=== uart_cmd_bridge ===
uart_cmd_bridge, PDN straps and rails:
The bar under the picture is 20 um long. Pins as bars on the die edge. Tap cells in grey.
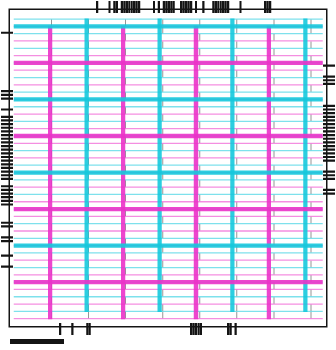
--- src/rtl/uart_cmd_bridge_pkg.sv ---
// Shared definitions for the UART command bridge: FSM encoding and CMD byte layout.
package uart_cmd_bridge_pkg;

  typedef enum logic [2:0] {
    S_IDLE  = 3'd0,
    S_DEV   = 3'd1,
    S_ADDR  = 3'd2,
    S_WDATA = 3'd3,
    S_WBUS  = 3'd4,
    S_RBUS  = 3'd5,
    S_RTX   = 3'd6
  } state_t;

  // CMD[7] selects the operation, CMD[6:0] holds burst length minus one
  localparam logic        UART_WRITE = 1'b1;
  localparam logic        UART_READ  = 1'b0;
  localparam int unsigned CMD_OP_BIT = 7;
  localparam int unsigned BURST_MSB  = 6;
  localparam int unsigned BURST_LSB  = 0;
  localparam int unsigned BURST_W    = BURST_MSB - BURST_LSB + 1;

endpackage

--- src/rtl/uart_word_packer.sv ---
// Byte <-> word shifter: assembles RX bytes MSB first and serialises a loaded word MSB first.
module uart_word_packer #(
  parameter  int unsigned DATA_BYTES = 4,
  localparam int unsigned DATA_W     = 8 * DATA_BYTES,
  localparam int unsigned CNT_W      = $clog2(DATA_BYTES + 1)
) (
  input  logic              i_clk,
  input  logic              i_rst,
  input  logic              i_clear,
  input  logic              i_shift_in,
  input  logic              i_load,
  input  logic              i_shift_out,
  input  logic [7:0]        i_byte,
  input  logic [DATA_W-1:0] i_word,
  output logic [DATA_W-1:0] o_word,
  output logic [7:0]        o_msb,
  output logic [CNT_W-1:0]  o_cnt
);

  logic [DATA_W-1:0] r_word;
  logic [CNT_W-1:0]  r_cnt;

  // Shift register with byte count; clear only empties the count
  always_ff @(posedge i_clk) begin
    if (i_rst) begin
      r_word <= '0;
      r_cnt  <= '0;
    end else if (i_clear) begin
      r_cnt  <= '0;
    end else if (i_load) begin
      r_word <= i_word;
      r_cnt  <= CNT_W'(DATA_BYTES);
    end else if (i_shift_in) begin
      r_word <= DATA_W'({r_word, i_byte});
      r_cnt  <= r_cnt + CNT_W'(1);
    end else if (i_shift_out) begin
      r_word <= DATA_W'({r_word, 8'h00});
      r_cnt  <= r_cnt - CNT_W'(1);
    end
  end

  assign o_word = r_word;
  assign o_msb  = r_word[DATA_W-1 -: 8];
  assign o_cnt  = r_cnt;

endmodule

--- src/rtl/uart_cmd_bridge.sv ---
// UART command bridge: decodes CMD/DEV/ADDR/payload frames into bus read/write bursts.
module uart_cmd_bridge
  import uart_cmd_bridge_pkg::*;
#(
  parameter  int unsigned DATA_BYTES     = 4,
  parameter  int unsigned ADDR_BYTES     = 2,
  parameter  int unsigned NUM_DEV        = 4,
  parameter  int unsigned TIMEOUT_CYCLES = 1024,
  localparam int unsigned DATA_W         = 8 * DATA_BYTES,
  localparam int unsigned ADDR_W         = 8 * ADDR_BYTES
) (
  input  logic               iGlobalClock,
  input  logic               iGlobalReset,
  input  logic               iUartByteAvailable,
  input  logic [7:0]         iUartRx,
  output logic [7:0]         oUartTx,
  output logic               oUartTxByteAvailable,
  input  logic               iUartTxBusy,
  output logic               oBusWrite,
  output logic               oBusRead,
  output logic [NUM_DEV-1:0] oBusDevSel,
  output logic [ADDR_W-1:0]  oBusAddr,
  output logic [DATA_W-1:0]  oBusData,
  input  logic [DATA_W-1:0]  iBusData,
  input  logic               iBusAck,
  output logic               oError
);

  localparam int unsigned TMR_W  = $clog2(TIMEOUT_CYCLES + 1);
  localparam int unsigned ACNT_W = $clog2(ADDR_BYTES + 1);
  localparam int unsigned CNT_W  = $clog2(DATA_BYTES + 1);

  state_t              r_state, w_state_nxt;
  logic                r_avail_q, r_byte_vld;
  logic [7:0]          r_byte;
  logic                r_op, r_dev_ok;
  logic [BURST_W-1:0]  r_burst;
  logic [7:0]          r_dev;
  logic [ACNT_W-1:0]   r_acnt;
  logic [ADDR_W-1:0]   r_addr;
  logic [TMR_W-1:0]    r_timer;
  logic                r_tx_stb, r_bus_wr, r_bus_rd, r_err;
  logic [7:0]          r_tx_byte;
  logic [NUM_DEV-1:0]  r_devsel;
  logic [DATA_W-1:0]   r_bus_data;

  logic                w_rise, w_addr_last, w_word_last, w_timed, w_timeout, w_last_word;
  logic                w_dev_ok_c, w_tx_fire, w_tx_done;
  logic                w_err_c, w_pk_clear, w_pk_shift_in, w_pk_load, w_word_done;
  logic [DATA_W-1:0]   w_pk_word;
  logic [7:0]          w_pk_msb;
  logic [CNT_W-1:0]    w_pk_cnt;

  assign w_rise      = iUartByteAvailable & ~r_avail_q;
  assign w_addr_last = (r_acnt == ACNT_W'(ADDR_BYTES - 1));
  assign w_word_last = (w_pk_cnt == CNT_W'(DATA_BYTES - 1));
  assign w_timed     = (r_state == S_DEV) || (r_state == S_ADDR) || (r_state == S_WDATA);
  assign w_timeout   = w_timed && !r_byte_vld && (r_timer == TMR_W'(TIMEOUT_CYCLES - 1));
  assign w_last_word = (r_burst == '0);
  assign w_dev_ok_c  = (r_byte < 8'(NUM_DEV));
  // A strobe is never issued back to back, leaving one idle cycle between bytes
  assign w_tx_fire   = (r_state == S_RTX) && (w_pk_cnt != '0) && !iUartTxBusy && !r_tx_stb;
  assign w_tx_done   = (r_state == S_RTX) && (w_pk_cnt == '0);

  uart_word_packer #(.DATA_BYTES(DATA_BYTES)) u_packer (
    .i_clk       (iGlobalClock),
    .i_rst       (iGlobalReset),
    .i_clear     (w_pk_clear),
    .i_shift_in  (w_pk_shift_in),
    .i_load      (w_pk_load),
    .i_shift_out (w_tx_fire),
    .i_byte      (r_byte),
    .i_word      (iBusData),
    .o_word      (w_pk_word),
    .o_msb       (w_pk_msb),
    .o_cnt       (w_pk_cnt)
  );

  // State register
  always_ff @(posedge iGlobalClock) begin
    if (iGlobalReset) r_state <= S_IDLE;
    else              r_state <= w_state_nxt;
  end

  // Next-state logic; a timeout overrides everything in the frame-receiving states
  always_comb begin
    w_state_nxt = r_state;
    if (w_timeout) begin
      w_state_nxt = S_IDLE;
    end else begin
      unique case (r_state)
        S_IDLE:  if (r_byte_vld) w_state_nxt = S_DEV;
        S_DEV:   if (r_byte_vld) w_state_nxt = S_ADDR;
        S_ADDR:
          if (r_byte_vld && w_addr_last) begin
            if (r_op == UART_WRITE) w_state_nxt = S_WDATA;
            else if (r_dev_ok)      w_state_nxt = S_RBUS;
            else                    w_state_nxt = S_IDLE;
          end
        S_WDATA:
          if (r_byte_vld && w_word_last) begin
            if (r_dev_ok)         w_state_nxt = S_WBUS;
            else if (w_last_word) w_state_nxt = S_IDLE;
          end
        S_WBUS:  if (iBusAck) w_state_nxt = w_last_word ? S_IDLE : S_WDATA;
        S_RBUS:  if (iBusAck) w_state_nxt = S_RTX;
        S_RTX:   if (w_tx_done) w_state_nxt = w_last_word ? S_IDLE : S_RBUS;
        default: w_state_nxt = S_IDLE;
      endcase
    end
  end

  // Per-state control decode for the datapath and the packer
  always_comb begin
    w_err_c       = 1'b0;
    w_pk_clear    = 1'b0;
    w_pk_shift_in = 1'b0;
    w_pk_load     = 1'b0;
    w_word_done   = 1'b0;
    if (w_timeout) w_err_c = 1'b1;
    if (r_byte_vld && ((r_state == S_WBUS) || (r_state == S_RBUS) || (r_state == S_RTX)))
      w_err_c = 1'b1;
    if ((r_state == S_DEV) && r_byte_vld && !w_dev_ok_c) w_err_c = 1'b1;
    if ((w_state_nxt == S_WDATA) && (r_state != S_WDATA)) w_pk_clear = 1'b1;
    if ((r_state == S_WDATA) && r_byte_vld) begin
      w_pk_shift_in = 1'b1;
      // Unselected device: swallow the word without a bus request
      if (w_word_last && !r_dev_ok) begin
        w_pk_clear  = 1'b1;
        w_word_done = 1'b1;
      end
    end
    if ((r_state == S_RBUS) && iBusAck) w_pk_load = 1'b1;
    if (((r_state == S_WBUS) && iBusAck) || w_tx_done) w_word_done = 1'b1;
  end

  // Datapath and registered outputs
  always_ff @(posedge iGlobalClock) begin
    if (iGlobalReset) begin
      r_avail_q  <= 1'b1;
      r_byte_vld <= 1'b0;
      r_byte     <= '0;
      r_op       <= UART_READ;
      r_burst    <= '0;
      r_dev      <= '0;
      r_dev_ok   <= 1'b0;
      r_acnt     <= '0;
      r_addr     <= '0;
      r_timer    <= '0;
      r_tx_stb   <= 1'b0;
      r_tx_byte  <= '0;
      r_bus_wr   <= 1'b0;
      r_bus_rd   <= 1'b0;
      r_devsel   <= '0;
      r_bus_data <= '0;
      r_err      <= 1'b0;
    end else begin
      r_avail_q  <= iUartByteAvailable;
      r_byte_vld <= w_rise;
      if (w_rise) r_byte <= iUartRx;
      r_timer <= (w_timed && !r_byte_vld) ? r_timer + TMR_W'(1) : '0;
      if ((r_state == S_IDLE) && r_byte_vld) begin
        r_op    <= r_byte[CMD_OP_BIT];
        r_burst <= r_byte[BURST_MSB:BURST_LSB];
      end
      if ((r_state == S_DEV) && r_byte_vld) begin
        r_dev    <= r_byte;
        r_dev_ok <= w_dev_ok_c;
        r_acnt   <= '0;
      end
      if ((r_state == S_ADDR) && r_byte_vld) begin
        r_addr <= ADDR_W'({r_addr, r_byte});
        r_acnt <= r_acnt + ACNT_W'(1);
      end
      if (w_word_done && !w_last_word) begin
        r_addr  <= r_addr + ADDR_W'(1);
        r_burst <= r_burst - BURST_W'(1);
      end
      if ((r_state == S_WDATA) && r_byte_vld && w_word_last && r_dev_ok)
        r_bus_data <= DATA_W'({w_pk_word, r_byte});
      r_bus_wr <= (w_state_nxt == S_WBUS);
      r_bus_rd <= (w_state_nxt == S_RBUS);
      r_devsel <= ((w_state_nxt == S_WBUS) || (w_state_nxt == S_RBUS)) ?
                  (NUM_DEV'(1) << r_dev) : '0;
      r_tx_stb <= w_tx_fire;
      if (w_tx_fire) r_tx_byte <= w_pk_msb;
      r_err <= w_err_c;
    end
  end

  assign oUartTx              = r_tx_byte;
  assign oUartTxByteAvailable = r_tx_stb;
  assign oBusWrite            = r_bus_wr;
  assign oBusRead             = r_bus_rd;
  assign oBusDevSel           = r_devsel;
  assign oBusAddr             = r_addr;
  assign oBusData             = r_bus_data;
  assign oError               = r_err;

endmodule

--- config.mk ---
export PLATFORM = sky130hd
export DESIGN_NAME = uart_cmd_bridge
export DESIGN_NICKNAME = d
export VERILOG_FILES = /design/src/rtl/uart_cmd_bridge_pkg.sv /design/src/rtl/uart_word_packer.sv /design/src/rtl/uart_cmd_bridge.sv
export SDC_FILE = /design/constraint.sdc
export NUM_CORES = 1
export LEC_CHECK = 0
export CAP_MARGIN = 25
export CORE_UTILIZATION = 45
export CTS_BUF_LIST = sky130_fd_sc_hd__clkbuf_8
export DETAILED_ROUTE_END_ITERATION = 10
export GPL_TIMING_DRIVEN = 0
export PLACE_DENSITY = 0.7
export SLEW_MARGIN = 0
export SYNTH_ARGS = -nofsm -noshare
export SYNTH_HDL_FRONTEND = slang
export SYNTH_SLANG_ARGS = --single-unit
--- constraint.sdc ---
create_clock -name iGlobalClock -period 2.9 [get_ports iGlobalClock]
set_clock_uncertainty 0.1 [all_clocks]
set_input_delay 0.58 -clock iGlobalClock [delete_from_list [all_inputs] [get_ports iGlobalClock]]
set_output_delay 0.58 -clock iGlobalClock [all_outputs]
set_load 0.005 [all_outputs]
==> run_results.csv <==
group,metric,value,unit
cts,numCtsBuffers,17,
layout,seq_area,2840,um^2
synth,async_flop_share,0,
worst_setup_path,crit_cells,6,
synth,fp_nets,792,
global_route,grt_first_pass_wirelength,27.7,mm
synth,syn-cell-area,6010,um^2
worst_setup_path,crit_arrival,2.95,ns
synth,ys_sh_simple,0.268,
layout,dominant-cell-class,"multi-input combinational cells",
global_route,met2_usage,0.402,
synth,syn_inst,742,
worst_setup_path,endpoint,"u_packer.o_cnt[2]",
pwr,finalPower,3830,uW
floorplan,die_h,118,um
cts,clock-root-buffer,"clkbuf_8",
synth,yosysWarnings,0,
run_status,status,"finished clean",
worst_setup_path,regToRegStartpoint,"r_state[2]",
timing,fin_crit_sh,0.949,
About 'PDN straps and rails' of uart_cmd_bridge:
net	colour
VSS	magenta
VDD	cyan
met1 rails	42
tap cells	172
rows	41
met5 straps	8

registers in the layout, summed over array words and instances, names as in the netlist, 2 cells and up:
register,flops
oBusData,32
u_packer.o_word,32
oBusAddr,16
r_timer,11
oUartTx,8
r_byte,8
r_dev,8
r_burst,7
oBusDevSel,4
r_state,3
u_packer.o_cnt,3
r_acnt,2
layout by cell type (no fill, tap or decap), types with 13 or more instances in the layout:
master	count
a21oi_1	65
a311oi_1	25
a31oi_1	13
clkbuf_1	40
clkbuf_8	19
clkdlybuf4s50_1	107
dfxtp_1	142
nand2_1	180
nand3_1	15
nor2_1	88

=== apogee_ce_gen ===
apogee_ce_gen, PDN straps and rails:
The bar under the picture is 10 um long. Pins as bars on the die edge. Tap cells in grey.
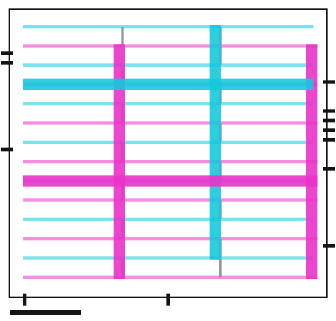
apogee_ce_gen, placement by cell class:
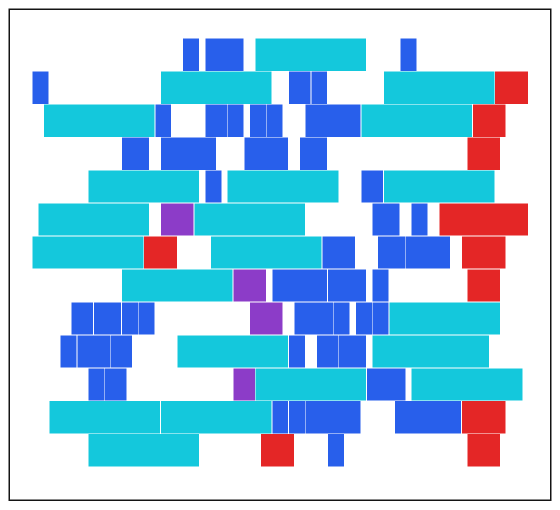
apogee_ce_gen, clock network drawn from the DEF:
The bar under the picture is 10 um long.
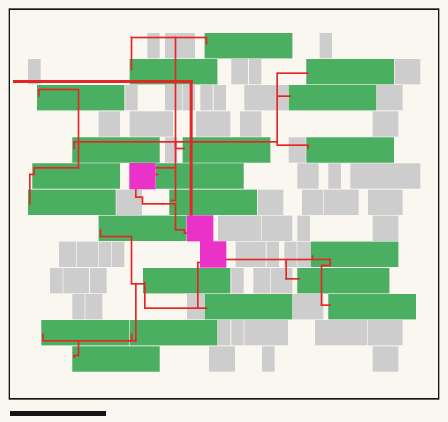
==> src/rtl/apogee_ce_gen.sv <==
// Apogee clock-enable generator: CPU f1/f2, pixel, I/O and PIT strobes.
// Optional turbo divisor is enabled by defining APOGEE_CE_TURBO_EN.
module apogee_ce_gen #(
  parameter int CPU_DIV       = 28,
  parameter int CPU_DIV_TURBO = 14,
  parameter int F2_PHASE      = 2,
  parameter int PIX_DIV       = 6,
  parameter int PIT_DIV       = 28
) (
  input  logic clk_sys,
  input  logic reset_n,
  input  logic turbo,
  input  logic pause,
  output logic f1,
  output logic f2,
  output logic clk_pix,
  output logic clk_pix2x,
  output logic clk_io,
  output logic ce_pit,
  output logic cpu_active,
  output logic turbo_active
);

`ifdef APOGEE_CE_TURBO_EN
  localparam int CMAX = (CPU_DIV > CPU_DIV_TURBO)
                      ? CPU_DIV : CPU_DIV_TURBO;
`else
  localparam int CMAX = CPU_DIV;
  localparam int turbo_div_unused = CPU_DIV_TURBO;
`endif
  localparam int CW = (CMAX > 1) ? $clog2(CMAX) : 1;
  localparam int PW = (PIX_DIV > 1) ? $clog2(PIX_DIV) : 1;
  localparam int TW = (PIT_DIV > 1) ? $clog2(PIT_DIV) : 1;

  localparam logic [CW-1:0] F2_AT  = CW'(F2_PHASE - 1);
  localparam logic [CW-1:0] N_LAST = CW'(CPU_DIV - 1);
  localparam logic [PW-1:0] P_LAST = PW'(PIX_DIV - 1);
  localparam logic [PW-1:0] P_HALF = PW'(PIX_DIV / 2 - 1);
  localparam logic [TW-1:0] T_LAST = TW'(PIT_DIV - 1);

  logic          started;
  logic [CW-1:0] cnt;
  logic [CW-1:0] last;
  logic [CW-1:0] nlast;
  logic          nturbo;
  logic          period_start;
  logic [PW-1:0] pcnt;
  logic [TW-1:0] tcnt;

  assign period_start = !started || (cnt == last);

`ifdef APOGEE_CE_TURBO_EN
  localparam logic [CW-1:0] T_LAST_CPU = CW'(CPU_DIV_TURBO - 1);
  always_comb begin
    nlast  = turbo ? T_LAST_CPU : N_LAST;
    nturbo = turbo;
  end
`else
  logic turbo_unused;
  assign turbo_unused = turbo;
  always_comb begin
    nlast  = N_LAST;
    nturbo = 1'b0;
  end
`endif

  // Divisor and pause are only taken at a period boundary
  always_ff @(posedge clk_sys or negedge reset_n) begin
    if (!reset_n) begin
      started      <= 1'b0;
      cnt          <= '0;
      last         <= N_LAST;
      turbo_active <= 1'b0;
      cpu_active   <= 1'b1;
      f1           <= 1'b0;
      f2           <= 1'b0;
    end else begin
      started <= 1'b1;
      if (period_start) begin
        cnt          <= '0;
        last         <= nlast;
        turbo_active <= nturbo;
        cpu_active   <= ~pause;
        f1           <= ~pause;
        f2           <= 1'b0;
      end else begin
        cnt <= cnt + 1'b1;
        f1  <= 1'b0;
        f2  <= cpu_active && (cnt == F2_AT);
      end
    end
  end

  always_ff @(posedge clk_sys or negedge reset_n) begin
    if (!reset_n) begin
      pcnt      <= '0;
      clk_pix   <= 1'b0;
      clk_pix2x <= 1'b0;
    end else begin
      pcnt      <= (pcnt == P_LAST) ? '0 : pcnt + 1'b1;
      clk_pix   <= (pcnt == P_LAST);
      clk_pix2x <= (pcnt == P_LAST) || (pcnt == P_HALF);
    end
  end

  always_ff @(posedge clk_sys or negedge reset_n) begin
    if (!reset_n) begin
      tcnt   <= '0;
      ce_pit <= 1'b0;
      clk_io <= 1'b0;
    end else begin
      tcnt   <= (tcnt == T_LAST) ? '0 : tcnt + 1'b1;
      ce_pit <= (tcnt == T_LAST);
      clk_io <= ~clk_io;
    end
  end

endmodule

==> config.mk <==
export PLATFORM = sky130hd
export DESIGN_NAME = apogee_ce_gen
export DESIGN_NICKNAME = d
export VERILOG_FILES = /design/src/rtl/apogee_ce_gen.sv
export SDC_FILE = /design/constraint.sdc
export NUM_CORES = 1
export LEC_CHECK = 0
export CAP_MARGIN = 30
export CORE_ASPECT_RATIO = 0.9
export CORE_MARGIN = 1.5
export CORE_UTILIZATION = 53
export DETAILED_ROUTE_END_ITERATION = 10
export PLACE_DENSITY_LB_ADDON = 0.25
export SKIP_LAST_GASP = 1
export SLEW_MARGIN = 40
export SYNTH_ARGS = -nofsm -noshare
export SYNTH_HDL_FRONTEND = slang
export SYNTH_SLANG_ARGS = --single-unit
==> constraint.sdc <==
create_clock -name clk_sys -period 1.7 [get_ports clk_sys]
set_input_delay 0.34 -clock clk_sys [delete_from_list [all_inputs] [get_ports clk_sys]]
set_output_delay 0.34 -clock clk_sys [all_outputs]
set_load 0.05 [all_outputs]
==> run_results.csv <==
group,metric,value,unit
layout,lay_top_cells,"20 x dfrtp_1, 8 x nand2_1, 8 x nor2_1",
synth,xor_area_frac,0.0319,
timing,drv_slew,0,
timing,rsz0062_at_grt,"no",
run_status,status,"complete, but fails checks",
synth,top_area_cell,"dfrtp_1",
layout,dominant-cell-class,"sequential cells",
route,drc,2,
layout,num-nonclk-buffers,10,
run_status,violations,"design-rule violations",
worst_setup_path,regToRegStartpoint,"cnt[0]",
layout,seq_area,527,um^2
global_route,grt_overflow,0,
placement,preCtsSetupSlack,0.465,ns
synth,ys_types,24,
floorplan,dieArea,1800,um^2
pwr,powerDensity,861,nW/um^2
route,top_layer_used,"met4",
pwr,ir_drop,705,uV
route,vias,514,
layout,design_area,956,um^2
global_route,met1_usage,0.187,
Notes on 'PDN straps and rails' of apogee_ce_gen above:
net	colour
VDD	cyan
VSS	magenta
met1 rails	14
rows	13

Notes on 'placement by cell class' of apogee_ce_gen above:
class	colour	cells	share of their area
clock drivers and dummy loads	purple	4	2.9%
remaining logic cells	blue	48	31%
remaining buffers and delay cells	red	10	9.9%
registers	cyan	21	56%

Notes on 'clock network drawn from the DEF' of apogee_ce_gen above:
[clock-net drivers] magenta | count: 3
[clock wires] red | length: 209 um
[flip-flops] green | count: 21
flops lie	spread over the die

power breakdown:
group	leakage, uW	internal, uW	switching (uW)
combinational	0.000210	26.3	42.4
sequential	0.000261	512	10.9
clock	0.0000177	87.4	143
total	0.000488	626	197
worst max-delay path by stage:
stage                     from    endpoint  slack (ns)  depth (start not counted)
global route        cpu_active  cpu_active        0.31                          1
global placement        cnt[0]          f2        0.52                          4
floorplan               cnt[0]          f2        0.57                          4
CTS                 cpu_active  cpu_active        0.34                          1
detailed placement      cnt[0]          f2        0.46                          4
finish              cpu_active  cpu_active        0.35                          1

=== mem_dump_unit_flat ===
mem_dump_unit_flat, PDN straps and rails:
The bar under the picture is 20 um long. Pins as bars on the die edge. Tap cells in grey.
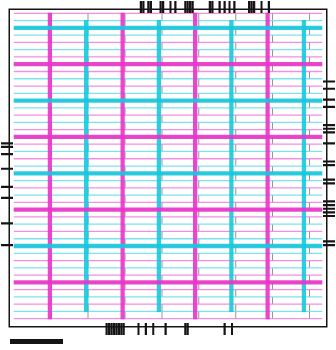
mem_dump_unit_flat, placement by cell class:
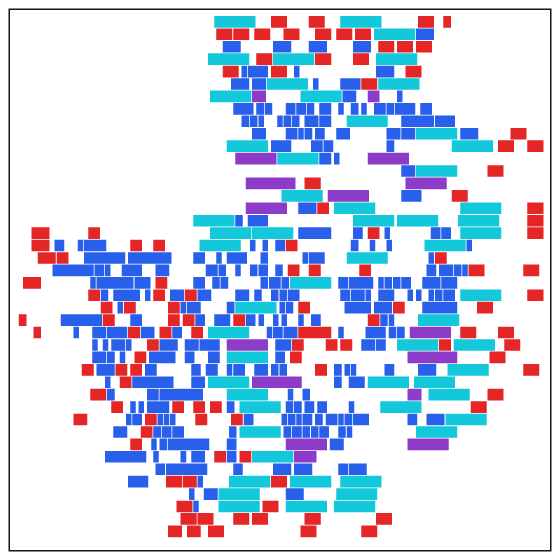
mem_dump_unit_flat, clock network drawn from the DEF:
The bar under the picture is 20 um long.
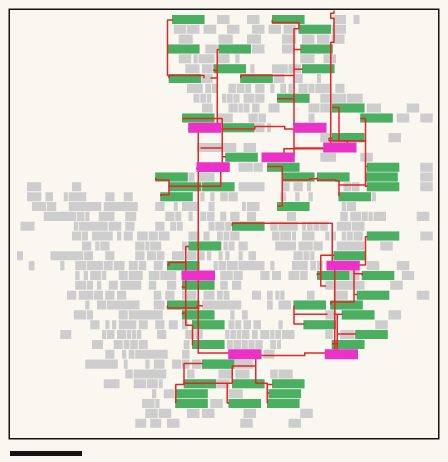
## config.mk

```make
export PLATFORM = sky130hd
export DESIGN_NAME = mem_dump_unit_flat
export DESIGN_NICKNAME = d
export VERILOG_FILES = /design/src/rtl/mem_dump_unit_if.sv /design/src/rtl/mem_dump_unit.sv /design/src/flat_wrapper.sv
export SDC_FILE = /design/constraint.sdc
export NUM_CORES = 1
export LEC_CHECK = 0
export CORE_UTILIZATION = 25
export CTS_CLUSTER_DIAMETER = 50
export DETAILED_ROUTE_END_ITERATION = 16
export HOLD_SLACK_MARGIN = 0.1
export REMOVE_ABC_BUFFERS = 1
export SYNTH_ARGS = -nofsm -noshare
export SYNTH_HDL_FRONTEND = slang
export SYNTH_SLANG_ARGS = --single-unit
```

## constraint.sdc

```tcl
create_clock -name clk -period 2.2 [get_ports clk]
set_input_delay 0.44 -clock clk [delete_from_list [all_inputs] [get_ports clk]]
set_output_delay 0.44 -clock clk [all_outputs]
set_load 0.02 [all_outputs]
```

## src/rtl/mem_dump_unit_if.sv

```systemverilog
// Bundle of the command, memory-bus and output-stream signals of the
// memory readback engine. The slave modport is the engine's view; the
// master modport is the view of whoever drives the commands, owns the
// memory and consumes the stream.
interface mem_dump_unit_if #(
    parameter int word_size = 8,
    parameter int addr_size = 8
);
    // command
    logic                 start;
    logic [addr_size-1:0] start_addr;
    logic [addr_size-1:0] end_addr;
    // memory bus
    logic                 bus_req;
    logic                 bus_gnt;
    logic [addr_size-1:0] mem_addr;
    logic [word_size-1:0] mem_data;
    // output stream
    logic                 dout_valid;
    logic                 dout_ready;
    logic [word_size-1:0] dout_data;
    logic [addr_size-1:0] dout_addr;
    logic                 dout_last;
    // status
    logic                 busy;
    logic                 done;
    logic [word_size-1:0] checksum;

    modport slave (
        input  start, start_addr, end_addr, bus_gnt, mem_data, dout_ready,
        output bus_req, mem_addr, dout_valid, dout_data, dout_addr, dout_last,
               busy, done, checksum
    );

    modport master (
        output start, start_addr, end_addr, bus_gnt, mem_data, dout_ready,
        input  bus_req, mem_addr, dout_valid, dout_data, dout_addr, dout_last,
               busy, done, checksum
    );
endinterface

```

## src/rtl/mem_dump_unit.sv

```systemverilog
// Memory readback engine: on a start command it requests the memory bus,
// reads an inclusive (wrapping) address range one word at a time, streams
// each word with its address over valid/ready and reports a modular sum
// of everything sent. All outputs are registered from the next state.
module mem_dump_unit #(
    parameter int word_size = 8,
    parameter int addr_size = 8
) (
    input  logic            clk,
    input  logic            rst,
    mem_dump_unit_if.slave  bus
);

    typedef enum logic [2:0] {
        S_IDLE = 3'd0,
        S_REQ  = 3'd1,
        S_READ = 3'd2,
        S_SEND = 3'd3,
        S_DONE = 3'd4
    } state_t;

    localparam logic [addr_size-1:0] ADDR_ZERO = {addr_size{1'b0}};
    localparam logic [addr_size-1:0] ADDR_ONE  = {{(addr_size-1){1'b0}}, 1'b1};
    localparam logic [word_size-1:0] WORD_ZERO = {word_size{1'b0}};
    localparam logic [addr_size:0]   CNT_ZERO  = {(addr_size+1){1'b0}};
    localparam logic [addr_size:0]   CNT_ONE   = {{addr_size{1'b0}}, 1'b1};

    // Words in the inclusive range; the extra bit lets a full wrap be 2^addr_size.
    function automatic logic [addr_size:0] word_count(
        input logic [addr_size-1:0] first,
        input logic [addr_size-1:0] last
    );
        logic [addr_size-1:0] span;
        span = last - first;
        return {1'b0, span} + CNT_ONE;
    endfunction

    // Running checksum, modulo 2^word_size.
    function automatic logic [word_size-1:0] sum_add(
        input logic [word_size-1:0] acc,
        input logic [word_size-1:0] word
    );
        return acc + word;
    endfunction

    state_t               state_q,      state_d;
    logic [addr_size-1:0] cur_addr_q,   cur_addr_d;
    logic [addr_size:0]   remaining_q,  remaining_d;
    logic [word_size-1:0] data_q,       data_d;
    logic [addr_size-1:0] daddr_q,      daddr_d;
    logic                 last_q,       last_d;
    logic [word_size-1:0] checksum_q,   checksum_d;
    logic                 bus_req_q,    bus_req_d;
    logic [addr_size-1:0] mem_addr_q,   mem_addr_d;
    logic                 dout_valid_q, dout_valid_d;
    logic                 busy_q,       busy_d;
    logic                 done_q,       done_d;

    // Next-state, datapath updates and next-output decode.
    always_comb begin
        state_d     = state_q;
        cur_addr_d  = cur_addr_q;
        remaining_d = remaining_q;
        data_d      = data_q;
        daddr_d     = daddr_q;
        last_d      = last_q;
        checksum_d  = checksum_q;

        case (state_q)
            S_IDLE: begin
                if (bus.start) begin
                    cur_addr_d  = bus.start_addr;
                    remaining_d = word_count(bus.start_addr, bus.end_addr);
                    checksum_d  = WORD_ZERO;
                    state_d     = S_REQ;
                end else begin
                    state_d = S_IDLE;
                end
            end
            S_REQ: begin
                if (bus.bus_gnt) begin
                    state_d = S_READ;
                end else begin
                    state_d = S_REQ;
                end
            end
            S_READ: begin
                // Without the grant the read data is meaningless: nothing is
                // captured and the same address is retried after re-grant.
                if (bus.bus_gnt) begin
                    data_d  = bus.mem_data;
                    daddr_d = cur_addr_q;
                    last_d  = (remaining_q == CNT_ONE);
                    state_d = S_SEND;
                end else begin
                    state_d = S_REQ;
                end
            end
            S_SEND: begin
                if (bus.dout_ready) begin
                    checksum_d  = sum_add(checksum_q, data_q);
                    cur_addr_d  = cur_addr_q + ADDR_ONE;
                    remaining_d = remaining_q - CNT_ONE;
                    if (last_q) begin
                        state_d = S_DONE;
                    end else if (bus.bus_gnt) begin
                        state_d = S_READ;
                    end else begin
                        state_d = S_REQ;
                    end
                end else begin
                    state_d = S_SEND;
                end
            end
            S_DONE: begin
                state_d = S_IDLE;
            end
            default: begin
                state_d = S_IDLE;
            end
        endcase

        bus_req_d    = (state_d == S_REQ) || (state_d == S_READ) || (state_d == S_SEND);
        dout_valid_d = (state_d == S_SEND);
        busy_d       = (state_d != S_IDLE);
        done_d       = (state_d == S_DONE);
        if (state_d == S_READ) begin
            mem_addr_d = cur_addr_d;
        end else begin
            mem_addr_d = ADDR_ZERO;
        end
    end

    // State, datapath and output registers; reset abandons any dump.
    always_ff @(posedge clk or negedge rst) begin
        if (!rst) begin
            state_q      <= S_IDLE;
            cur_addr_q   <= ADDR_ZERO;
            remaining_q  <= CNT_ZERO;
            data_q       <= WORD_ZERO;
            daddr_q      <= ADDR_ZERO;
            last_q       <= 1'b0;
            checksum_q   <= WORD_ZERO;
            bus_req_q    <= 1'b0;
            mem_addr_q   <= ADDR_ZERO;
            dout_valid_q <= 1'b0;
            busy_q       <= 1'b0;
            done_q       <= 1'b0;
        end else begin
            state_q      <= state_d;
            cur_addr_q   <= cur_addr_d;
            remaining_q  <= remaining_d;
            data_q       <= data_d;
            daddr_q      <= daddr_d;
            last_q       <= last_d;
            checksum_q   <= checksum_d;
            bus_req_q    <= bus_req_d;
            mem_addr_q   <= mem_addr_d;
            dout_valid_q <= dout_valid_d;
            busy_q       <= busy_d;
            done_q       <= done_d;
        end
    end

    assign bus.bus_req    = bus_req_q;
    assign bus.mem_addr   = mem_addr_q;
    assign bus.dout_valid = dout_valid_q;
    assign bus.dout_data  = data_q;
    assign bus.dout_addr  = daddr_q;
    assign bus.dout_last  = last_q;
    assign bus.busy       = busy_q;
    assign bus.done       = done_q;
    assign bus.checksum   = checksum_q;

endmodule

```

## src/flat_wrapper.sv

```systemverilog
// flat-port wrapper written by rule: the top's interface ports become plain ports
module mem_dump_unit_flat 
#(
    parameter int word_size = 8,
    parameter int addr_size = 8
)
  (clk, rst, bus_start, bus_start_addr, bus_end_addr, bus_bus_gnt, bus_mem_data, bus_dout_ready, bus_bus_req, bus_mem_addr, bus_dout_valid, bus_dout_data, bus_dout_addr, bus_dout_last, bus_busy, bus_done, bus_checksum);
  mem_dump_unit_if #(.word_size(word_size), .addr_size(addr_size)) bus_i ();
  input  logic clk;
  input  logic rst;
  input wire logic [$bits(bus_i.start)-1:0] bus_start;
  input wire logic [$bits(bus_i.start_addr)-1:0] bus_start_addr;
  input wire logic [$bits(bus_i.end_addr)-1:0] bus_end_addr;
  input wire logic [$bits(bus_i.bus_gnt)-1:0] bus_bus_gnt;
  input wire logic [$bits(bus_i.mem_data)-1:0] bus_mem_data;
  input wire logic [$bits(bus_i.dout_ready)-1:0] bus_dout_ready;
  output wire logic [$bits(bus_i.bus_req)-1:0] bus_bus_req;
  output wire logic [$bits(bus_i.mem_addr)-1:0] bus_mem_addr;
  output wire logic [$bits(bus_i.dout_valid)-1:0] bus_dout_valid;
  output wire logic [$bits(bus_i.dout_data)-1:0] bus_dout_data;
  output wire logic [$bits(bus_i.dout_addr)-1:0] bus_dout_addr;
  output wire logic [$bits(bus_i.dout_last)-1:0] bus_dout_last;
  output wire logic [$bits(bus_i.busy)-1:0] bus_busy;
  output wire logic [$bits(bus_i.done)-1:0] bus_done;
  output wire logic [$bits(bus_i.checksum)-1:0] bus_checksum;
  assign bus_i.start = bus_start;
  assign bus_i.start_addr = bus_start_addr;
  assign bus_i.end_addr = bus_end_addr;
  assign bus_i.bus_gnt = bus_bus_gnt;
  assign bus_i.mem_data = bus_mem_data;
  assign bus_i.dout_ready = bus_dout_ready;
  assign bus_bus_req = bus_i.bus_req;
  assign bus_mem_addr = bus_i.mem_addr;
  assign bus_dout_valid = bus_i.dout_valid;
  assign bus_dout_data = bus_i.dout_data;
  assign bus_dout_addr = bus_i.dout_addr;
  assign bus_dout_last = bus_i.dout_last;
  assign bus_busy = bus_i.busy;
  assign bus_done = bus_i.done;
  assign bus_checksum = bus_i.checksum;
  mem_dump_unit #(.word_size(word_size), .addr_size(addr_size)) u_core (.clk(clk), .rst(rst), .bus(bus_i));
endmodule
```

==> run_results.csv <==
group,metric,value,unit
run_status,status,"finished clean",
synth,synth_area_per_cell,10.0,um^2
placement,dp_hpwl,6.49,mm
floorplan,die_x,118,um
worst_setup_path,crit_cells,8,
global_route,grt_first_pass_wirelength,14.2,mm
layout,num_antenna_cells,0,
layout,fin_util,0.385,
cts,htree_levels,3,
cts,clock_path_buffers,2,
timing,skew,0.00874,ns
cts,cts_setup_buffers,8,
route,drt_first_pass_iters,4,
timing,tightest_slew,0.591,ns
route,top_layer_used,"met4",
## Picture notes: 'PDN straps and rails' of mem_dump_unit_flat
net	colour
VDD	cyan
VSS	magenta
met4 straps	8
met1 rails	43
signal pins	66

## Picture notes: 'placement by cell class' of mem_dump_unit_flat
class	colour	cells	share of their area
remaining buffers and delay cells	red	117	21%
registers	cyan	57	29%
remaining logic cells	blue	269	42%
clock drivers and dummy loads	purple	16	7.3%

## Picture notes: 'clock network drawn from the DEF' of mem_dump_unit_flat
[clock-net drivers] magenta | count: 9
[clock wires] red | length: 766 um
[flip-flops] green | count: 57
routed clock nets	10

[final cells by class]
class | instances | area [um^2] | area share
multi-input combinational | 243 | 1940 | 0.382
sequential | 57 | 1430 | 0.281
timing repair buffer | 117 | 1040 | 0.204
clock buffer | 10 | 239 | 0.0470
tap | 176 | 220 | 0.0433
clock inverter | 6 | 115 | 0.0227
inverter | 26 | 100 | 0.0197
[kinds of logic after synthesis]
kind of cell             synth area share
buffers and inverters              0.0456
AND/OR/NAND/NOR                     0.161
flip-flops                          0.423
adder cells (fa/ha/maj)            0.0786
XOR/XNOR                           0.0415
multiplexers                       0.0593
AND-OR/OR-AND                       0.192

=== id_ex_alu_stage ===
id_ex_alu_stage, clock routing:
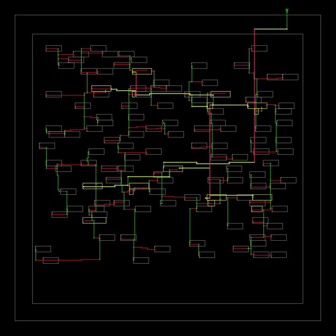
id_ex_alu_stage, placement by cell class:
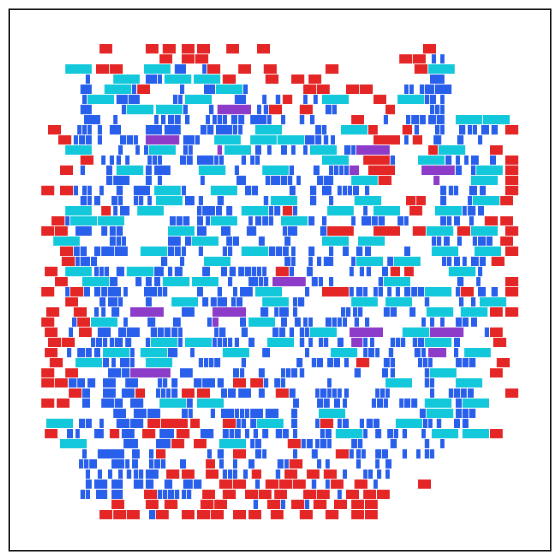
`src/rtl/id_ex_alu_stage.sv`:
```
// id_ex_alu_stage: ID/EX stage with operand forwarding and a 2-entry skid buffer that feeds the 16-bit ALU
//   clk, reset           : single clock, synchronous active-high reset
//   flush                : synchronous pipeline kill (branch taken)
//   in_*                 : decoded instruction offered on the in_valid/in_ready handshake
//   exmem_*, memwb_*     : forwarding sources (EX/MEM has priority over MEM/WB)
//   out_valid/out_ready  : handshake toward EX for the head entry
//   input_A/B, ALU_Control, out_rd_addr, out_reg_write, out_store_data : registered head payload
//   stall_count          : present only when ID_EX_STALL_COUNT_EN is defined
module id_ex_alu_stage #(
  parameter int DATA_W     = 16,
  parameter int REG_ADDR_W = 3
) (
  input  logic                  clk,
  input  logic                  reset,
  input  logic                  flush,
  input  logic                  in_valid,
  output logic                  in_ready,
  input  logic [REG_ADDR_W-1:0] in_rs_addr,
  input  logic [REG_ADDR_W-1:0] in_rt_addr,
  input  logic [REG_ADDR_W-1:0] in_rd_addr,
  input  logic [DATA_W-1:0]     in_rs_data,
  input  logic [DATA_W-1:0]     in_rt_data,
  input  logic [DATA_W-1:0]     in_imm,
  input  logic                  in_use_imm,
  input  logic [2:0]            in_alu_op,
  input  logic                  in_reg_write,
  input  logic                  exmem_reg_write,
  input  logic [REG_ADDR_W-1:0] exmem_rd_addr,
  input  logic [DATA_W-1:0]     exmem_result,
  input  logic                  memwb_reg_write,
  input  logic [REG_ADDR_W-1:0] memwb_rd_addr,
  input  logic [DATA_W-1:0]     memwb_result,
  output logic                  out_valid,
  input  logic                  out_ready,
  output logic [DATA_W-1:0]     input_A,
  output logic [DATA_W-1:0]     input_B,
  output logic [2:0]            ALU_Control,
  output logic [REG_ADDR_W-1:0] out_rd_addr,
  output logic                  out_reg_write,
  output logic [DATA_W-1:0]     out_store_data
`ifdef ID_EX_STALL_COUNT_EN
  ,
  output logic [DATA_W-1:0]     stall_count
`endif
);
  typedef enum logic [1:0] {EMPTY, ONE, TWO} state_t;
  typedef struct packed {
    logic [DATA_W-1:0]     a;
    logic [DATA_W-1:0]     b;
    logic [DATA_W-1:0]     st;
    logic [2:0]            op;
    logic [REG_ADDR_W-1:0] rd;
    logic                  rw;
  } entry_t;
  state_t state_q, state_d;
  entry_t head_q, head_d, skid_q, skid_d, in_e;
  logic [DATA_W-1:0] rs_fwd, rt_fwd;
  logic accept, consume;
  always_comb begin
    rs_fwd = (exmem_reg_write && exmem_rd_addr == in_rs_addr && in_rs_addr != '0) ? exmem_result :
             (memwb_reg_write && memwb_rd_addr == in_rs_addr && in_rs_addr != '0) ? memwb_result : in_rs_data;
    rt_fwd = (exmem_reg_write && exmem_rd_addr == in_rt_addr && in_rt_addr != '0) ? exmem_result :
             (memwb_reg_write && memwb_rd_addr == in_rt_addr && in_rt_addr != '0) ? memwb_result : in_rt_data;
    in_e = '{a: rs_fwd, b: in_use_imm ? in_imm : rt_fwd, st: rt_fwd, op: in_alu_op, rd: in_rd_addr, rw: in_reg_write};
  end
  assign accept  = in_valid && in_ready;
  assign consume = out_valid && out_ready;
  always_ff @(posedge clk) begin
    if (reset) state_q <= EMPTY;
    else state_q <= state_d;
  end
  always_comb begin
    state_d = flush ? EMPTY :
              state_q == EMPTY ? (accept ? ONE : EMPTY) :
              state_q == ONE ? ((accept && !consume) ? TWO : (!accept && consume) ? EMPTY : ONE) :
              (consume ? ONE : TWO);
  end
  // in_ready is a pure state decode, so out_ready never reaches it combinationally
  always_comb begin
    in_ready  = state_q != TWO;
    out_valid = state_q != EMPTY;
  end
  // a flushed accept is dropped; head keeps its last value so EMPTY outputs hold
  always_comb begin
    head_d = head_q;
    skid_d = skid_q;
    if (!flush) begin
      if (state_q == TWO && consume) head_d = skid_q;
      else if (accept && (state_q == EMPTY || consume)) head_d = in_e;
      else if (accept && state_q == ONE) skid_d = in_e;
    end
  end
  always_ff @(posedge clk) begin
    if (reset) begin
      head_q <= '0;
      skid_q <= '0;
    end else begin
      head_q <= head_d;
      skid_q <= skid_d;
    end
  end
  assign input_A        = head_q.a;
  assign input_B        = head_q.b;
  assign ALU_Control    = head_q.op;
  assign out_rd_addr    = head_q.rd;
  assign out_reg_write  = head_q.rw;
  assign out_store_data = head_q.st;
`ifdef ID_EX_STALL_COUNT_EN
  logic [DATA_W-1:0] stall_q;
  always_ff @(posedge clk) begin
    if (reset) stall_q <= '0;
    else if (out_valid && !out_ready && stall_q != '1) stall_q <= stall_q + 1'b1;
  end
  assign stall_count = stall_q;
`endif
endmodule

```
`config.mk`:
```
export PLATFORM = sky130hd
export DESIGN_NAME = id_ex_alu_stage
export DESIGN_NICKNAME = d
export VERILOG_FILES = /design/src/rtl/id_ex_alu_stage.sv
export SDC_FILE = /design/constraint.sdc
export NUM_CORES = 1
export LEC_CHECK = 0
export ABC_AREA = 1
export CAP_MARGIN = 20
export CELL_PAD_IN_SITES_DETAIL_PLACEMENT = 0
export CELL_PAD_IN_SITES_GLOBAL_PLACEMENT = 1
export CORE_MARGIN = 8
export CORE_UTILIZATION = 37
export DETAILED_ROUTE_END_ITERATION = 8
export PLACE_DENSITY = 0.84
export SETUP_SLACK_MARGIN = 0.05
export SLEW_MARGIN = 5
export SYNTH_ARGS = -nofsm -noshare
export SYNTH_HDL_FRONTEND = slang
export SYNTH_SLANG_ARGS = --single-unit
```
`constraint.sdc`:
```
create_clock -name clk -period 2.8 [get_ports clk]
set_clock_uncertainty 0.15 [all_clocks]
set_input_delay 0.7 -clock clk [delete_from_list [all_inputs] [get_ports clk]]
set_output_delay 0.7 -clock clk [all_outputs]
set_load 0.01 [all_outputs]
```
==> run_results.csv <==
group,metric,value,unit
global_route,antenna_found_initial,0,
pwr,powerDensity,459,nW/um^2
worst_setup_path,path_class,"in2reg",
timing,fin_crit_sh,0.857,
synth,ys_cells,901,
worst_hold_path,hp-start,"skid_q[1]",
pwr,power_frac_comb,0.211,
global_route,met3_usage,0.0491,
layout,drive_above_1_share,0.136,
worst_hold_path,hold_path.class,"reg2reg",
synth,synth_area_per_cell,6.84,um^2
worst_setup_path,cp_slowest_cell,"clkdlybuf4s50_1",
run_status,status,"finished clean",
placement,postPlaceCellArea,8060,um^2
synth,fp_nets,1009,
floorplan,ios,164,
pwr,p_clk_frac,0.347,
floorplan,core_area,16400,um^2
pwr,p_leak,0.00384,uW
Notes on 'clock routing' of id_ex_alu_stage above:
Latency at later pin: 0.36 ns
cts bufs inserted: 9
total clock sinks: 112

Notes on 'placement by cell class' of id_ex_alu_stage above:
class	colour	cells	share of their area
remaining logic cells	blue	732	45%
registers	cyan	112	28%
remaining buffers and delay cells	red	188	24%
clock drivers and dummy loads	purple	16	3.7%

[flip-flops by register name, summed over array words and instances, names as in the netlist]
signal	flops
skid_q	55
input_A	16
input_B	16
out_store_data	16
ALU_Control	3
out_rd_addr	3
state_q	2
out_reg_write	1
[worst min-delay path, cell delays in order (launching register included)]
cell and delay, ns:
dfxtp_1 0.31, inv_1 0.05, a21oi_1 0.05
[layout make-up]
cell class | count | area, um^2
tap | 220 | 275
sequential | 112 | 2240
multi-input combinational | 642 | 3290
clock inverter | 5 | 56.3
timing repair buffer | 188 | 1910
inverter | 90 | 340
fill | 1649 | 8050
clock buffer | 11 | 243

=== uart_rx_flat ===
uart_rx_flat, PDN straps and rails:
The bar under the picture is 20 um long. Pins as bars on the die edge. Tap cells in grey.
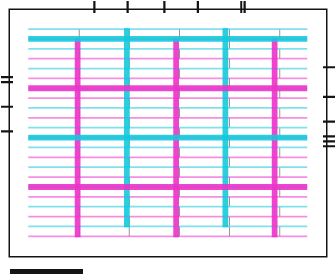
uart_rx_flat, placement by cell class:
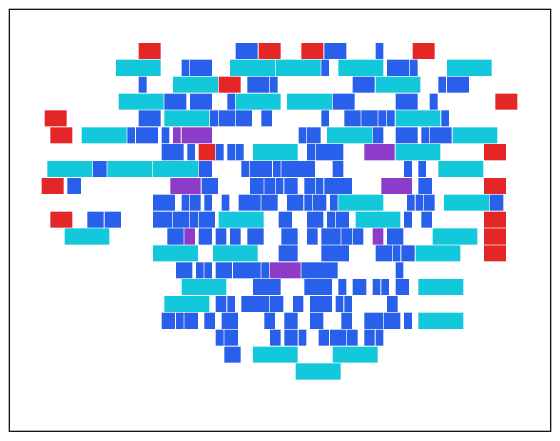
uart_rx_flat, clock network drawn from the DEF:
The bar under the picture is 20 um long.
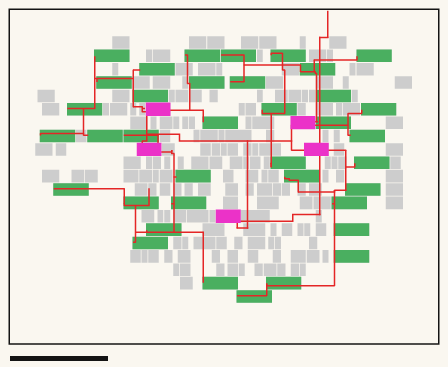
===== config.mk =====
export PLATFORM = sky130hd
export DESIGN_NAME = uart_rx_flat
export DESIGN_NICKNAME = d
export VERILOG_FILES = /design/src/rtl/uart_rx_if.sv /design/src/rtl/uart_rx.sv /design/src/flat_wrapper.sv
export SDC_FILE = /design/constraint.sdc
export NUM_CORES = 1
export LEC_CHECK = 0
export CORE_ASPECT_RATIO = 0.75
export CORE_MARGIN = 5
export CORE_UTILIZATION = 40
export DETAILED_ROUTE_END_ITERATION = 12
export GPL_TIMING_DRIVEN = 1
export PLACE_DENSITY = 0.69
export SETUP_SLACK_MARGIN = 0.05
export SLEW_MARGIN = 20
export SYNTH_ARGS = -nofsm -noshare
export SYNTH_HDL_FRONTEND = slang
export SYNTH_SLANG_ARGS = --single-unit
export TNS_END_PERCENT = 5

===== constraint.sdc =====
create_clock -name clk -period 3.4 [get_ports clk]
set_input_delay 0.51 -clock clk [delete_from_list [all_inputs] [get_ports clk]]
set_output_delay 0.51 -clock clk [all_outputs]
set_load 0.01 [all_outputs]

===== src/rtl/uart_rx_if.sv =====
// Byte-side bus of the UART receiver: received data, its valid/ready handshake,
// and the error/status outputs.
// Ports: master = receiver (drives data/status, takes ready); slave = consumer.
interface uart_rx_if;
  logic [7:0] rx_data;
  logic       rx_data_valid;
  logic       rx_data_ready;
  logic       rx_frame_err;
  logic       rx_overrun;
  logic       rx_busy;

  modport master (
    output rx_data, rx_data_valid, rx_frame_err, rx_overrun, rx_busy,
    input  rx_data_ready
  );

  modport slave (
    input  rx_data, rx_data_valid, rx_frame_err, rx_overrun, rx_busy,
    output rx_data_ready
  );
endinterface


===== src/rtl/uart_rx.sv =====
// 8N1 UART receiver: 2-FF synchronised rx_pin, mid-bit sampling, LSB-first byte rebuild.
// Latency: rx_data_valid rises 1 clk after the mid-stop-bit sample (~9.5 bit times + 3 clk).
// Backpressure: byte held with valid until valid&ready; a byte completing while still
//   held is dropped with a 1-clk rx_overrun pulse. Bad stop bit gives a 1-clk rx_frame_err.
// Ports: clk, rst_n (sync, active low), rx_pin (async serial in), rx_bus (uart_rx_if.master).
module uart_rx #(
  parameter int CLK_FRE   = 50,
  parameter int BAUD_RATE = 115200
) (
  input  logic          clk,
  input  logic          rst_n,
  input  logic          rx_pin,
  uart_rx_if.master     rx_bus
);

  localparam int CYCLES_PER_BIT = CLK_FRE * 1000000 / BAUD_RATE;
  localparam int CNT_W          = $clog2(CYCLES_PER_BIT);

  localparam logic [CNT_W-1:0] CNT_HALF = CNT_W'(CYCLES_PER_BIT / 2 - 1);
  localparam logic [CNT_W-1:0] CNT_LAST = CNT_W'(CYCLES_PER_BIT - 1);

  localparam logic [2:0] S_IDLE      = 3'd0;
  localparam logic [2:0] S_START     = 3'd1;
  localparam logic [2:0] S_DATA      = 3'd2;
  localparam logic [2:0] S_STOP      = 3'd3;
  localparam logic [2:0] S_WAIT_HIGH = 3'd4;

  logic [2:0]       state;
  logic [1:0]       sync_q;
  logic [CNT_W-1:0] cnt;
  logic [2:0]       idx;
  logic [7:0]       shreg;
  logic [7:0]       data_q;
  logic             valid_q;
  logic             frame_err_q;
  logic             overrun_q;
  logic             busy_q;
  logic             rxs;

  assign rxs = sync_q[1];

  assign rx_bus.rx_data       = data_q;
  assign rx_bus.rx_data_valid = valid_q;
  assign rx_bus.rx_frame_err  = frame_err_q;
  assign rx_bus.rx_overrun    = overrun_q;
  assign rx_bus.rx_busy       = busy_q;

  always_ff @(posedge clk) begin
    if (!rst_n) begin
      state       <= S_IDLE;
      sync_q      <= 2'b11;
      cnt         <= '0;
      idx         <= '0;
      shreg       <= '0;
      data_q      <= '0;
      valid_q     <= 1'b0;
      frame_err_q <= 1'b0;
      overrun_q   <= 1'b0;
      busy_q      <= 1'b0;
    end else begin
      sync_q      <= {sync_q[0], rx_pin};
      frame_err_q <= 1'b0;
      overrun_q   <= 1'b0;

      // Consumer handshake; a delivery below in the same cycle overrides this.
      if (valid_q && rx_bus.rx_data_ready) valid_q <= 1'b0;

      case (state)
        S_IDLE: begin
          if (!rxs) begin
            state  <= S_START;
            cnt    <= '0;
            busy_q <= 1'b1;
          end
        end

        // Half-bit check re-centres all later samples on mid-bit.
        S_START: begin
          if (cnt == CNT_HALF) begin
            cnt <= '0;
            if (!rxs) begin
              state <= S_DATA;
              idx   <= '0;
            end else begin
              state  <= S_IDLE;
              busy_q <= 1'b0;
            end
          end else begin
            cnt <= cnt + 1'b1;
          end
        end

        S_DATA: begin
          if (cnt == CNT_LAST) begin
            cnt        <= '0;
            shreg[idx] <= rxs;
            if (idx == 3'd7) state <= S_STOP;
            else             idx   <= idx + 3'd1;
          end else begin
            cnt <= cnt + 1'b1;
          end
        end

        // Leaving at mid-stop-bit lets the next start edge be caught with no idle gap.
        S_STOP: begin
          if (cnt == CNT_LAST) begin
            cnt <= '0;
            if (rxs) begin
              state  <= S_IDLE;
              busy_q <= 1'b0;
              if (!valid_q || rx_bus.rx_data_ready) begin
                data_q  <= shreg;
                valid_q <= 1'b1;
              end else begin
                overrun_q <= 1'b1;
              end
            end else begin
              frame_err_q <= 1'b1;
              state       <= S_WAIT_HIGH;
            end
          end else begin
            cnt <= cnt + 1'b1;
          end
        end

        // Wait out a stuck-low line so it is not mistaken for a new start bit.
        S_WAIT_HIGH: begin
          if (rxs) begin
            state  <= S_IDLE;
            busy_q <= 1'b0;
          end
        end

        default: begin
          state  <= S_IDLE;
          busy_q <= 1'b0;
        end
      endcase
    end
  end

endmodule


===== src/flat_wrapper.sv =====
// flat-port wrapper written by rule: the top's interface ports become plain ports
module uart_rx_flat 
#(
  parameter int CLK_FRE   = 50,
  parameter int BAUD_RATE = 115200
)
  (clk, rst_n, rx_pin, rx_bus_rx_data, rx_bus_rx_data_valid, rx_bus_rx_frame_err, rx_bus_rx_overrun, rx_bus_rx_busy, rx_bus_rx_data_ready);
  uart_rx_if rx_bus_i ();
  input  logic clk;
  input  logic rst_n;
  input  logic rx_pin;
  output wire logic [$bits(rx_bus_i.rx_data)-1:0] rx_bus_rx_data;
  output wire logic [$bits(rx_bus_i.rx_data_valid)-1:0] rx_bus_rx_data_valid;
  output wire logic [$bits(rx_bus_i.rx_frame_err)-1:0] rx_bus_rx_frame_err;
  output wire logic [$bits(rx_bus_i.rx_overrun)-1:0] rx_bus_rx_overrun;
  output wire logic [$bits(rx_bus_i.rx_busy)-1:0] rx_bus_rx_busy;
  input wire logic [$bits(rx_bus_i.rx_data_ready)-1:0] rx_bus_rx_data_ready;
  assign rx_bus_rx_data = rx_bus_i.rx_data;
  assign rx_bus_rx_data_valid = rx_bus_i.rx_data_valid;
  assign rx_bus_rx_frame_err = rx_bus_i.rx_frame_err;
  assign rx_bus_rx_overrun = rx_bus_i.rx_overrun;
  assign rx_bus_rx_busy = rx_bus_i.rx_busy;
  assign rx_bus_i.rx_data_ready = rx_bus_rx_data_ready;
  uart_rx #(.CLK_FRE(CLK_FRE), .BAUD_RATE(BAUD_RATE)) u_core (.clk(clk), .rst_n(rst_n), .rx_pin(rx_pin), .rx_bus(rx_bus_i));
endmodule

==> run_results.csv <==
group,metric,value,unit
run_status,status,"finished clean",
worst_setup_path,regToRegStartpoint,"u_core.cnt[1]",
pwr,p_leak,0.000723,uW
global_route,grt_max_degree,17,
worst_setup_path,worst_r2r_endpoint,"u_core.state[1]",
pwr,power_switching_share,0.268,
cts,clk_pin_slew,0.07,ns
cts,clkLatencyLatePin,0.28,ns
timing,setup_ws,1.32,ns
worst_setup_path,cp_cell_sequence,"inv_1 > ha_1 > and4bb_1 > nand4_2 > a21o_1 > or4_1 > a21oi_1",
synth,ff_type,"dfxtp_1",
placement,dp_hpwl,2.32,mm
layout,inverters,4,
floorplan,die_h,67.8,um
route,ant_nets,0,
timing,fin_crit,2.08,ns
global_route,antenna_found_initial,0,
cts,clock_sinks,37,
layout,fin_util,0.465,
route,wl_per_cell,12.1,um
worst_setup_path,crit_cells,7,
timing,setup_viol,0,
synth,xor_area_frac,0.00492,
timing,fin_crit_sh,0.611,
layout,logic_area,971,um^2
cts,clock-root-buffer,"clkbuf_8",
About 'PDN straps and rails' of uart_rx_flat:
net	colour
VDD	cyan
VSS	magenta
signal pins	16
tap cells	57

About 'placement by cell class' of uart_rx_flat:
class	colour	cells	share of their area
registers	cyan	37	38%
remaining buffers and delay cells	red	16	8.0%
remaining logic cells	blue	156	50%
clock drivers and dummy loads	purple	8	4.2%

About 'clock network drawn from the DEF' of uart_rx_flat:
[clock wires] red | length: 479 um
[flip-flops] green | count: 37
[clock-net drivers] magenta | count: 5
routed clock nets	6

[sequential cells by signal, summed over array words and instances (netlist names)]
name / count
u_core.cnt: 9
u_core.rx_bus.rx_frame_err: 1
u_core.sync_q: 2
u_core.rx_bus.rx_data: 8
u_core.idx: 3
u_core.shreg: 8
u_core.state: 3
u_core.rx_bus.rx_overrun: 1
u_core.rx_bus.rx_busy: 1
u_core.rx_bus.rx_data_valid: 1
[metal layers]
layer	global-route usage	share of wire	up-vias	routed length, um
met5	0	0	-	0
li1	-	-	744	-
met1	0.182	0.55	621	1800
met2	0.159	0.38	33	1240
met4	0.0525	0.016	0	53
met3	0.0293	0.062	4	206

=== mewb_skid_stage ===
===== src/rtl/mewb_skid_stage.sv =====
`default_nettype none
// ============================================================================
// Module      : mewb_skid_stage
// Description : MEM/WB pipeline stage built as a two-entry (main + skid)
//               register with a valid/ready handshake. A stalled writeback
//               back-pressures data memory without dropping an in-flight
//               instruction. Includes a synchronous flush, bubble-safe
//               control output and a saturating back-pressure counter.
// Revision    : 1.0 - initial release
// ----------------------------------------------------------------------------
// Ports
//   clk        : rising-edge clock
//   rst_n      : asynchronous active-low reset
//   flush      : synchronous kill of all held entries
//   stat_clr   : synchronous clear of stall_cnt
//   in_valid   : upstream entry valid
//   in_ready   : stage can accept this cycle (registered state only)
//   in_pc4 / in_alu / in_dmrd / in_rd / in_ctrl : upstream entry fields
//   out_valid  : head entry valid
//   out_ready  : writeback consumes head this cycle
//   out_pc4 / out_alu / out_dmrd / out_rd : head fields (hold when empty)
//   out_ctrl   : head control, forced to 0 when out_valid is low
//   stall_cnt  : saturating count of cycles with out_valid & !out_ready
// ============================================================================
module mewb_skid_stage #(
  parameter int DATA_W = 32,
  parameter int RD_W   = 5,
  parameter int CTRL_W = 3,
  parameter int CNT_W  = 16
) (
  input  logic              clk,
  input  logic              rst_n,
  input  logic              flush,
  input  logic              stat_clr,
  input  logic              in_valid,
  output logic              in_ready,
  input  logic [DATA_W-1:0] in_pc4,
  input  logic [DATA_W-1:0] in_alu,
  input  logic [DATA_W-1:0] in_dmrd,
  input  logic [RD_W-1:0]   in_rd,
  input  logic [CTRL_W-1:0] in_ctrl,
  output logic              out_valid,
  input  logic              out_ready,
  output logic [DATA_W-1:0] out_pc4,
  output logic [DATA_W-1:0] out_alu,
  output logic [DATA_W-1:0] out_dmrd,
  output logic [RD_W-1:0]   out_rd,
  output logic [CTRL_W-1:0] out_ctrl,
  output logic [CNT_W-1:0]  stall_cnt
);

  localparam int             c_ENT_W   = 3 * DATA_W + RD_W + CTRL_W;
  localparam logic [CNT_W-1:0] c_CNT_MAX = '1;
  localparam logic [CNT_W-1:0] c_CNT_ONE = CNT_W'(1);

  typedef enum logic [1:0] {
    EMPTY = 2'b00,
    ONE   = 2'b01,
    FULL  = 2'b10
  } state_t;

  state_t             r_state;
  state_t             w_stateNext;
  logic               r_rstDone;
  logic [c_ENT_W-1:0] r_main;
  logic [c_ENT_W-1:0] r_skid;
  logic [c_ENT_W-1:0] w_inEnt;
  logic [CTRL_W-1:0]  w_mainCtrl;
  logic [CNT_W-1:0]   r_stallCnt;
  logic               w_inFire;
  logic               w_outFire;
  logic               w_loadMainIn;
  logic               w_loadMainSkid;
  logic               w_loadSkid;

  assign w_inEnt = {in_pc4, in_alu, in_dmrd, in_rd, in_ctrl};

  // r_rstDone keeps in_ready low until the first edge after reset release.
  assign in_ready  = r_rstDone & (r_state != FULL);
  assign out_valid = (r_state != EMPTY);
  assign w_inFire  = in_valid & in_ready;
  assign w_outFire = out_valid & out_ready;

  // Next-state and register-load decode. Flush wins over everything; an
  // out_fire during flush is simply consumed, an in_fire is dropped.
  always_comb begin
    w_stateNext    = r_state;
    w_loadMainIn   = 1'b0;
    w_loadMainSkid = 1'b0;
    w_loadSkid     = 1'b0;
    if (flush) begin
      w_stateNext = EMPTY;
    end else begin
      case (r_state)
        EMPTY: begin
          if (w_inFire) begin
            w_loadMainIn = 1'b1;
            w_stateNext  = ONE;
          end
        end
        ONE: begin
          case ({w_inFire, w_outFire})
            2'b11: w_loadMainIn = 1'b1;
            2'b10: begin
              w_loadSkid  = 1'b1;
              w_stateNext = FULL;
            end
            2'b01: w_stateNext = EMPTY;
            default: w_stateNext = ONE;
          endcase
        end
        FULL: begin
          // Skid drains into main only; it never bypasses the head.
          if (w_outFire) begin
            w_loadMainSkid = 1'b1;
            w_stateNext    = ONE;
          end
        end
        default: w_stateNext = EMPTY;
      endcase
    end
  end

  always_ff @(posedge clk or negedge rst_n) begin
    if (!rst_n) begin
      r_state   <= EMPTY;
      r_rstDone <= 1'b0;
    end else begin
      r_state   <= w_stateNext;
      r_rstDone <= 1'b1;
    end
  end

  always_ff @(posedge clk or negedge rst_n) begin
    if (!rst_n) begin
      r_main <= '0;
      r_skid <= '0;
    end else begin
      if (w_loadMainIn) begin
        r_main <= w_inEnt;
      end else if (w_loadMainSkid) begin
        r_main <= r_skid;
      end
      if (w_loadSkid) begin
        r_skid <= w_inEnt;
      end
    end
  end

  always_ff @(posedge clk or negedge rst_n) begin
    if (!rst_n) begin
      r_stallCnt <= '0;
    end else if (stat_clr) begin
      r_stallCnt <= '0;
    end else if (out_valid && !out_ready && (r_stallCnt != c_CNT_MAX)) begin
      r_stallCnt <= r_stallCnt + c_CNT_ONE;
    end
  end

  assign {out_pc4, out_alu, out_dmrd, out_rd, w_mainCtrl} = r_main;
  // A bubble must never assert ru_write downstream.
  assign out_ctrl  = w_mainCtrl & {CTRL_W{out_valid}};
  assign stall_cnt = r_stallCnt;

endmodule
`default_nettype wire


===== config.mk =====
export PLATFORM = sky130hd
export DESIGN_NAME = mewb_skid_stage
export DESIGN_NICKNAME = d
export VERILOG_FILES = /design/src/rtl/mewb_skid_stage.sv
export SDC_FILE = /design/constraint.sdc
export NUM_CORES = 1
export LEC_CHECK = 0
export CORE_UTILIZATION = 42
export DETAILED_ROUTE_END_ITERATION = 12
export GPL_TIMING_DRIVEN = 1
export PLACE_DENSITY = 0.69
export REMOVE_ABC_BUFFERS = 1
export SYNTH_ARGS = -nofsm -noshare
export SYNTH_HDL_FRONTEND = slang
export SYNTH_SLANG_ARGS = --single-unit

===== constraint.sdc =====
create_clock -name clk -period 3.2 [get_ports clk]
set_input_delay 0.96 -clock clk [delete_from_list [all_inputs] [get_ports clk]]
set_output_delay 0.96 -clock clk [all_outputs]
set_load 0.01 [all_outputs]

mewb_skid_stage, PDN straps and rails:
The bar under the picture is 50 um long. Pins as bars on the die edge. Tap cells in grey.
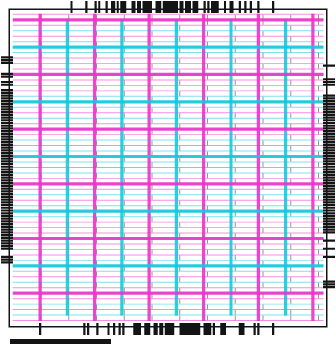
net	colour
VDD	cyan
VSS	magenta
rows	56
met4 straps	11
signal pins	232

-- critical path: cells and delay by family, from the launching register on --
| kind | cells | cell delay [ns] |
|---|---|---|
| buffers and inverters | 1 | 0.47 |
| flip-flops | 1 | 0.47 |
| AND/OR/NAND/NOR | 2 | 0.50 |
-- layer usage --
metal  part of all wire  vias to the layer above
met5                  0                        -
met4              0.018                        0
met3              0.094                       35
met2               0.46                      176
met1               0.43                     3285
li1                   -                     3024
-- power breakdown --
part / switching, uW / internal (uW)
clock: 1130 / 1780
sequential: 317 / 3500
combinational: 586 / 1040
total: 2030 / 6320
==> run_results.csv <==
group,metric,value,unit
synth,edf_count,0,
synth,numSynthFlops,227,
cts,htree_levels,1,
floorplan,fp_util,0.430,
synth,ys_sh_adder,0.00371,
synth,synth.area.top_cells,"dfrtp_1 56%, mux2_2 12%, a22o_1 9.0%, a21o_1 7.7%, buf_4 7.5%",
timing,fin_crit_sh,0.911,
timing,skew,0.0113,ns
run_status,status,"finished clean",
pwr,powerDensity,641,nW/um^2
floorplan,die_x,157,um
worst_setup_path,rr_worst_depth,5,
timing,tightest_slew,1.11,ns
route,drt_first_pass_iters,4,
worst_setup_path,critPathMaxFanout,7,
global_route,met1_usage,0.230,
synth,syn-cell-area,10100,um^2
worst_setup_path,endpoint,"out_ctrl[2]",
pwr,finalPower,8350,uW
cts,cts_setup_buffers,0,
route,drt-initial-drc-count,276,
route,ant_nets,0,
pwr,p_leak,0.00618,uW
layout,logic_gates,407,

=== shrimp_fetch_stage ===
`src/rtl/shrimp_fetch_stage.sv`:
```
// Purpose: two-stage fetch front-end between shrimp_instruction_counter and decode.
// Latency: address presented in cycle t is delivered on instr_valid after the second following edge.
// Backpressure: none; decode must accept every instr_valid pulse.
module shrimp_fetch_stage #(
    parameter int                     ADDR_WIDTH  = 16,
    parameter int                     INSTR_WIDTH = 16,
    parameter logic [INSTR_WIDTH-1:0] HALT_OPCODE = 16'hFFFF,
    parameter int                     COUNT_WIDTH = 16
) (
    input  logic                   clock,
    input  logic                   reset,
    input  logic [ADDR_WIDTH-1:0]  instruction_address,
    input  logic                   jump,
    output logic [ADDR_WIDTH-1:0]  mem_addr,
    output logic                   mem_en,
    input  logic [INSTR_WIDTH-1:0] mem_rdata,
    output logic                   instr_valid,
    output logic [INSTR_WIDTH-1:0] instr,
    output logic [ADDR_WIDTH-1:0]  instr_pc,
    output logic                   halted,
    output logic                   fetch_fault,
    output logic [ADDR_WIDTH-1:0]  fault_addr,
    output logic [COUNT_WIDTH-1:0] fetch_count
);

    typedef enum logic [1:0] {
        RUN    = 2'd0,
        HALTED = 2'd1,
        FAULT  = 2'd2
    } state_t;

    state_t                  state;
    state_t                  state_nxt;
    logic                    live_q;
    logic [ADDR_WIDTH-1:0]   addr_q;

    logic                    running;
    logic                    halt_now;
    logic                    misaligned;
    logic                    live_nxt;
    logic                    valid_nxt;

    assign running    = (state == RUN);
    assign halt_now   = instr_valid && (instr == HALT_OPCODE) && running;
    // A jump at the same edge squashes the odd address, so it cannot fault.
    assign misaligned = running && !jump && instruction_address[0] && !halt_now;
    assign live_nxt   = running && !jump && !instruction_address[0] && !halt_now;
    assign valid_nxt  = live_q && !jump && running && !halt_now;

    assign mem_addr = instruction_address;
    assign mem_en   = running && reset;

    always_ff @(posedge clock or negedge reset) begin
        if (!reset) begin
            state <= RUN;
        end else begin
            state <= state_nxt;
        end
    end

    always_comb begin
        state_nxt = state;
        case (state)
            RUN: begin
                if (halt_now) begin
                    state_nxt = HALTED;
                end else if (misaligned) begin
                    state_nxt = FAULT;
                end
            end
            default: begin
                state_nxt = state;
            end
        endcase
    end

    // Stage 1: address/liveness tag, aligned with the memory read in flight.
    always_ff @(posedge clock or negedge reset) begin
        if (!reset) begin
            addr_q <= '0;
            live_q <= 1'b0;
        end else begin
            addr_q <= instruction_address;
            live_q <= live_nxt;
        end
    end

    // Stage 2: memory data joins its address; valid only if never squashed.
    always_ff @(posedge clock or negedge reset) begin
        if (!reset) begin
            instr       <= '0;
            instr_pc    <= '0;
            instr_valid <= 1'b0;
            fetch_count <= '0;
        end else begin
            instr       <= mem_rdata;
            instr_pc    <= addr_q;
            instr_valid <= valid_nxt;
            fetch_count <= fetch_count + {{(COUNT_WIDTH-1){1'b0}}, valid_nxt};
        end
    end

    always_ff @(posedge clock or negedge reset) begin
        if (!reset) begin
            halted      <= 1'b0;
            fetch_fault <= 1'b0;
            fault_addr  <= '0;
        end else begin
            if (halt_now) begin
                halted <= 1'b1;
            end
            if (misaligned) begin
                fetch_fault <= 1'b1;
                fault_addr  <= instruction_address;
            end
        end
    end

endmodule

```
`config.mk`:
```
export PLATFORM = sky130hd
export DESIGN_NAME = shrimp_fetch_stage
export DESIGN_NICKNAME = d
export VERILOG_FILES = /design/src/rtl/shrimp_fetch_stage.sv
export SDC_FILE = /design/constraint.sdc
export NUM_CORES = 1
export LEC_CHECK = 0
export ABC_AREA = 1
export CELL_PAD_IN_SITES_DETAIL_PLACEMENT = 0
export CELL_PAD_IN_SITES_GLOBAL_PLACEMENT = 1
export CORE_UTILIZATION = 36
export DETAILED_ROUTE_END_ITERATION = 16
export HOLD_SLACK_MARGIN = 0.06
export PLACE_DENSITY = 0.88
export SLEW_MARGIN = 10
export SYNTH_ARGS = -nofsm -noshare
export SYNTH_HDL_FRONTEND = slang
export SYNTH_SLANG_ARGS = --single-unit
```
`constraint.sdc`:
```
create_clock -name clock -period 3.9 [get_ports clock]
set_input_delay 0.78 -clock clock [delete_from_list [all_inputs] [get_ports clock]]
set_output_delay 0.78 -clock clock [all_outputs]
set_load 0.005 [all_outputs]
```
shrimp_fetch_stage, placement by cell class:
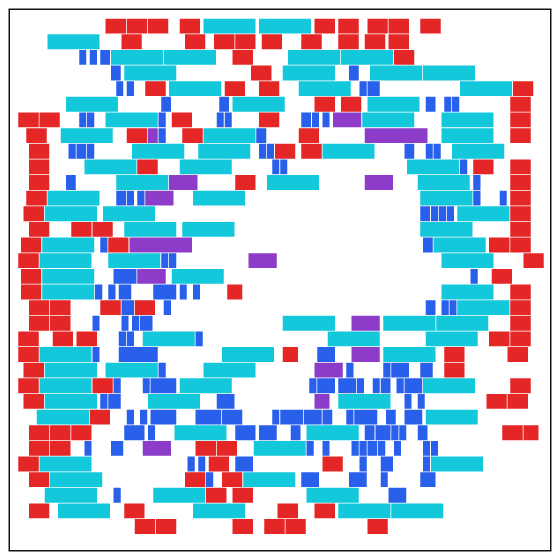
class	colour	cells	share of their area
registers	cyan	86	50%
remaining buffers and delay cells	red	120	28%
remaining logic cells	blue	141	17%
clock drivers and dummy loads	purple	14	4.9%

shrimp_fetch_stage, routed metal, one colour a layer:
The bar under the picture is 20 um long. Only two layers are drawn.
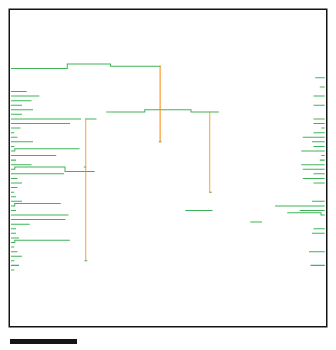
layer	colour	wire length
M4	orange	88.4 um
M3	green	471 um

==> run_results.csv <==
group,metric,value,unit
run_status,status,"finished clean",
layout,layout_top_cell,"clkdlybuf4s50_1",
layout,lay_top_cells,"117 x clkdlybuf4s50_1, 86 x dfrtp_1, 59 x nand2_1",
cts,clkLatencyLatePin,0.34,ns
cts,clock-root-buffer,"clkbuf_8",
route,wl_met3,471,um
worst_setup_path,path_buffers,2,
layout,nets,396,
synth,ff_type,"dfrtp_1",
timing,finalHoldViolCount,0,
layout,seq_share,0.486,
worst_setup_path,cp_cell_sequence,"clkdlybuf4s50_1 > clkdlybuf4s50_1",
synth,yosysTopAreaCellShare,0.708,
global_route,met2_usage,0.241,
worst_setup_path,end_kind,"output port",
route,drt-initial-drc-count,55,
timing,drv_slew,0,
route,wl_per_cell,13.0,um
shrimp_fetch_stage, PDN straps and rails:
The bar under the picture is 20 um long. Pins as bars on the die edge. Tap cells in grey.
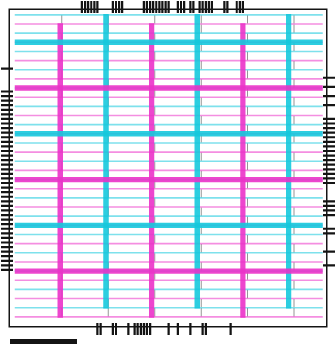
net	colour
VDD	cyan
VSS	magenta
met4 straps	6
signal pins	119
tap cells	105

[where the power goes]
part / internal, uW / switching [uW] / leakage, uW
registers: 916 / 8.99 / 0.00107
logic: 73.6 / 41.4 / 0.000826
clock network: 370 / 290 / 0.000104
[path summary, 6_finish.rpt]
path,startpoint,endpoint,slack (ns),cells after the start
max,instruction_address[0],mem_addr[0],1.29,2
min,addr_q[10],instr_pc[10],0.35,0
max reg2reg,instr[0],fetch_count[12],1.55,14
min reg2reg,addr_q[10],instr_pc[10],0.35,0
max in group asynchronous,reset,instr_pc[13],2.42,3
min in group asynchronous,reset,fetch_count[14],0.52,2

=== fetch_sequencer_flat ===
**config.mk**
```make
export PLATFORM = sky130hd
export DESIGN_NAME = fetch_sequencer_flat
export DESIGN_NICKNAME = d
export VERILOG_FILES = /design/src/rtl/isa_pkg.sv /design/src/rtl/fetch_sequencer_if.sv /design/src/rtl/step_counter.sv /design/src/rtl/fetch_sequencer.sv /design/src/flat_wrapper.sv
export SDC_FILE = /design/constraint.sdc
export NUM_CORES = 1
export LEC_CHECK = 0
export ABC_AREA = 1
export CORE_UTILIZATION = 45
export CTS_CLUSTER_DIAMETER = 50
export DETAILED_ROUTE_END_ITERATION = 10
export MAX_ROUTING_LAYER = met4
export PLACE_DENSITY_LB_ADDON = 0.05
export SLEW_MARGIN = 15
export SYNTH_ARGS = -nofsm -noshare
export SYNTH_HDL_FRONTEND = slang
export SYNTH_SLANG_ARGS = --single-unit
```
**constraint.sdc**
```tcl
create_clock -name clk -period 2.1 [get_ports clk]
set_input_delay 0.63 -clock clk [delete_from_list [all_inputs] [get_ports clk]]
set_output_delay 0.63 -clock clk [all_outputs]
set_load 0.03 [all_outputs]
```
**src/rtl/isa_pkg.sv**
```systemverilog
// isa_pkg: shared definitions for the fetch sequencer slice.
//   - state_e      : sequencer state encoding (RUN / HALT / ERR), 2 bits
//   - CNT_MAX_DEF  : default highest legal instruction step
//   - RESET_PC_DEF : default PC loaded on reset
//   - INSM_* / INSL_* : IR bit positions of the decoder opcode fields
package isa_pkg;

  typedef enum logic [1:0] {
    S_RUN  = 2'd0,
    S_HALT = 2'd1,
    S_ERR  = 2'd2
  } state_e;

  localparam logic [2:0]  CNT_MAX_DEF  = 3'd7;
  localparam logic [15:0] RESET_PC_DEF = 16'h0000;

  localparam int INSM_HI = 15;
  localparam int INSM_LO = 8;
  localparam int INSL_HI = 1;
  localparam int INSL_LO = 0;

endpackage

```
**src/rtl/fetch_sequencer_if.sv**
```systemverilog
// fetch_sequencer_if: bundle between instruction memory / PC-next mux /
// decoder and the fetch sequencer.
//   Into the sequencer : MEM_rdata, PC_next, Buff_PC, Done
//   Out of the sequencer: MEM_addr, PC, IR, InsM, InsL, Cnt, Halted,
//                         Seq_Err, Retired
//   modport slave  : the sequencer side
//   modport master : the surrounding core (or a testbench)
interface fetch_sequencer_if #(
  parameter int AW = 16,
  parameter int DW = 16
);

  logic [DW-1:0] MEM_rdata;
  logic [AW-1:0] PC_next;
  logic          Buff_PC;
  logic          Done;
  logic [AW-1:0] MEM_addr;
  logic [AW-1:0] PC;
  logic [DW-1:0] IR;
  logic [7:0]    InsM;
  logic [1:0]    InsL;
  logic [2:0]    Cnt;
  logic          Halted;
  logic          Seq_Err;
  logic [15:0]   Retired;

  modport slave (
    input  MEM_rdata, PC_next, Buff_PC, Done,
    output MEM_addr, PC, IR, InsM, InsL, Cnt, Halted, Seq_Err, Retired
  );

  modport master (
    output MEM_rdata, PC_next, Buff_PC, Done,
    input  MEM_addr, PC, IR, InsM, InsL, Cnt, Halted, Seq_Err, Retired
  );

endinterface

```
**src/rtl/step_counter.sv**
```systemverilog
// step_counter: instruction step counter.
//   clk      : clock
//   i_rst    : synchronous active-high reset, counter to 0
//   i_clr    : clear counter to 0 (instruction end / halt)
//   i_en     : advance by one; holds once CNT_MAX is reached
//   o_cnt    : current step
//   o_at_max : o_cnt equals CNT_MAX
module step_counter #(
  parameter int             CW      = 3,
  parameter logic [CW-1:0]  CNT_MAX = '1
) (
  input  logic          clk,
  input  logic          i_rst,
  input  logic          i_clr,
  input  logic          i_en,
  output logic [CW-1:0] o_cnt,
  output logic          o_at_max
);

  logic [CW-1:0] r_cnt;

  assign o_cnt    = r_cnt;
  assign o_at_max = (r_cnt == CNT_MAX);

  always_ff @(posedge clk) begin
    if (i_rst) begin
      r_cnt <= '0;
    end else if (i_clr) begin
      r_cnt <= '0;
    end else if (i_en && !o_at_max) begin
      r_cnt <= r_cnt + 1'b1;
    end
  end

endmodule

```
**src/rtl/fetch_sequencer.sv**
```systemverilog
// fetch_sequencer: holds PC, fetches the instruction word into IR and runs
// the step counter that the decoder uses to sequence each instruction.
//   clk  : clock, all state changes on the rising edge
//   Rst  : synchronous active-high reset, dominates every other input
//   bus  : fetch_sequencer_if.slave
//          in : MEM_rdata (word at MEM_addr), PC_next, Buff_PC, Done
//          out: MEM_addr(=PC), PC, IR, InsM, InsL, Cnt, Halted, Seq_Err,
//               Retired
// Step 0 latches the fetched word; steps 1..CNT_MAX wait for Buff_PC
// (commit PC_next) or Done (halt). Running off the end of the step range
// is a sequencing error. HALT and ERR are absorbing until reset.
module fetch_sequencer
  import isa_pkg::*;
#(
  parameter int            AW       = 16,
  parameter int            DW       = 16,
  parameter logic [AW-1:0] RESET_PC = RESET_PC_DEF,
  parameter logic [2:0]    CNT_MAX  = CNT_MAX_DEF
) (
  input logic              clk,
  input logic              Rst,
  fetch_sequencer_if.slave bus
);

  state_e        r_state;
  logic [AW-1:0] r_pc;
  logic [DW-1:0] r_ir;
  logic          r_halted;
  logic          r_seq_err;
  logic [15:0]   r_retired;

  logic [2:0]    w_cnt;
  logic          w_at_max;
  logic          w_run;
  logic          w_cnt_zero;
  logic          w_cnt_clr;
  logic          w_cnt_en;

  assign w_run      = (r_state == S_RUN);
  assign w_cnt_zero = (w_cnt == 3'd0);

  // Buff_PC or Done end the instruction only once it has been fetched;
  // at step 0 both are ignored for sequencing and the fetch always runs.
  assign w_cnt_clr = w_run && !w_cnt_zero && (bus.Buff_PC || bus.Done);
  // The counter freezes outside RUN; it saturates on its own at CNT_MAX.
  assign w_cnt_en  = w_run && !w_cnt_clr;

  step_counter #(
    .CW      (3),
    .CNT_MAX (CNT_MAX)
  ) u_step_counter (
    .clk      (clk),
    .i_rst    (Rst),
    .i_clr    (w_cnt_clr),
    .i_en     (w_cnt_en),
    .o_cnt    (w_cnt),
    .o_at_max (w_at_max)
  );

  always_ff @(posedge clk) begin
    if (Rst) begin
      r_state   <= S_RUN;
      r_pc      <= RESET_PC;
      r_ir      <= '0;
      r_halted  <= 1'b0;
      r_seq_err <= 1'b0;
      r_retired <= 16'd0;
    end else if (w_run) begin
      if (w_cnt_zero) begin
        r_ir <= bus.MEM_rdata;
        // A commit before the instruction was even fetched is a decoder bug.
        if (bus.Buff_PC) begin
          r_seq_err <= 1'b1;
        end
      end else begin
        // Commit happens even alongside Done so PC ends up past the HLT.
        if (bus.Buff_PC) begin
          r_pc      <= bus.PC_next;
          r_retired <= r_retired + 16'd1;
        end
        if (bus.Done) begin
          r_state  <= S_HALT;
          r_halted <= 1'b1;
        end else if (!bus.Buff_PC && w_at_max) begin
          r_state   <= S_ERR;
          r_seq_err <= 1'b1;
        end
      end
    end
  end

  assign bus.MEM_addr = r_pc;
  assign bus.PC       = r_pc;
  assign bus.IR       = r_ir;
  assign bus.InsM     = r_ir[INSM_HI:INSM_LO];
  assign bus.InsL     = r_ir[INSL_HI:INSL_LO];
  assign bus.Cnt      = w_cnt;
  assign bus.Halted   = r_halted;
  assign bus.Seq_Err  = r_seq_err;
  assign bus.Retired  = r_retired;

endmodule

```
**src/flat_wrapper.sv**
```systemverilog
// flat-port wrapper written by rule: the top's interface ports become plain ports
module fetch_sequencer_flat import isa_pkg::*;
#(
  parameter int            AW       = 16,
  parameter int            DW       = 16,
  parameter logic [AW-1:0] RESET_PC = RESET_PC_DEF,
  parameter logic [2:0]    CNT_MAX  = CNT_MAX_DEF
)
  (clk, Rst, bus_MEM_rdata, bus_PC_next, bus_Buff_PC, bus_Done, bus_MEM_addr, bus_PC, bus_IR, bus_InsM, bus_InsL, bus_Cnt, bus_Halted, bus_Seq_Err, bus_Retired);
  fetch_sequencer_if #(.AW(AW), .DW(DW)) bus_i ();
  input logic clk;
  input logic Rst;
  input wire logic [$bits(bus_i.MEM_rdata)-1:0] bus_MEM_rdata;
  input wire logic [$bits(bus_i.PC_next)-1:0] bus_PC_next;
  input wire logic [$bits(bus_i.Buff_PC)-1:0] bus_Buff_PC;
  input wire logic [$bits(bus_i.Done)-1:0] bus_Done;
  output wire logic [$bits(bus_i.MEM_addr)-1:0] bus_MEM_addr;
  output wire logic [$bits(bus_i.PC)-1:0] bus_PC;
  output wire logic [$bits(bus_i.IR)-1:0] bus_IR;
  output wire logic [$bits(bus_i.InsM)-1:0] bus_InsM;
  output wire logic [$bits(bus_i.InsL)-1:0] bus_InsL;
  output wire logic [$bits(bus_i.Cnt)-1:0] bus_Cnt;
  output wire logic [$bits(bus_i.Halted)-1:0] bus_Halted;
  output wire logic [$bits(bus_i.Seq_Err)-1:0] bus_Seq_Err;
  output wire logic [$bits(bus_i.Retired)-1:0] bus_Retired;
  assign bus_i.MEM_rdata = bus_MEM_rdata;
  assign bus_i.PC_next = bus_PC_next;
  assign bus_i.Buff_PC = bus_Buff_PC;
  assign bus_i.Done = bus_Done;
  assign bus_MEM_addr = bus_i.MEM_addr;
  assign bus_PC = bus_i.PC;
  assign bus_IR = bus_i.IR;
  assign bus_InsM = bus_i.InsM;
  assign bus_InsL = bus_i.InsL;
  assign bus_Cnt = bus_i.Cnt;
  assign bus_Halted = bus_i.Halted;
  assign bus_Seq_Err = bus_i.Seq_Err;
  assign bus_Retired = bus_i.Retired;
  fetch_sequencer #(.AW(AW), .DW(DW), .RESET_PC(RESET_PC), .CNT_MAX(CNT_MAX)) u_core (.clk(clk), .Rst(Rst), .bus(bus_i));
endmodule
```
fetch_sequencer_flat, clock routing:
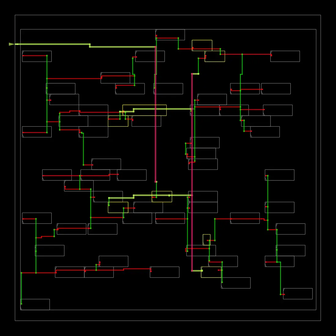
clock group total power: 730 uW
clock skew: 0.00668 ns
CLK BUF: 6

==> run_results.csv <==
group,metric,value,unit
pwr,ir_drop,1080,uV
cts,post_cts_resized,0,
synth,synth_chip_area,2530,um^2
run_status,status,"finished clean",
layout,logic_area,1080,um^2
placement,io_buffers,114,
pwr,powerDensity,1380,nW/um^2
synth,syn_inst,341,
pwr,largestPowerGroup,"combinational cells",
worst_hold_path,holdPathStages,2,
synth,yosysTopAreaCellShare,0.434,
floorplan,die_x,77.1,um
pwr,p_seq_frac,0.301,
global_route,grt_first_pass_wirelength,9.83,mm
worst_setup_path,max_stage_delay,0.70,ns
route,top_layer_used,"met4",
route,drt_first_pass_iters,6,
fetch_sequencer_flat, placement by cell class:
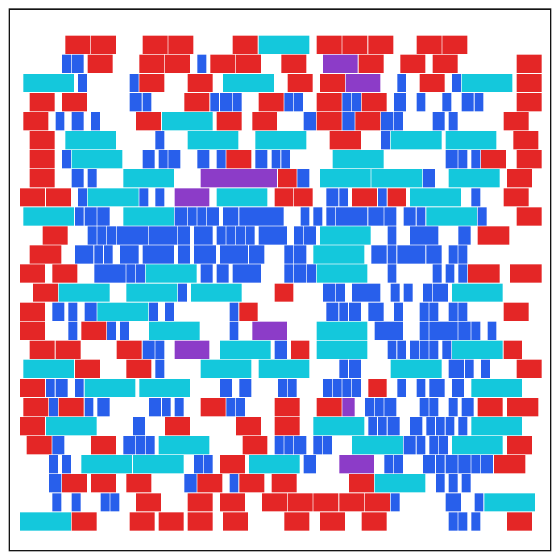
class	colour	cells	share of their area
clock drivers and dummy loads	purple	8	3.3%
remaining logic cells	blue	249	32%
remaining buffers and delay cells	red	123	34%
registers	cyan	55	30%

worst max-delay path by stage:
stage,start,endpoint,slack [ns],cells past startpoint
floorplan,u_core.u_step_counter.o_cnt[0],u_core.bus.Retired[2],0.51,7
global placement,bus_Buff_PC,u_core.bus.Retired[12],0.13,6
detailed placement,bus_Buff_PC,u_core.bus.MEM_addr[14],0.08,6
CTS,u_core.bus.Retired[2],bus_Retired[2],0.004,1
global route,u_core.bus.Retired[7],bus_Retired[7],0.002,1
finish,u_core.bus.Retired[7],bus_Retired[7],0.04,1

=== wei_dispatcher_flat ===
[src/rtl/wei_pkg.sv]
// Shared widths, record payload and popcount helper for the weight dispatcher.
package wei_pkg;

    localparam int unsigned NUMPEC    = 48;
    localparam int unsigned FLG_W     = 32;
    localparam int unsigned WEI_W     = 256;
    localparam int unsigned CNT_W     = $clog2(FLG_W + 1);
    localparam int unsigned REC_DEPTH = 4;

    typedef struct packed {
        logic [FLG_W-1:0] flg;
        logic [WEI_W-1:0] wei;
        logic [CNT_W-1:0] nzcnt;
    } wei_rec_t;

    localparam int unsigned REC_W = $bits(wei_rec_t);

    function automatic logic [CNT_W-1:0] popcount(input logic [FLG_W-1:0] v);
        logic [CNT_W-1:0] n;
        n = '0;
        for (int i = 0; i < int'(FLG_W); i++) begin
            n = n + CNT_W'(v[i]);
        end
        return n;
    endfunction

endpackage

[src/rtl/wei_dispatcher_if.sv]
// Weight-GBF / CTRLWEI / PEC bundle seen by the weight dispatcher.
interface wei_dispatcher_if;
    import wei_pkg::*;

    logic              CTRLWEI_PlsFetch;
    logic              CTRLACT_FnhFrm;
    logic [NUMPEC-1:0] PECCTRLWEI_GetWei;
    logic              GBFFLGWEI_Val;
    logic              GBFWEI_Val;
    logic [FLG_W-1:0]  GBFFLGWEI_Dat;
    logic [WEI_W-1:0]  GBFWEI_Dat;
    logic              DISWEI_RdFlg;
    logic              DISWEI_RdWei;
    logic              DISWEI_RdyWei;
    logic [FLG_W-1:0]  DISWEI_Flg;
    logic [WEI_W-1:0]  DISWEI_Wei;
    logic [CNT_W-1:0]  DISWEI_NzCnt;
    logic              DISWEI_Err;

    modport master (
        output CTRLWEI_PlsFetch, CTRLACT_FnhFrm, PECCTRLWEI_GetWei,
               GBFFLGWEI_Val, GBFWEI_Val, GBFFLGWEI_Dat, GBFWEI_Dat,
        input  DISWEI_RdFlg, DISWEI_RdWei, DISWEI_RdyWei, DISWEI_Flg,
               DISWEI_Wei, DISWEI_NzCnt, DISWEI_Err
    );

    modport slave (
        input  CTRLWEI_PlsFetch, CTRLACT_FnhFrm, PECCTRLWEI_GetWei,
               GBFFLGWEI_Val, GBFWEI_Val, GBFFLGWEI_Dat, GBFWEI_Dat,
        output DISWEI_RdFlg, DISWEI_RdWei, DISWEI_RdyWei, DISWEI_Flg,
               DISWEI_Wei, DISWEI_NzCnt, DISWEI_Err
    );

endinterface

[src/rtl/wei_rec_fifo.sv]
// Show-ahead record FIFO with synchronous flush; head entry is visible on rdata.
module wei_rec_fifo #(
    parameter  int unsigned DEPTH = 4,
    parameter  int unsigned W     = 8,
    localparam int unsigned CW    = $clog2(DEPTH + 1)
) (
    input  logic          clk,
    input  logic          rst_n,
    input  logic          flush,
    input  logic          push,
    input  logic [W-1:0]  wdata,
    input  logic          pop,
    output logic [W-1:0]  rdata,
    output logic [CW-1:0] count,
    output logic          full,
    output logic          empty
);

    localparam int unsigned PW = $clog2(DEPTH);

    logic [W-1:0]  mem [DEPTH];
    logic [PW-1:0] wr_ptr;
    logic [PW-1:0] rd_ptr;
    logic          do_push;
    logic          do_pop;

    // Pointer wrap also covers non-power-of-two depths.
    function automatic logic [PW-1:0] ptr_inc(input logic [PW-1:0] p);
        return (p == PW'(DEPTH - 1)) ? '0 : p + 1'b1;
    endfunction

    assign full    = (count == CW'(DEPTH));
    assign empty   = (count == '0);
    assign do_pop  = pop & ~empty;
    assign do_push = push & (~full | do_pop);
    assign rdata   = mem[rd_ptr];

    always_ff @(posedge clk or negedge rst_n) begin
        if (!rst_n) begin
            wr_ptr <= '0;
            rd_ptr <= '0;
            count  <= '0;
        end else if (flush) begin
            wr_ptr <= '0;
            rd_ptr <= '0;
            count  <= '0;
        end else begin
            if (do_push) wr_ptr <= ptr_inc(wr_ptr);
            if (do_pop)  rd_ptr <= ptr_inc(rd_ptr);
            count <= count + CW'(do_push) - CW'(do_pop);
        end
    end

    // Storage is datapath only; validity is tracked by count.
    always_ff @(posedge clk) begin
        if (do_push && !flush) mem[wr_ptr] <= wdata;
    end

endmodule

[src/rtl/wei_dispatcher.sv]
// Weight dispatcher: gates GBF reads on fetch pulses, captures returning data one
// cycle later into a show-ahead record buffer and hands the head to the PECs.
module wei_dispatcher
    import wei_pkg::*;
#(
    parameter int unsigned DEPTH = REC_DEPTH
) (
    input  logic             clk,
    input  logic             rst_n,
    wei_dispatcher_if.slave  bus
);

    localparam int unsigned CW = $clog2(DEPTH + 1);

    logic              rd_d1;
    logic              err;
    logic [CW-1:0]     count;
    logic              full;
    logic              empty;
    logic [CW:0]       occ;
    logic              room;
    logic              issue_c;
    logic              refuse_c;
    logic              get_any;
    logic              get_multi;
    logic              push;
    logic              pop;
    wei_rec_t          rec_in;
    wei_rec_t          rec_out;

    // Occupancy counts the read still in flight so a fetch can never overrun.
    assign occ      = {1'b0, count} + (CW+1)'(rd_d1);
    assign room     = (occ < (CW+1)'(DEPTH));
    assign issue_c  = rst_n & bus.CTRLWEI_PlsFetch & bus.GBFFLGWEI_Val & bus.GBFWEI_Val
                    & ~bus.CTRLACT_FnhFrm & room;
    assign refuse_c = bus.CTRLWEI_PlsFetch & ~bus.CTRLACT_FnhFrm
                    & ~(bus.GBFFLGWEI_Val & bus.GBFWEI_Val & room);

    assign get_any   = |bus.PECCTRLWEI_GetWei;
    assign get_multi = |(bus.PECCTRLWEI_GetWei & (bus.PECCTRLWEI_GetWei - NUMPEC'(1)));
    assign pop       = get_any & ~empty;
    assign push      = rd_d1 & ~bus.CTRLACT_FnhFrm;

    always_comb begin
        rec_in       = '0;
        rec_in.flg   = bus.GBFFLGWEI_Dat;
        rec_in.wei   = bus.GBFWEI_Dat;
        rec_in.nzcnt = popcount(bus.GBFFLGWEI_Dat);
    end

    // Capture stage and sticky error flag.
    always_ff @(posedge clk or negedge rst_n) begin
        if (!rst_n) begin
            rd_d1 <= 1'b0;
            err   <= 1'b0;
        end else begin
            rd_d1 <= issue_c;
            if (refuse_c || get_multi || (get_any && empty)) err <= 1'b1;
        end
    end

    wei_rec_fifo #(
        .DEPTH (DEPTH),
        .W     (REC_W)
    ) u_fifo (
        .clk   (clk),
        .rst_n (rst_n),
        .flush (bus.CTRLACT_FnhFrm),
        .push  (push),
        .wdata (rec_in),
        .pop   (pop),
        .rdata (rec_out),
        .count (count),
        .full  (full),
        .empty (empty)
    );

    // Head fields read as zero when no record is held.
    assign bus.DISWEI_RdFlg  = issue_c;
    assign bus.DISWEI_RdWei  = issue_c;
    assign bus.DISWEI_RdyWei = ~empty;
    assign bus.DISWEI_Flg    = empty ? '0 : rec_out.flg;
    assign bus.DISWEI_Wei    = empty ? '0 : rec_out.wei;
    assign bus.DISWEI_NzCnt  = empty ? '0 : rec_out.nzcnt;
    assign bus.DISWEI_Err    = err;

endmodule

[src/flat_wrapper.sv]
// flat-port wrapper written by rule: the top's interface ports become plain ports
module wei_dispatcher_flat import wei_pkg::*;
#(
    parameter int unsigned DEPTH = REC_DEPTH
)
  (clk, rst_n, bus_CTRLWEI_PlsFetch, bus_CTRLACT_FnhFrm, bus_PECCTRLWEI_GetWei, bus_GBFFLGWEI_Val, bus_GBFWEI_Val, bus_GBFFLGWEI_Dat, bus_GBFWEI_Dat, bus_DISWEI_RdFlg, bus_DISWEI_RdWei, bus_DISWEI_RdyWei, bus_DISWEI_Flg, bus_DISWEI_Wei, bus_DISWEI_NzCnt, bus_DISWEI_Err);
  wei_dispatcher_if bus_i ();
  input  logic clk;
  input  logic rst_n;
  input wire logic [$bits(bus_i.CTRLWEI_PlsFetch)-1:0] bus_CTRLWEI_PlsFetch;
  input wire logic [$bits(bus_i.CTRLACT_FnhFrm)-1:0] bus_CTRLACT_FnhFrm;
  input wire logic [$bits(bus_i.PECCTRLWEI_GetWei)-1:0] bus_PECCTRLWEI_GetWei;
  input wire logic [$bits(bus_i.GBFFLGWEI_Val)-1:0] bus_GBFFLGWEI_Val;
  input wire logic [$bits(bus_i.GBFWEI_Val)-1:0] bus_GBFWEI_Val;
  input wire logic [$bits(bus_i.GBFFLGWEI_Dat)-1:0] bus_GBFFLGWEI_Dat;
  input wire logic [$bits(bus_i.GBFWEI_Dat)-1:0] bus_GBFWEI_Dat;
  output wire logic [$bits(bus_i.DISWEI_RdFlg)-1:0] bus_DISWEI_RdFlg;
  output wire logic [$bits(bus_i.DISWEI_RdWei)-1:0] bus_DISWEI_RdWei;
  output wire logic [$bits(bus_i.DISWEI_RdyWei)-1:0] bus_DISWEI_RdyWei;
  output wire logic [$bits(bus_i.DISWEI_Flg)-1:0] bus_DISWEI_Flg;
  output wire logic [$bits(bus_i.DISWEI_Wei)-1:0] bus_DISWEI_Wei;
  output wire logic [$bits(bus_i.DISWEI_NzCnt)-1:0] bus_DISWEI_NzCnt;
  output wire logic [$bits(bus_i.DISWEI_Err)-1:0] bus_DISWEI_Err;
  assign bus_i.CTRLWEI_PlsFetch = bus_CTRLWEI_PlsFetch;
  assign bus_i.CTRLACT_FnhFrm = bus_CTRLACT_FnhFrm;
  assign bus_i.PECCTRLWEI_GetWei = bus_PECCTRLWEI_GetWei;
  assign bus_i.GBFFLGWEI_Val = bus_GBFFLGWEI_Val;
  assign bus_i.GBFWEI_Val = bus_GBFWEI_Val;
  assign bus_i.GBFFLGWEI_Dat = bus_GBFFLGWEI_Dat;
  assign bus_i.GBFWEI_Dat = bus_GBFWEI_Dat;
  assign bus_DISWEI_RdFlg = bus_i.DISWEI_RdFlg;
  assign bus_DISWEI_RdWei = bus_i.DISWEI_RdWei;
  assign bus_DISWEI_RdyWei = bus_i.DISWEI_RdyWei;
  assign bus_DISWEI_Flg = bus_i.DISWEI_Flg;
  assign bus_DISWEI_Wei = bus_i.DISWEI_Wei;
  assign bus_DISWEI_NzCnt = bus_i.DISWEI_NzCnt;
  assign bus_DISWEI_Err = bus_i.DISWEI_Err;
  wei_dispatcher #(.DEPTH(DEPTH)) u_core (.clk(clk), .rst_n(rst_n), .bus(bus_i));
endmodule
[config.mk]
export PLATFORM = sky130hd
export DESIGN_NAME = wei_dispatcher_flat
export DESIGN_NICKNAME = d
export VERILOG_FILES = /design/src/rtl/wei_pkg.sv /design/src/rtl/wei_dispatcher_if.sv /design/src/rtl/wei_rec_fifo.sv /design/src/rtl/wei_dispatcher.sv /design/src/flat_wrapper.sv
export SDC_FILE = /design/constraint.sdc
export NUM_CORES = 1
export LEC_CHECK = 0
export ABC_AREA = 1
export ABC_CLOCK_PERIOD_IN_PS = 13200
export CAP_MARGIN = 15
export CORE_MARGIN = 5
export CORE_UTILIZATION = 52
export CTS_BUF_LIST = sky130_fd_sc_hd__clkbuf_8
export DETAILED_ROUTE_END_ITERATION = 6
export HOLD_SLACK_MARGIN = 0.03
export PLACE_DENSITY = 0.79
export SETUP_SLACK_MARGIN = 0.3
export SLEW_MARGIN = 0
export SYNTH_ARGS = -nofsm -noshare
export SYNTH_HDL_FRONTEND = slang
export SYNTH_SLANG_ARGS = --single-unit
[constraint.sdc]
create_clock -name clk -period 13.2 [get_ports clk]
set_input_delay 3.96 -clock clk [delete_from_list [all_inputs] [get_ports clk]]
set_output_delay 3.96 -clock clk [all_outputs]
set_load 0.005 [all_outputs]
wei_dispatcher_flat, PDN straps and rails:
The bar under the picture is 100 um long. Pins as bars on the die edge. Tap cells in grey.
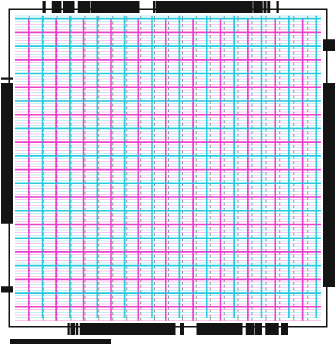
net	colour
VSS	magenta
VDD	cyan
rows	111
met1 rails	112

==> run_results.csv <==
group,metric,value,unit
synth,syn_inst,3923,
global_route,grt-busiest-layer,"met2",
layout,logic_area,11000,um^2
timing,setup_viol,0,
timing,relSlewSlack,0.183,
synth,ys_types,33,
layout,logic_gates,2417,
worst_setup_path,critPathRequiredTime,9.24,ns
synth,synth_seq_share,0.743,
timing,rsz0062_at_grt,"no",
synth,compound_area_frac,0.0951,
run_status,status,"finished clean",
timing,skew,0.0353,ns
synth,numSynthFlops,1185,
layout,largest_reg_flops,1176,
synth,synth.area.top_cells,"edfxtp_1 74%, nor2_1 10%, o21ai_0 6.3%, a21oi_1 3.1%, fa_1 1.0%",
layout,layout_top_cell,"nor2_1",
worst_setup_path,cp_slowest_cell,"clkdlybuf4s50_1",
==> cell usage after synthesis (all sizes together) <==
cell	count
o21bai	1
a22oi	1
and2	2
nand2	129
a211oi	1
clkbuf	126
xnor2	1
nor3	3
nor2	1300
dfrtp	9
edfxtp	1176
a21oi	296
nand3b	1
buf	103
nand3	25
inv	92
nand4	4
o21a	1
fa	25
xor2	4
o21ai	603
or2	5
ha	15
==> metal layers <==
layer  vias to the layer above  part of all wire
met2                      1256              0.51
li1                      15072                 -
met3                       261             0.078
met4                        10             0.046
met5                         -           0.00056
met1                     15664              0.37

=== decode_stage_flat ===
decode_stage_flat, PDN straps and rails:
The bar under the picture is 50 um long. Pins as bars on the die edge. Tap cells in grey.
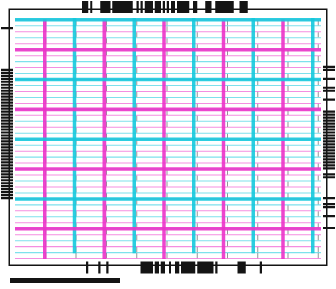
decode_stage_flat, placement by cell class:
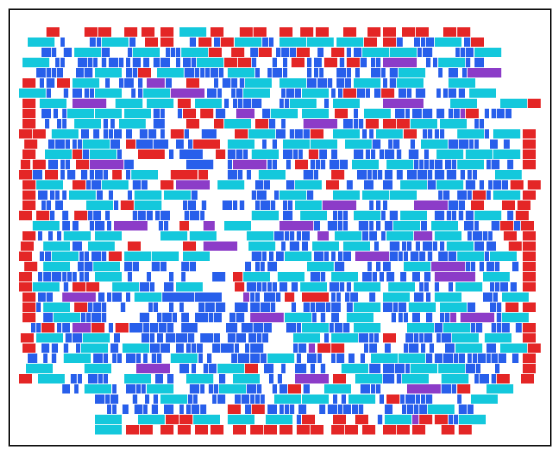
--- config.mk ---
export PLATFORM = sky130hd
export DESIGN_NAME = decode_stage_flat
export DESIGN_NICKNAME = d
export VERILOG_FILES = /design/src/rtl/decode_stage_pkg.sv /design/src/rtl/decode_stage_if.sv /design/src/rtl/decode_stage_imm_gen.sv /design/src/rtl/decode_stage.sv /design/src/flat_wrapper.sv
export SDC_FILE = /design/constraint.sdc
export NUM_CORES = 1
export LEC_CHECK = 0
export CORE_ASPECT_RATIO = 0.8
export CORE_MARGIN = 2
export CORE_UTILIZATION = 55
export DETAILED_ROUTE_END_ITERATION = 10
export PLACE_DENSITY = 0.84
export SLEW_MARGIN = 5
export SYNTH_ARGS = -nofsm -noshare
export SYNTH_HDL_FRONTEND = slang
export SYNTH_HIERARCHICAL = 1
export SYNTH_SLANG_ARGS = --single-unit
--- constraint.sdc ---
create_clock -name clk -period 3.9 [get_ports clk]
set_clock_uncertainty 0.05 [all_clocks]
set_input_delay 0.78 -clock clk [delete_from_list [all_inputs] [get_ports clk]]
set_output_delay 0.78 -clock clk [all_outputs]
set_load 0.02 [all_outputs]
--- src/rtl/decode_stage_pkg.sv ---
`default_nettype none
// ============================================================================
// Module   : decode_pkg
// Brief    : Opcodes, immediate-source encodings and decoded-entry type.
// Revision : 1.0
// ============================================================================
package decode_pkg;

    localparam logic [6:0] OP_LOAD   = 7'b0000011;
    localparam logic [6:0] OP_IMM    = 7'b0010011;
    localparam logic [6:0] OP_JALR   = 7'b1100111;
    localparam logic [6:0] OP_STORE  = 7'b0100011;
    localparam logic [6:0] OP_BRANCH = 7'b1100011;
    localparam logic [6:0] OP_JAL    = 7'b1101111;
    localparam logic [6:0] OP_LUI    = 7'b0110111;
    localparam logic [6:0] OP_AUIPC  = 7'b0010111;
    localparam logic [6:0] OP_REG    = 7'b0110011;
    localparam logic [6:0] OP_FENCE  = 7'b0001111;
    localparam logic [6:0] OP_SYSTEM = 7'b1110011;

    localparam logic [2:0] IMM_I    = 3'b000;
    localparam logic [2:0] IMM_S    = 3'b001;
    localparam logic [2:0] IMM_B    = 3'b010;
    localparam logic [2:0] IMM_J    = 3'b011;
    localparam logic [2:0] IMM_U    = 3'b100;
    localparam logic [2:0] IMM_NONE = 3'b101;

    // XLEN-independent part of a decoded entry; pc and imm are kept alongside.
    typedef struct packed {
        logic [2:0] imm_src;
        logic [4:0] rd;
        logic [4:0] rs1;
        logic [4:0] rs2;
        logic [2:0] funct3;
        logic [6:0] funct7;
        logic [6:0] opcode;
        logic       illegal;
    } dec_fields_t;

endpackage
`default_nettype wire

--- src/rtl/decode_stage_if.sv ---
`default_nettype none
// ============================================================================
// Module   : decode_stage_if
// Brief    : Fetch-side and execute-side handshake bundle of the decode stage.
// Revision : 1.0
// ============================================================================
interface decode_stage_if #(
    parameter int XLEN = 32
);
    logic            in_valid;
    logic            in_ready;
    logic [31:0]     in_instr;
    logic [XLEN-1:0] in_pc;
    logic            out_valid;
    logic            out_ready;
    logic [XLEN-1:0] out_pc;
    logic [XLEN-1:0] out_imm;
    logic [2:0]      out_imm_src;
    logic [4:0]      out_rd;
    logic [4:0]      out_rs1;
    logic [4:0]      out_rs2;
    logic [2:0]      out_funct3;
    logic [6:0]      out_funct7;
    logic [6:0]      out_opcode;
    logic            out_illegal;

    modport master (
        output in_valid, in_instr, in_pc, out_ready,
        input  in_ready, out_valid, out_pc, out_imm, out_imm_src, out_rd,
               out_rs1, out_rs2, out_funct3, out_funct7, out_opcode, out_illegal
    );

    modport slave (
        input  in_valid, in_instr, in_pc, out_ready,
        output in_ready, out_valid, out_pc, out_imm, out_imm_src, out_rd,
               out_rs1, out_rs2, out_funct3, out_funct7, out_opcode, out_illegal
    );
endinterface
`default_nettype wire

--- src/rtl/decode_stage_imm_gen.sv ---
`default_nettype none
// ============================================================================
// Module   : imm_gen
// Brief    : Combinational immediate generator and opcode legality check.
// Revision : 1.0
// ============================================================================
module imm_gen
    import decode_pkg::*;
#(
    parameter int XLEN             = 32,
    parameter bit ALLOW_COMPRESSED = 1'b0
) (
    input  logic [31:0]     i_instr,
    output logic [2:0]      o_imm_src,
    output logic [XLEN-1:0] o_imm,
    output logic            o_illegal
);
    logic [31:0] w_imm32;

    always_comb begin
        w_imm32   = '0;
        o_imm_src = IMM_I;
        o_illegal = 1'b0;
        if (i_instr[1:0] != 2'b11 && !ALLOW_COMPRESSED) begin
            o_illegal = 1'b1;
        end else begin
            case (i_instr[6:0])
                OP_LOAD, OP_IMM, OP_JALR, OP_FENCE, OP_SYSTEM: begin
                    w_imm32 = {{20{i_instr[31]}}, i_instr[31:20]};
                end
                OP_STORE: begin
                    o_imm_src = IMM_S;
                    w_imm32   = {{20{i_instr[31]}}, i_instr[31:25], i_instr[11:7]};
                end
                OP_BRANCH: begin
                    o_imm_src = IMM_B;
                    w_imm32   = {{19{i_instr[31]}}, i_instr[31], i_instr[7],
                                 i_instr[30:25], i_instr[11:8], 1'b0};
                end
                OP_JAL: begin
                    o_imm_src = IMM_J;
                    w_imm32   = {{11{i_instr[31]}}, i_instr[31], i_instr[19:12],
                                 i_instr[20], i_instr[30:21], 1'b0};
                end
                OP_LUI, OP_AUIPC: begin
                    o_imm_src = IMM_U;
                    w_imm32   = {i_instr[31:12], 12'b0};
                end
                OP_REG: begin
                    o_imm_src = IMM_NONE;
                end
                default: begin
                    o_illegal = 1'b1;
                end
            endcase
        end
    end

    // Bit 31 of every format is instr[31], so widening sign-extends from it.
    assign o_imm = XLEN'($signed(w_imm32));

endmodule
`default_nettype wire

--- src/rtl/decode_stage.sv ---
`default_nettype none
// ============================================================================
// Module   : decode_stage
// Brief    : Registered instruction decode with valid/ready and a skid entry.
// Revision : 1.0
// ============================================================================
module decode_stage
    import decode_pkg::*;
#(
    parameter int XLEN             = 32,
    parameter bit ALLOW_COMPRESSED = 1'b0
) (
    input  wire logic     clk,
    input  wire logic     rst_n,
    input  wire logic     flush,
    decode_stage_if.slave bus
);
    logic [2:0]      w_imm_src;
    logic [XLEN-1:0] w_imm;
    logic            w_illegal;
    dec_fields_t     w_fields;
    logic            w_accept;
    logic            w_drain;

    logic            r_main_valid;
    logic            r_skid_valid;
    dec_fields_t     r_main_f;
    dec_fields_t     r_skid_f;
    logic [XLEN-1:0] r_main_pc;
    logic [XLEN-1:0] r_skid_pc;
    logic [XLEN-1:0] r_main_imm;
    logic [XLEN-1:0] r_skid_imm;

    imm_gen #(
        .XLEN             (XLEN),
        .ALLOW_COMPRESSED (ALLOW_COMPRESSED)
    ) u_imm_gen (
        .i_instr   (bus.in_instr),
        .o_imm_src (w_imm_src),
        .o_imm     (w_imm),
        .o_illegal (w_illegal)
    );

    assign w_fields = '{
        imm_src: w_imm_src,
        rd:      bus.in_instr[11:7],
        rs1:     bus.in_instr[19:15],
        rs2:     bus.in_instr[24:20],
        funct3:  bus.in_instr[14:12],
        funct7:  bus.in_instr[31:25],
        opcode:  bus.in_instr[6:0],
        illegal: w_illegal
    };

    // in_ready depends only on skid occupancy, so it never combinationally
    // follows out_ready.
    assign w_accept = bus.in_valid && !r_skid_valid;
    assign w_drain  = r_main_valid && bus.out_ready;

    always_ff @(posedge clk) begin
        if (!rst_n) begin
            r_main_valid <= 1'b0;
            r_skid_valid <= 1'b0;
            r_main_f     <= '0;
            r_skid_f     <= '0;
            r_main_pc    <= '0;
            r_skid_pc    <= '0;
            r_main_imm   <= '0;
            r_skid_imm   <= '0;
        end else if (flush) begin
            r_main_valid <= 1'b0;
            r_skid_valid <= 1'b0;
        end else if (w_drain && r_skid_valid) begin
            r_main_valid <= 1'b1;
            r_main_f     <= r_skid_f;
            r_main_pc    <= r_skid_pc;
            r_main_imm   <= r_skid_imm;
            r_skid_valid <= 1'b0;
        end else if (w_drain || !r_main_valid) begin
            r_main_valid <= w_accept;
            if (w_accept) begin
                r_main_f   <= w_fields;
                r_main_pc  <= bus.in_pc;
                r_main_imm <= w_imm;
            end
        end else if (w_accept) begin
            r_skid_valid <= 1'b1;
            r_skid_f     <= w_fields;
            r_skid_pc    <= bus.in_pc;
            r_skid_imm   <= w_imm;
        end
    end

    assign bus.in_ready    = !r_skid_valid;
    assign bus.out_valid   = r_main_valid;
    assign bus.out_pc      = r_main_pc;
    assign bus.out_imm     = r_main_imm;
    assign bus.out_imm_src = r_main_f.imm_src;
    assign bus.out_rd      = r_main_f.rd;
    assign bus.out_rs1     = r_main_f.rs1;
    assign bus.out_rs2     = r_main_f.rs2;
    assign bus.out_funct3  = r_main_f.funct3;
    assign bus.out_funct7  = r_main_f.funct7;
    assign bus.out_opcode  = r_main_f.opcode;
    assign bus.out_illegal = r_main_f.illegal;

endmodule
`default_nettype wire

--- src/flat_wrapper.sv ---
// flat-port wrapper written by rule: the top's interface ports become plain ports
module decode_stage_flat import decode_pkg::*;
#(
    parameter int XLEN             = 32,
    parameter bit ALLOW_COMPRESSED = 1'b0
)
  (clk, rst_n, flush, bus_in_valid, bus_in_instr, bus_in_pc, bus_out_ready, bus_in_ready, bus_out_valid, bus_out_pc, bus_out_imm, bus_out_imm_src, bus_out_rd, bus_out_rs1, bus_out_rs2, bus_out_funct3, bus_out_funct7, bus_out_opcode, bus_out_illegal);
  decode_stage_if #(.XLEN(XLEN)) bus_i ();
  input  wire logic clk;
  input  wire logic rst_n;
  input  wire logic flush;
  input wire logic [$bits(bus_i.in_valid)-1:0] bus_in_valid;
  input wire logic [$bits(bus_i.in_instr)-1:0] bus_in_instr;
  input wire logic [$bits(bus_i.in_pc)-1:0] bus_in_pc;
  input wire logic [$bits(bus_i.out_ready)-1:0] bus_out_ready;
  output wire logic [$bits(bus_i.in_ready)-1:0] bus_in_ready;
  output wire logic [$bits(bus_i.out_valid)-1:0] bus_out_valid;
  output wire logic [$bits(bus_i.out_pc)-1:0] bus_out_pc;
  output wire logic [$bits(bus_i.out_imm)-1:0] bus_out_imm;
  output wire logic [$bits(bus_i.out_imm_src)-1:0] bus_out_imm_src;
  output wire logic [$bits(bus_i.out_rd)-1:0] bus_out_rd;
  output wire logic [$bits(bus_i.out_rs1)-1:0] bus_out_rs1;
  output wire logic [$bits(bus_i.out_rs2)-1:0] bus_out_rs2;
  output wire logic [$bits(bus_i.out_funct3)-1:0] bus_out_funct3;
  output wire logic [$bits(bus_i.out_funct7)-1:0] bus_out_funct7;
  output wire logic [$bits(bus_i.out_opcode)-1:0] bus_out_opcode;
  output wire logic [$bits(bus_i.out_illegal)-1:0] bus_out_illegal;
  assign bus_i.in_valid = bus_in_valid;
  assign bus_i.in_instr = bus_in_instr;
  assign bus_i.in_pc = bus_in_pc;
  assign bus_i.out_ready = bus_out_ready;
  assign bus_in_ready = bus_i.in_ready;
  assign bus_out_valid = bus_i.out_valid;
  assign bus_out_pc = bus_i.out_pc;
  assign bus_out_imm = bus_i.out_imm;
  assign bus_out_imm_src = bus_i.out_imm_src;
  assign bus_out_rd = bus_i.out_rd;
  assign bus_out_rs1 = bus_i.out_rs1;
  assign bus_out_rs2 = bus_i.out_rs2;
  assign bus_out_funct3 = bus_i.out_funct3;
  assign bus_out_funct7 = bus_i.out_funct7;
  assign bus_out_opcode = bus_i.out_opcode;
  assign bus_out_illegal = bus_i.out_illegal;
  decode_stage #(.XLEN(XLEN), .ALLOW_COMPRESSED(ALLOW_COMPRESSED)) u_core (.clk(clk), .rst_n(rst_n), .flush(flush), .bus(bus_i));
endmodule
==> run_results.csv <==
group,metric,value,unit
cts,clock_sinks,202,
route,m1WireLength,10.8,mm
route,wl_per_cell,16.4,um
layout,logic_gates,808,
route,wl_met3,1.77,mm
run_status,status,"finished clean",
synth,synth.top_cells.by_count,"409 x nand2_1, 202 x dfxtp_1, 101 x a31oi_1",
timing,rsz0062_at_grt,"no",
pwr,largestPowerGroup,"registers",
timing,relSlewSlack,0.485,
layout,top_register,"u_core/r_skid_f",
job,drv_cap,0,
synth,ys_sh_adder,0,
global_route,grt_first_pass_wirelength,37.6,mm
synth,yosysWarnings,6,
About 'PDN straps and rails' of decode_stage_flat:
net	colour
VSS	magenta
VDD	cyan
tap cells	210
signal pins	171

About 'placement by cell class' of decode_stage_flat:
class	colour	cells	share of their area
remaining logic cells	blue	811	39%
remaining buffers and delay cells	red	185	17%
clock drivers and dummy loads	purple	34	6.3%
registers	cyan	202	38%

through the flow:
step           area [um^2]  setup WS, ns
2_1_floorplan         8630          1.91
3_3_place_gp         10300         0.880
3_5_place_dp         10300         0.835
4_1_cts              11000          1.27
5_1_grt              11000          1.01
6_report             11000          1.17
worst paths after layout:
path / from / end / slack, ns
min: u_core/r_skid_imm[3] / u_core/r_skid_imm[3] / 0.40
max reg2reg: u_core/bus.out_valid / u_core/bus.out_pc[25] / 1.78
max: bus_in_instr[2] / u_core/r_skid_imm[13] / 1.17
min reg2reg: u_core/r_skid_imm[3] / u_core/r_skid_imm[3] / 0.40

=== digital_tube_scanner ===
==> src/rtl/display_pkg.sv <==
// Shared constants for the seven-segment tube scanner:
// hex glyph table, active-low levels and scanner FSM states.
package display_pkg;

  typedef enum logic {
    S_BLANK = 1'b0,
    S_DRIVE = 1'b1
  } state_t;

  localparam logic [7:0] ALL_OFF = 8'hFF;

  // Active-high g..a glyphs for hex digits 0..F
  localparam logic [6:0] SEG7 [16] = '{
    7'h3F, 7'h06, 7'h5B, 7'h4F,
    7'h66, 7'h6D, 7'h7D, 7'h07,
    7'h7F, 7'h6F, 7'h77, 7'h7C,
    7'h39, 7'h5E, 7'h79, 7'h71
  };

endpackage

==> src/rtl/hex_to_seg7.sv <==
// Combinational hex nibble to active-high
// seven-segment (g..a) decoder.
module hex_to_seg7
  import display_pkg::*;
(
  input  logic [3:0] i_nib,
  output logic [6:0] o_seg
);

  assign o_seg = SEG7[i_nib];

endmodule

==> src/rtl/digital_tube_scanner.sv <==
// Eight-digit multiplexed seven-segment driver with
// inter-digit blanking and optional leading-zero blanking.
module digital_tube_scanner
  import display_pkg::*;
#(
  parameter int SCAN_DIV     = 100000,
  parameter int BLANK_CYCLES = 1000
) (
  input  logic        iFpgaClk,
  input  logic        iFpgaRst,
  input  logic        iWrEn,
  input  logic [31:0] iWrData,
  input  logic [7:0]  iDpMask,
  input  logic        iZeroSuppress,
  output logic [7:0]  oDigitalTubeNotEnable,
  output logic [7:0]  oDigitalTubeShape
);

  localparam int CW = $clog2(SCAN_DIV);

  logic [31:0]   rValue;
  logic [CW-1:0] rCnt;
  logic [2:0]    rDigit;
  state_t        rState;

  state_t        w_state_nxt;
  logic          w_cnt_end;
  logic          w_blank_end;
  logic [4:0]    w_shift;
  logic [3:0]    w_nib;
  logic [6:0]    w_seg_raw;
  logic [6:0]    w_seg;
  logic          w_suppress;
  logic [7:0]    w_en_nxt;
  logic [7:0]    w_shape_nxt;

  assign w_cnt_end   = rCnt == CW'(SCAN_DIV - 1);
  assign w_blank_end = rCnt == CW'(BLANK_CYCLES - 1);
  assign w_shift     = {rDigit, 2'b00};
  assign w_nib       = rValue[w_shift +: 4];

  hex_to_seg7 u_dec (
    .i_nib (w_nib),
    .o_seg (w_seg_raw)
  );

  // Blank this digit when it and every higher nibble are zero
  assign w_suppress = iZeroSuppress
                   && (rDigit != 3'd0)
                   && ((rValue >> w_shift) == 32'd0);
  assign w_seg = w_suppress ? 7'h00 : w_seg_raw;

  always_comb begin
    w_state_nxt = rState;
    w_en_nxt    = ALL_OFF;
    w_shape_nxt = ALL_OFF;
    unique case (rState)
      S_BLANK: if (w_blank_end) w_state_nxt = S_DRIVE;
      S_DRIVE: if (w_cnt_end)   w_state_nxt = S_BLANK;
    endcase
    // Outputs follow the next state so pins and state move together
    if (w_state_nxt == S_DRIVE) begin
      w_en_nxt    = ~(8'h01 << rDigit);
      w_shape_nxt = ~{iDpMask[rDigit], w_seg};
    end
  end

  always_ff @(posedge iFpgaClk) begin
    if (iFpgaRst) begin
      rValue                <= 32'd0;
      rCnt                  <= '0;
      rDigit                <= 3'd0;
      rState                <= S_BLANK;
      oDigitalTubeNotEnable <= ALL_OFF;
      oDigitalTubeShape     <= ALL_OFF;
    end else begin
      if (iWrEn) rValue <= iWrData;
      rCnt   <= w_cnt_end ? '0 : rCnt + CW'(1);
      rDigit <= rDigit + 3'(w_cnt_end);
      rState <= w_state_nxt;
      oDigitalTubeNotEnable <= w_en_nxt;
      oDigitalTubeShape     <= w_shape_nxt;
    end
  end

endmodule

==> config.mk <==
export PLATFORM = sky130hd
export DESIGN_NAME = digital_tube_scanner
export DESIGN_NICKNAME = d
export VERILOG_FILES = /design/src/rtl/display_pkg.sv /design/src/rtl/hex_to_seg7.sv /design/src/rtl/digital_tube_scanner.sv
export SDC_FILE = /design/constraint.sdc
export NUM_CORES = 1
export LEC_CHECK = 0
export CORE_MARGIN = 5
export CORE_UTILIZATION = 57
export CTS_CLUSTER_DIAMETER = 30
export CTS_CLUSTER_SIZE = 14
export DETAILED_ROUTE_END_ITERATION = 7
export PLACE_DENSITY = 0.85
export SLEW_MARGIN = 20
export SYNTH_ARGS = -nofsm -noshare
export SYNTH_HDL_FRONTEND = slang
export SYNTH_HIERARCHICAL = 1
export SYNTH_SLANG_ARGS = --single-unit
==> constraint.sdc <==
create_clock -name iFpgaClk -period 4.2 [get_ports iFpgaClk]
set_clock_uncertainty 0.2 [all_clocks]
set_input_delay 0.42 -clock iFpgaClk [delete_from_list [all_inputs] [get_ports iFpgaClk]]
set_output_delay 0.42 -clock iFpgaClk [all_outputs]
set_load 0.02 [all_outputs]
digital_tube_scanner, PDN straps and rails:
The bar under the picture is 20 um long. Pins as bars on the die edge. Tap cells in grey.
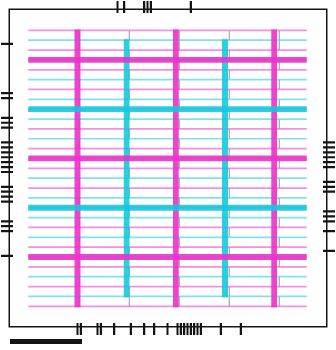
net	colour
VSS	magenta
VDD	cyan
tap cells	75
met1 rails	29

==> run_results.csv <==
group,metric,value,unit
timing,fin_crit,3.46,ns
synth,ys_types,45,
layout,seq_area,1380,um^2
synth,synth_area_per_cell,9.63,um^2
run_status,status,"finished clean",
cts,cts_tree,"yes",
route,drt_first_pass_iters,4,
worst_setup_path,worst_r2r_endpoint,"oDigitalTubeShape[4]",
timing,setup_tns,0,ns
pwr,p_seq,699,uW
worst_setup_path,cp_cell_sequence,"mux2i_1 > a22oi_1 > and3_1 > or4_1 > or4_1 > nand3_2",
global_route,grt_overflow,0,
synth,edf_count,0,
global_route,met1_usage,0.261,
pwr,power.switching,343,uW
layout,sh_comb_area,0.447,
worst_hold_path,hp-start,"rCnt[0]",
synth,ff_type,"dfxtp_1",
global_route,met2_usage,0.326,
placement,preCtsSetupSlack,0.760,ns
synth,top_area_cell,"dfxtp_1",
timing,hold_slack,0.285,ns
route,viasPerCell,5.75,
worst_setup_path,path_class,"reg2reg",
route,drc,0,
## cells by family after synthesis
group                    Yosys count  synth area share
AND-OR/OR-AND                     35            0.0674
XOR/XNOR                          13            0.0335
adder cells (fa/ha/maj)           10            0.0368
buffers and inverters             29            0.0401
flip-flops                        69             0.406
multiplexers                      58             0.207
AND/OR/NAND/NOR                  139             0.209
## registers in the layout (all words and copies together), names as in the netlist
register / cells
oDigitalTubeNotEnable: 8
oDigitalTubeShape: 8
rCnt: 17
rDigit: 3
rState: 1
rValue: 32

=== clock_divider_multi ===
<file path="src/rtl/clock_divider_multi.sv">
// clock_divider_multi: independent divider channels, each with programmable period and high time plus a period-start tick.
// Shadowed settings reload only at period boundaries, and all outputs are registered in the Clk_in domain.
module clock_divider_multi #(
    parameter int WIDTH    = 33,
    parameter int CHANNELS = 4
) (
    input  logic                      Clk_in,
    input  logic                      Rst_in,
    input  logic [CHANNELS-1:0]       En,
    input  logic [CHANNELS*WIDTH-1:0] Period,
    input  logic [CHANNELS*WIDTH-1:0] High,
    output logic [CHANNELS-1:0]       Clk_out,
    output logic [CHANNELS-1:0]       Tick
);
    typedef enum logic {IDLE, RUN} state_t;
    localparam logic [WIDTH-1:0] ONE   = WIDTH'(1);
    localparam logic [WIDTH:0]   ONE_X = (WIDTH+1)'(1);
    for (genvar c = 0; c < CHANNELS; c++) begin : g_ch
        state_t           state, state_nxt;
        logic [WIDTH-1:0] per, hi, cnt, cnt_nxt, ps, ps_nxt, hs, hs_nxt;
        logic [WIDTH:0]   cnt_inc;
        logic             clk_q, clk_nxt, tick_q, tick_nxt, reload, load;
        assign per        = Period[c*WIDTH +: WIDTH];
        assign hi         = High[c*WIDTH +: WIDTH];
        assign Clk_out[c] = clk_q;
        assign Tick[c]    = tick_q;
        // A start, a wrap and a stopped (Ps=0) channel all begin a fresh period from the live inputs
        always_comb begin
            cnt_inc   = {1'b0, cnt} + ONE_X;
            reload    = state == IDLE || ps == '0 || cnt == ps - ONE;
            load      = reload || !En[c];
            state_nxt = En[c] ? RUN : IDLE;
            ps_nxt    = load ? per : ps;
            hs_nxt    = load ? hi : hs;
            cnt_nxt   = load ? '0 : cnt_inc[WIDTH-1:0];
            tick_nxt  = En[c] && reload && per != '0;
            clk_nxt   = En[c] && (reload ? (hi != '0 && per != '0) : cnt_inc < {1'b0, hs});
        end
        always_ff @(posedge Clk_in) begin
            if (Rst_in) begin
                state  <= IDLE;
                cnt    <= '0;
                ps     <= '0;
                hs     <= '0;
                clk_q  <= 1'b0;
                tick_q <= 1'b0;
            end else begin
                state  <= state_nxt;
                cnt    <= cnt_nxt;
                ps     <= ps_nxt;
                hs     <= hs_nxt;
                clk_q  <= clk_nxt;
                tick_q <= tick_nxt;
            end
        end
    end
endmodule

</file>
<file path="config.mk">
export PLATFORM = sky130hd
export DESIGN_NAME = clock_divider_multi
export DESIGN_NICKNAME = d
export VERILOG_FILES = /design/src/rtl/clock_divider_multi.sv
export SDC_FILE = /design/constraint.sdc
export NUM_CORES = 1
export LEC_CHECK = 0
export CAP_MARGIN = 25
export CORE_AREA = 5 5 301 303
export CTS_CLUSTER_SIZE = 40
export DETAILED_ROUTE_END_ITERATION = 16
export DIE_AREA = 0 0 306 308
export SLEW_MARGIN = 10
export SYNTH_ARGS = -nofsm -noshare
export SYNTH_HDL_FRONTEND = slang
export SYNTH_SLANG_ARGS = --single-unit
</file>
<file path="constraint.sdc">
create_clock -name Clk_in -period 5.5 [get_ports Clk_in]
set_clock_uncertainty 0.1 [all_clocks]
set_input_delay 0.55 -clock Clk_in [delete_from_list [all_inputs] [get_ports Clk_in]]
set_output_delay 0.55 -clock Clk_in [all_outputs]
set_load 0.05 [all_outputs]
</file>
clock_divider_multi, PDN straps and rails:
The bar under the picture is 100 um long. Pins as bars on the die edge. Tap cells in grey.
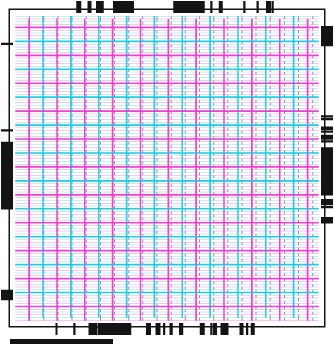
net	colour
VDD	cyan
VSS	magenta
rows	109
met1 rails	110
tap cells	1,165

clock_divider_multi, placement by cell class:
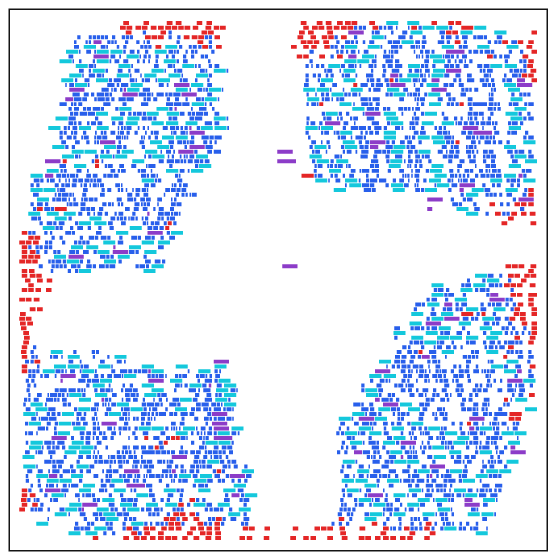
class	colour	cells	share of their area
registers	cyan	408	27%
remaining logic cells	blue	2,501	57%
clock drivers and dummy loads	purple	93	6.0%
remaining buffers and delay cells	red	303	10%

clock_divider_multi, clock network drawn from the DEF:
The bar under the picture is 100 um long.
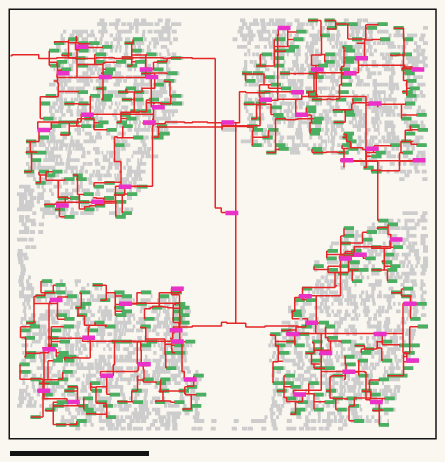
[clock wires] red | length: 6,440 um
[clock-net drivers] magenta | count: 51
[flip-flops] green | count: 408
flops lie	spread over the die
routed clock nets	52

placed cells by master, fill, tap and decap left out, types with 37 or more instances in the layout:
cell type	count
a21oi_1	52
nor4_1	91
clkbuf_16	53
nand3_1	81
and3_1	39
clkdlybuf4s50_1	276
nor3_1	57
a21o_1	37
nand2b_1	257
nor2_1	113
nand2_1	89
nor2b_1	280
dfxtp_1	408
xor2_1	100
ha_1	136
inv_1	169
xnor2_1	194
or4_1	49
nand4_1	67
o41ai_1	144
mux2i_1	138
o21ai_0	184
==> run_results.csv <==
group,metric,value,unit
timing,fin_crit_sh,0.847,
floorplan,core_area,87700,um^2
floorplan,fp_util,0.298,
run_status,status,"finished clean",
pwr,largestPowerGroup,"clock",
layout,top_regs,"g_ch.cnt: 132 flops, g_ch.hs: 132 flops, g_ch.ps: 132 flops",
timing,rsz0062_at_grt,"no",
route,met2_length,34.7,mm
global_route,antenna_found_initial,0,
global_route,grt_pass1_vias,21607,
cts,hold_buffers,0,
layout,seq_share,0.258,
layout,num-fill-cells,8987,
cts,cts_tree,"yes",
worst_setup_path,rr_worst_depth,10,
cts,post_cts_resized,0,
timing,fin_crit,4.66,ns
worst_setup_path,critical_path.startpoint_type,"flip-flop",
layout,clkCellAreaFrac,0.0568,
cts,clk_pin_slew,0.05,ns
synth,syn_inst,3092,
synth,yosysWarnings,0,
synth,synth.logic.top_family,"simple AND/OR/NAND/NOR gates",
worst_setup_path,cp_slowest_cell,"or4_1",
pwr,p_int,5820,uW
synth,ys_cells,3092,


==> gallery <==
Clock routing.
shot_01.png
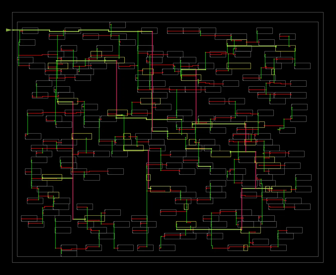
shot_02.png
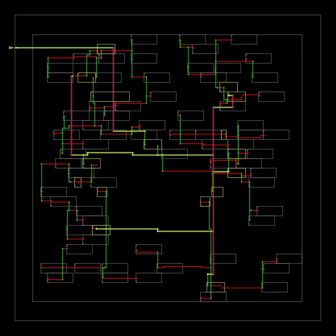
shot_03.png
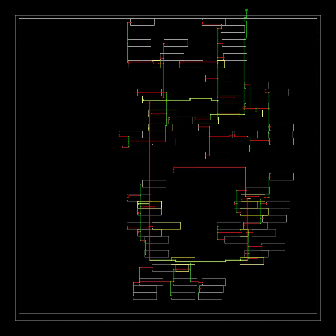
shot_04.png
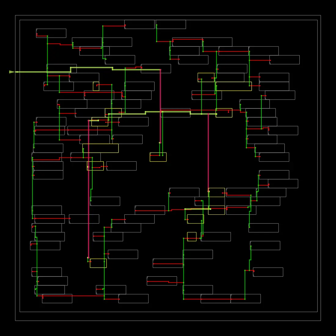
shot_05.png
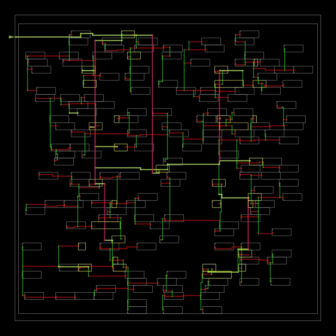
shot_06.png
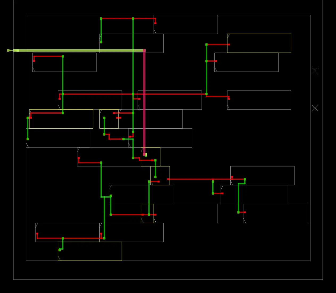
- digital_tube_scanner = shot_02.png
- shrimp_fetch_stage = shot_04.png
- mem_dump_unit_flat = shot_03.png
- apogee_ce_gen = shot_06.png
- uart_cmd_bridge = shot_05.png
- decode_stage_flat = shot_01.png
The one with the fewest sequential cells is shot_06.png.
The one with the fewest clock buffers is shot_06.png.


## Gallery

Clock routing.
panel A
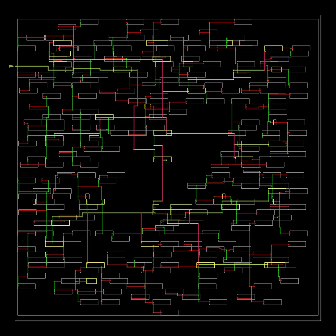
panel B
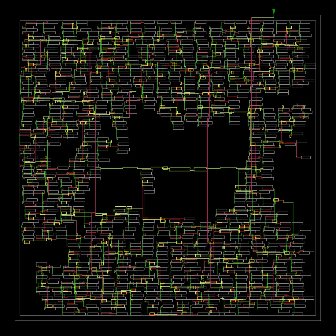
panel C
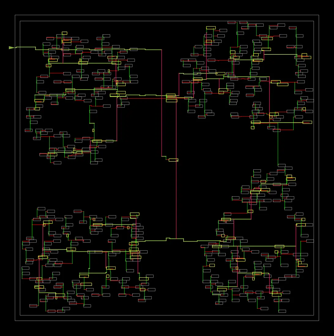
The one with the fewest sequential cells is panel A.
The one with the most clock buffers is panel B.
- wei_dispatcher_flat = panel B
- mewb_skid_stage = panel A
- clock_divider_multi = panel C

No activity file was given, so power comes from the tool's default toggle rates.
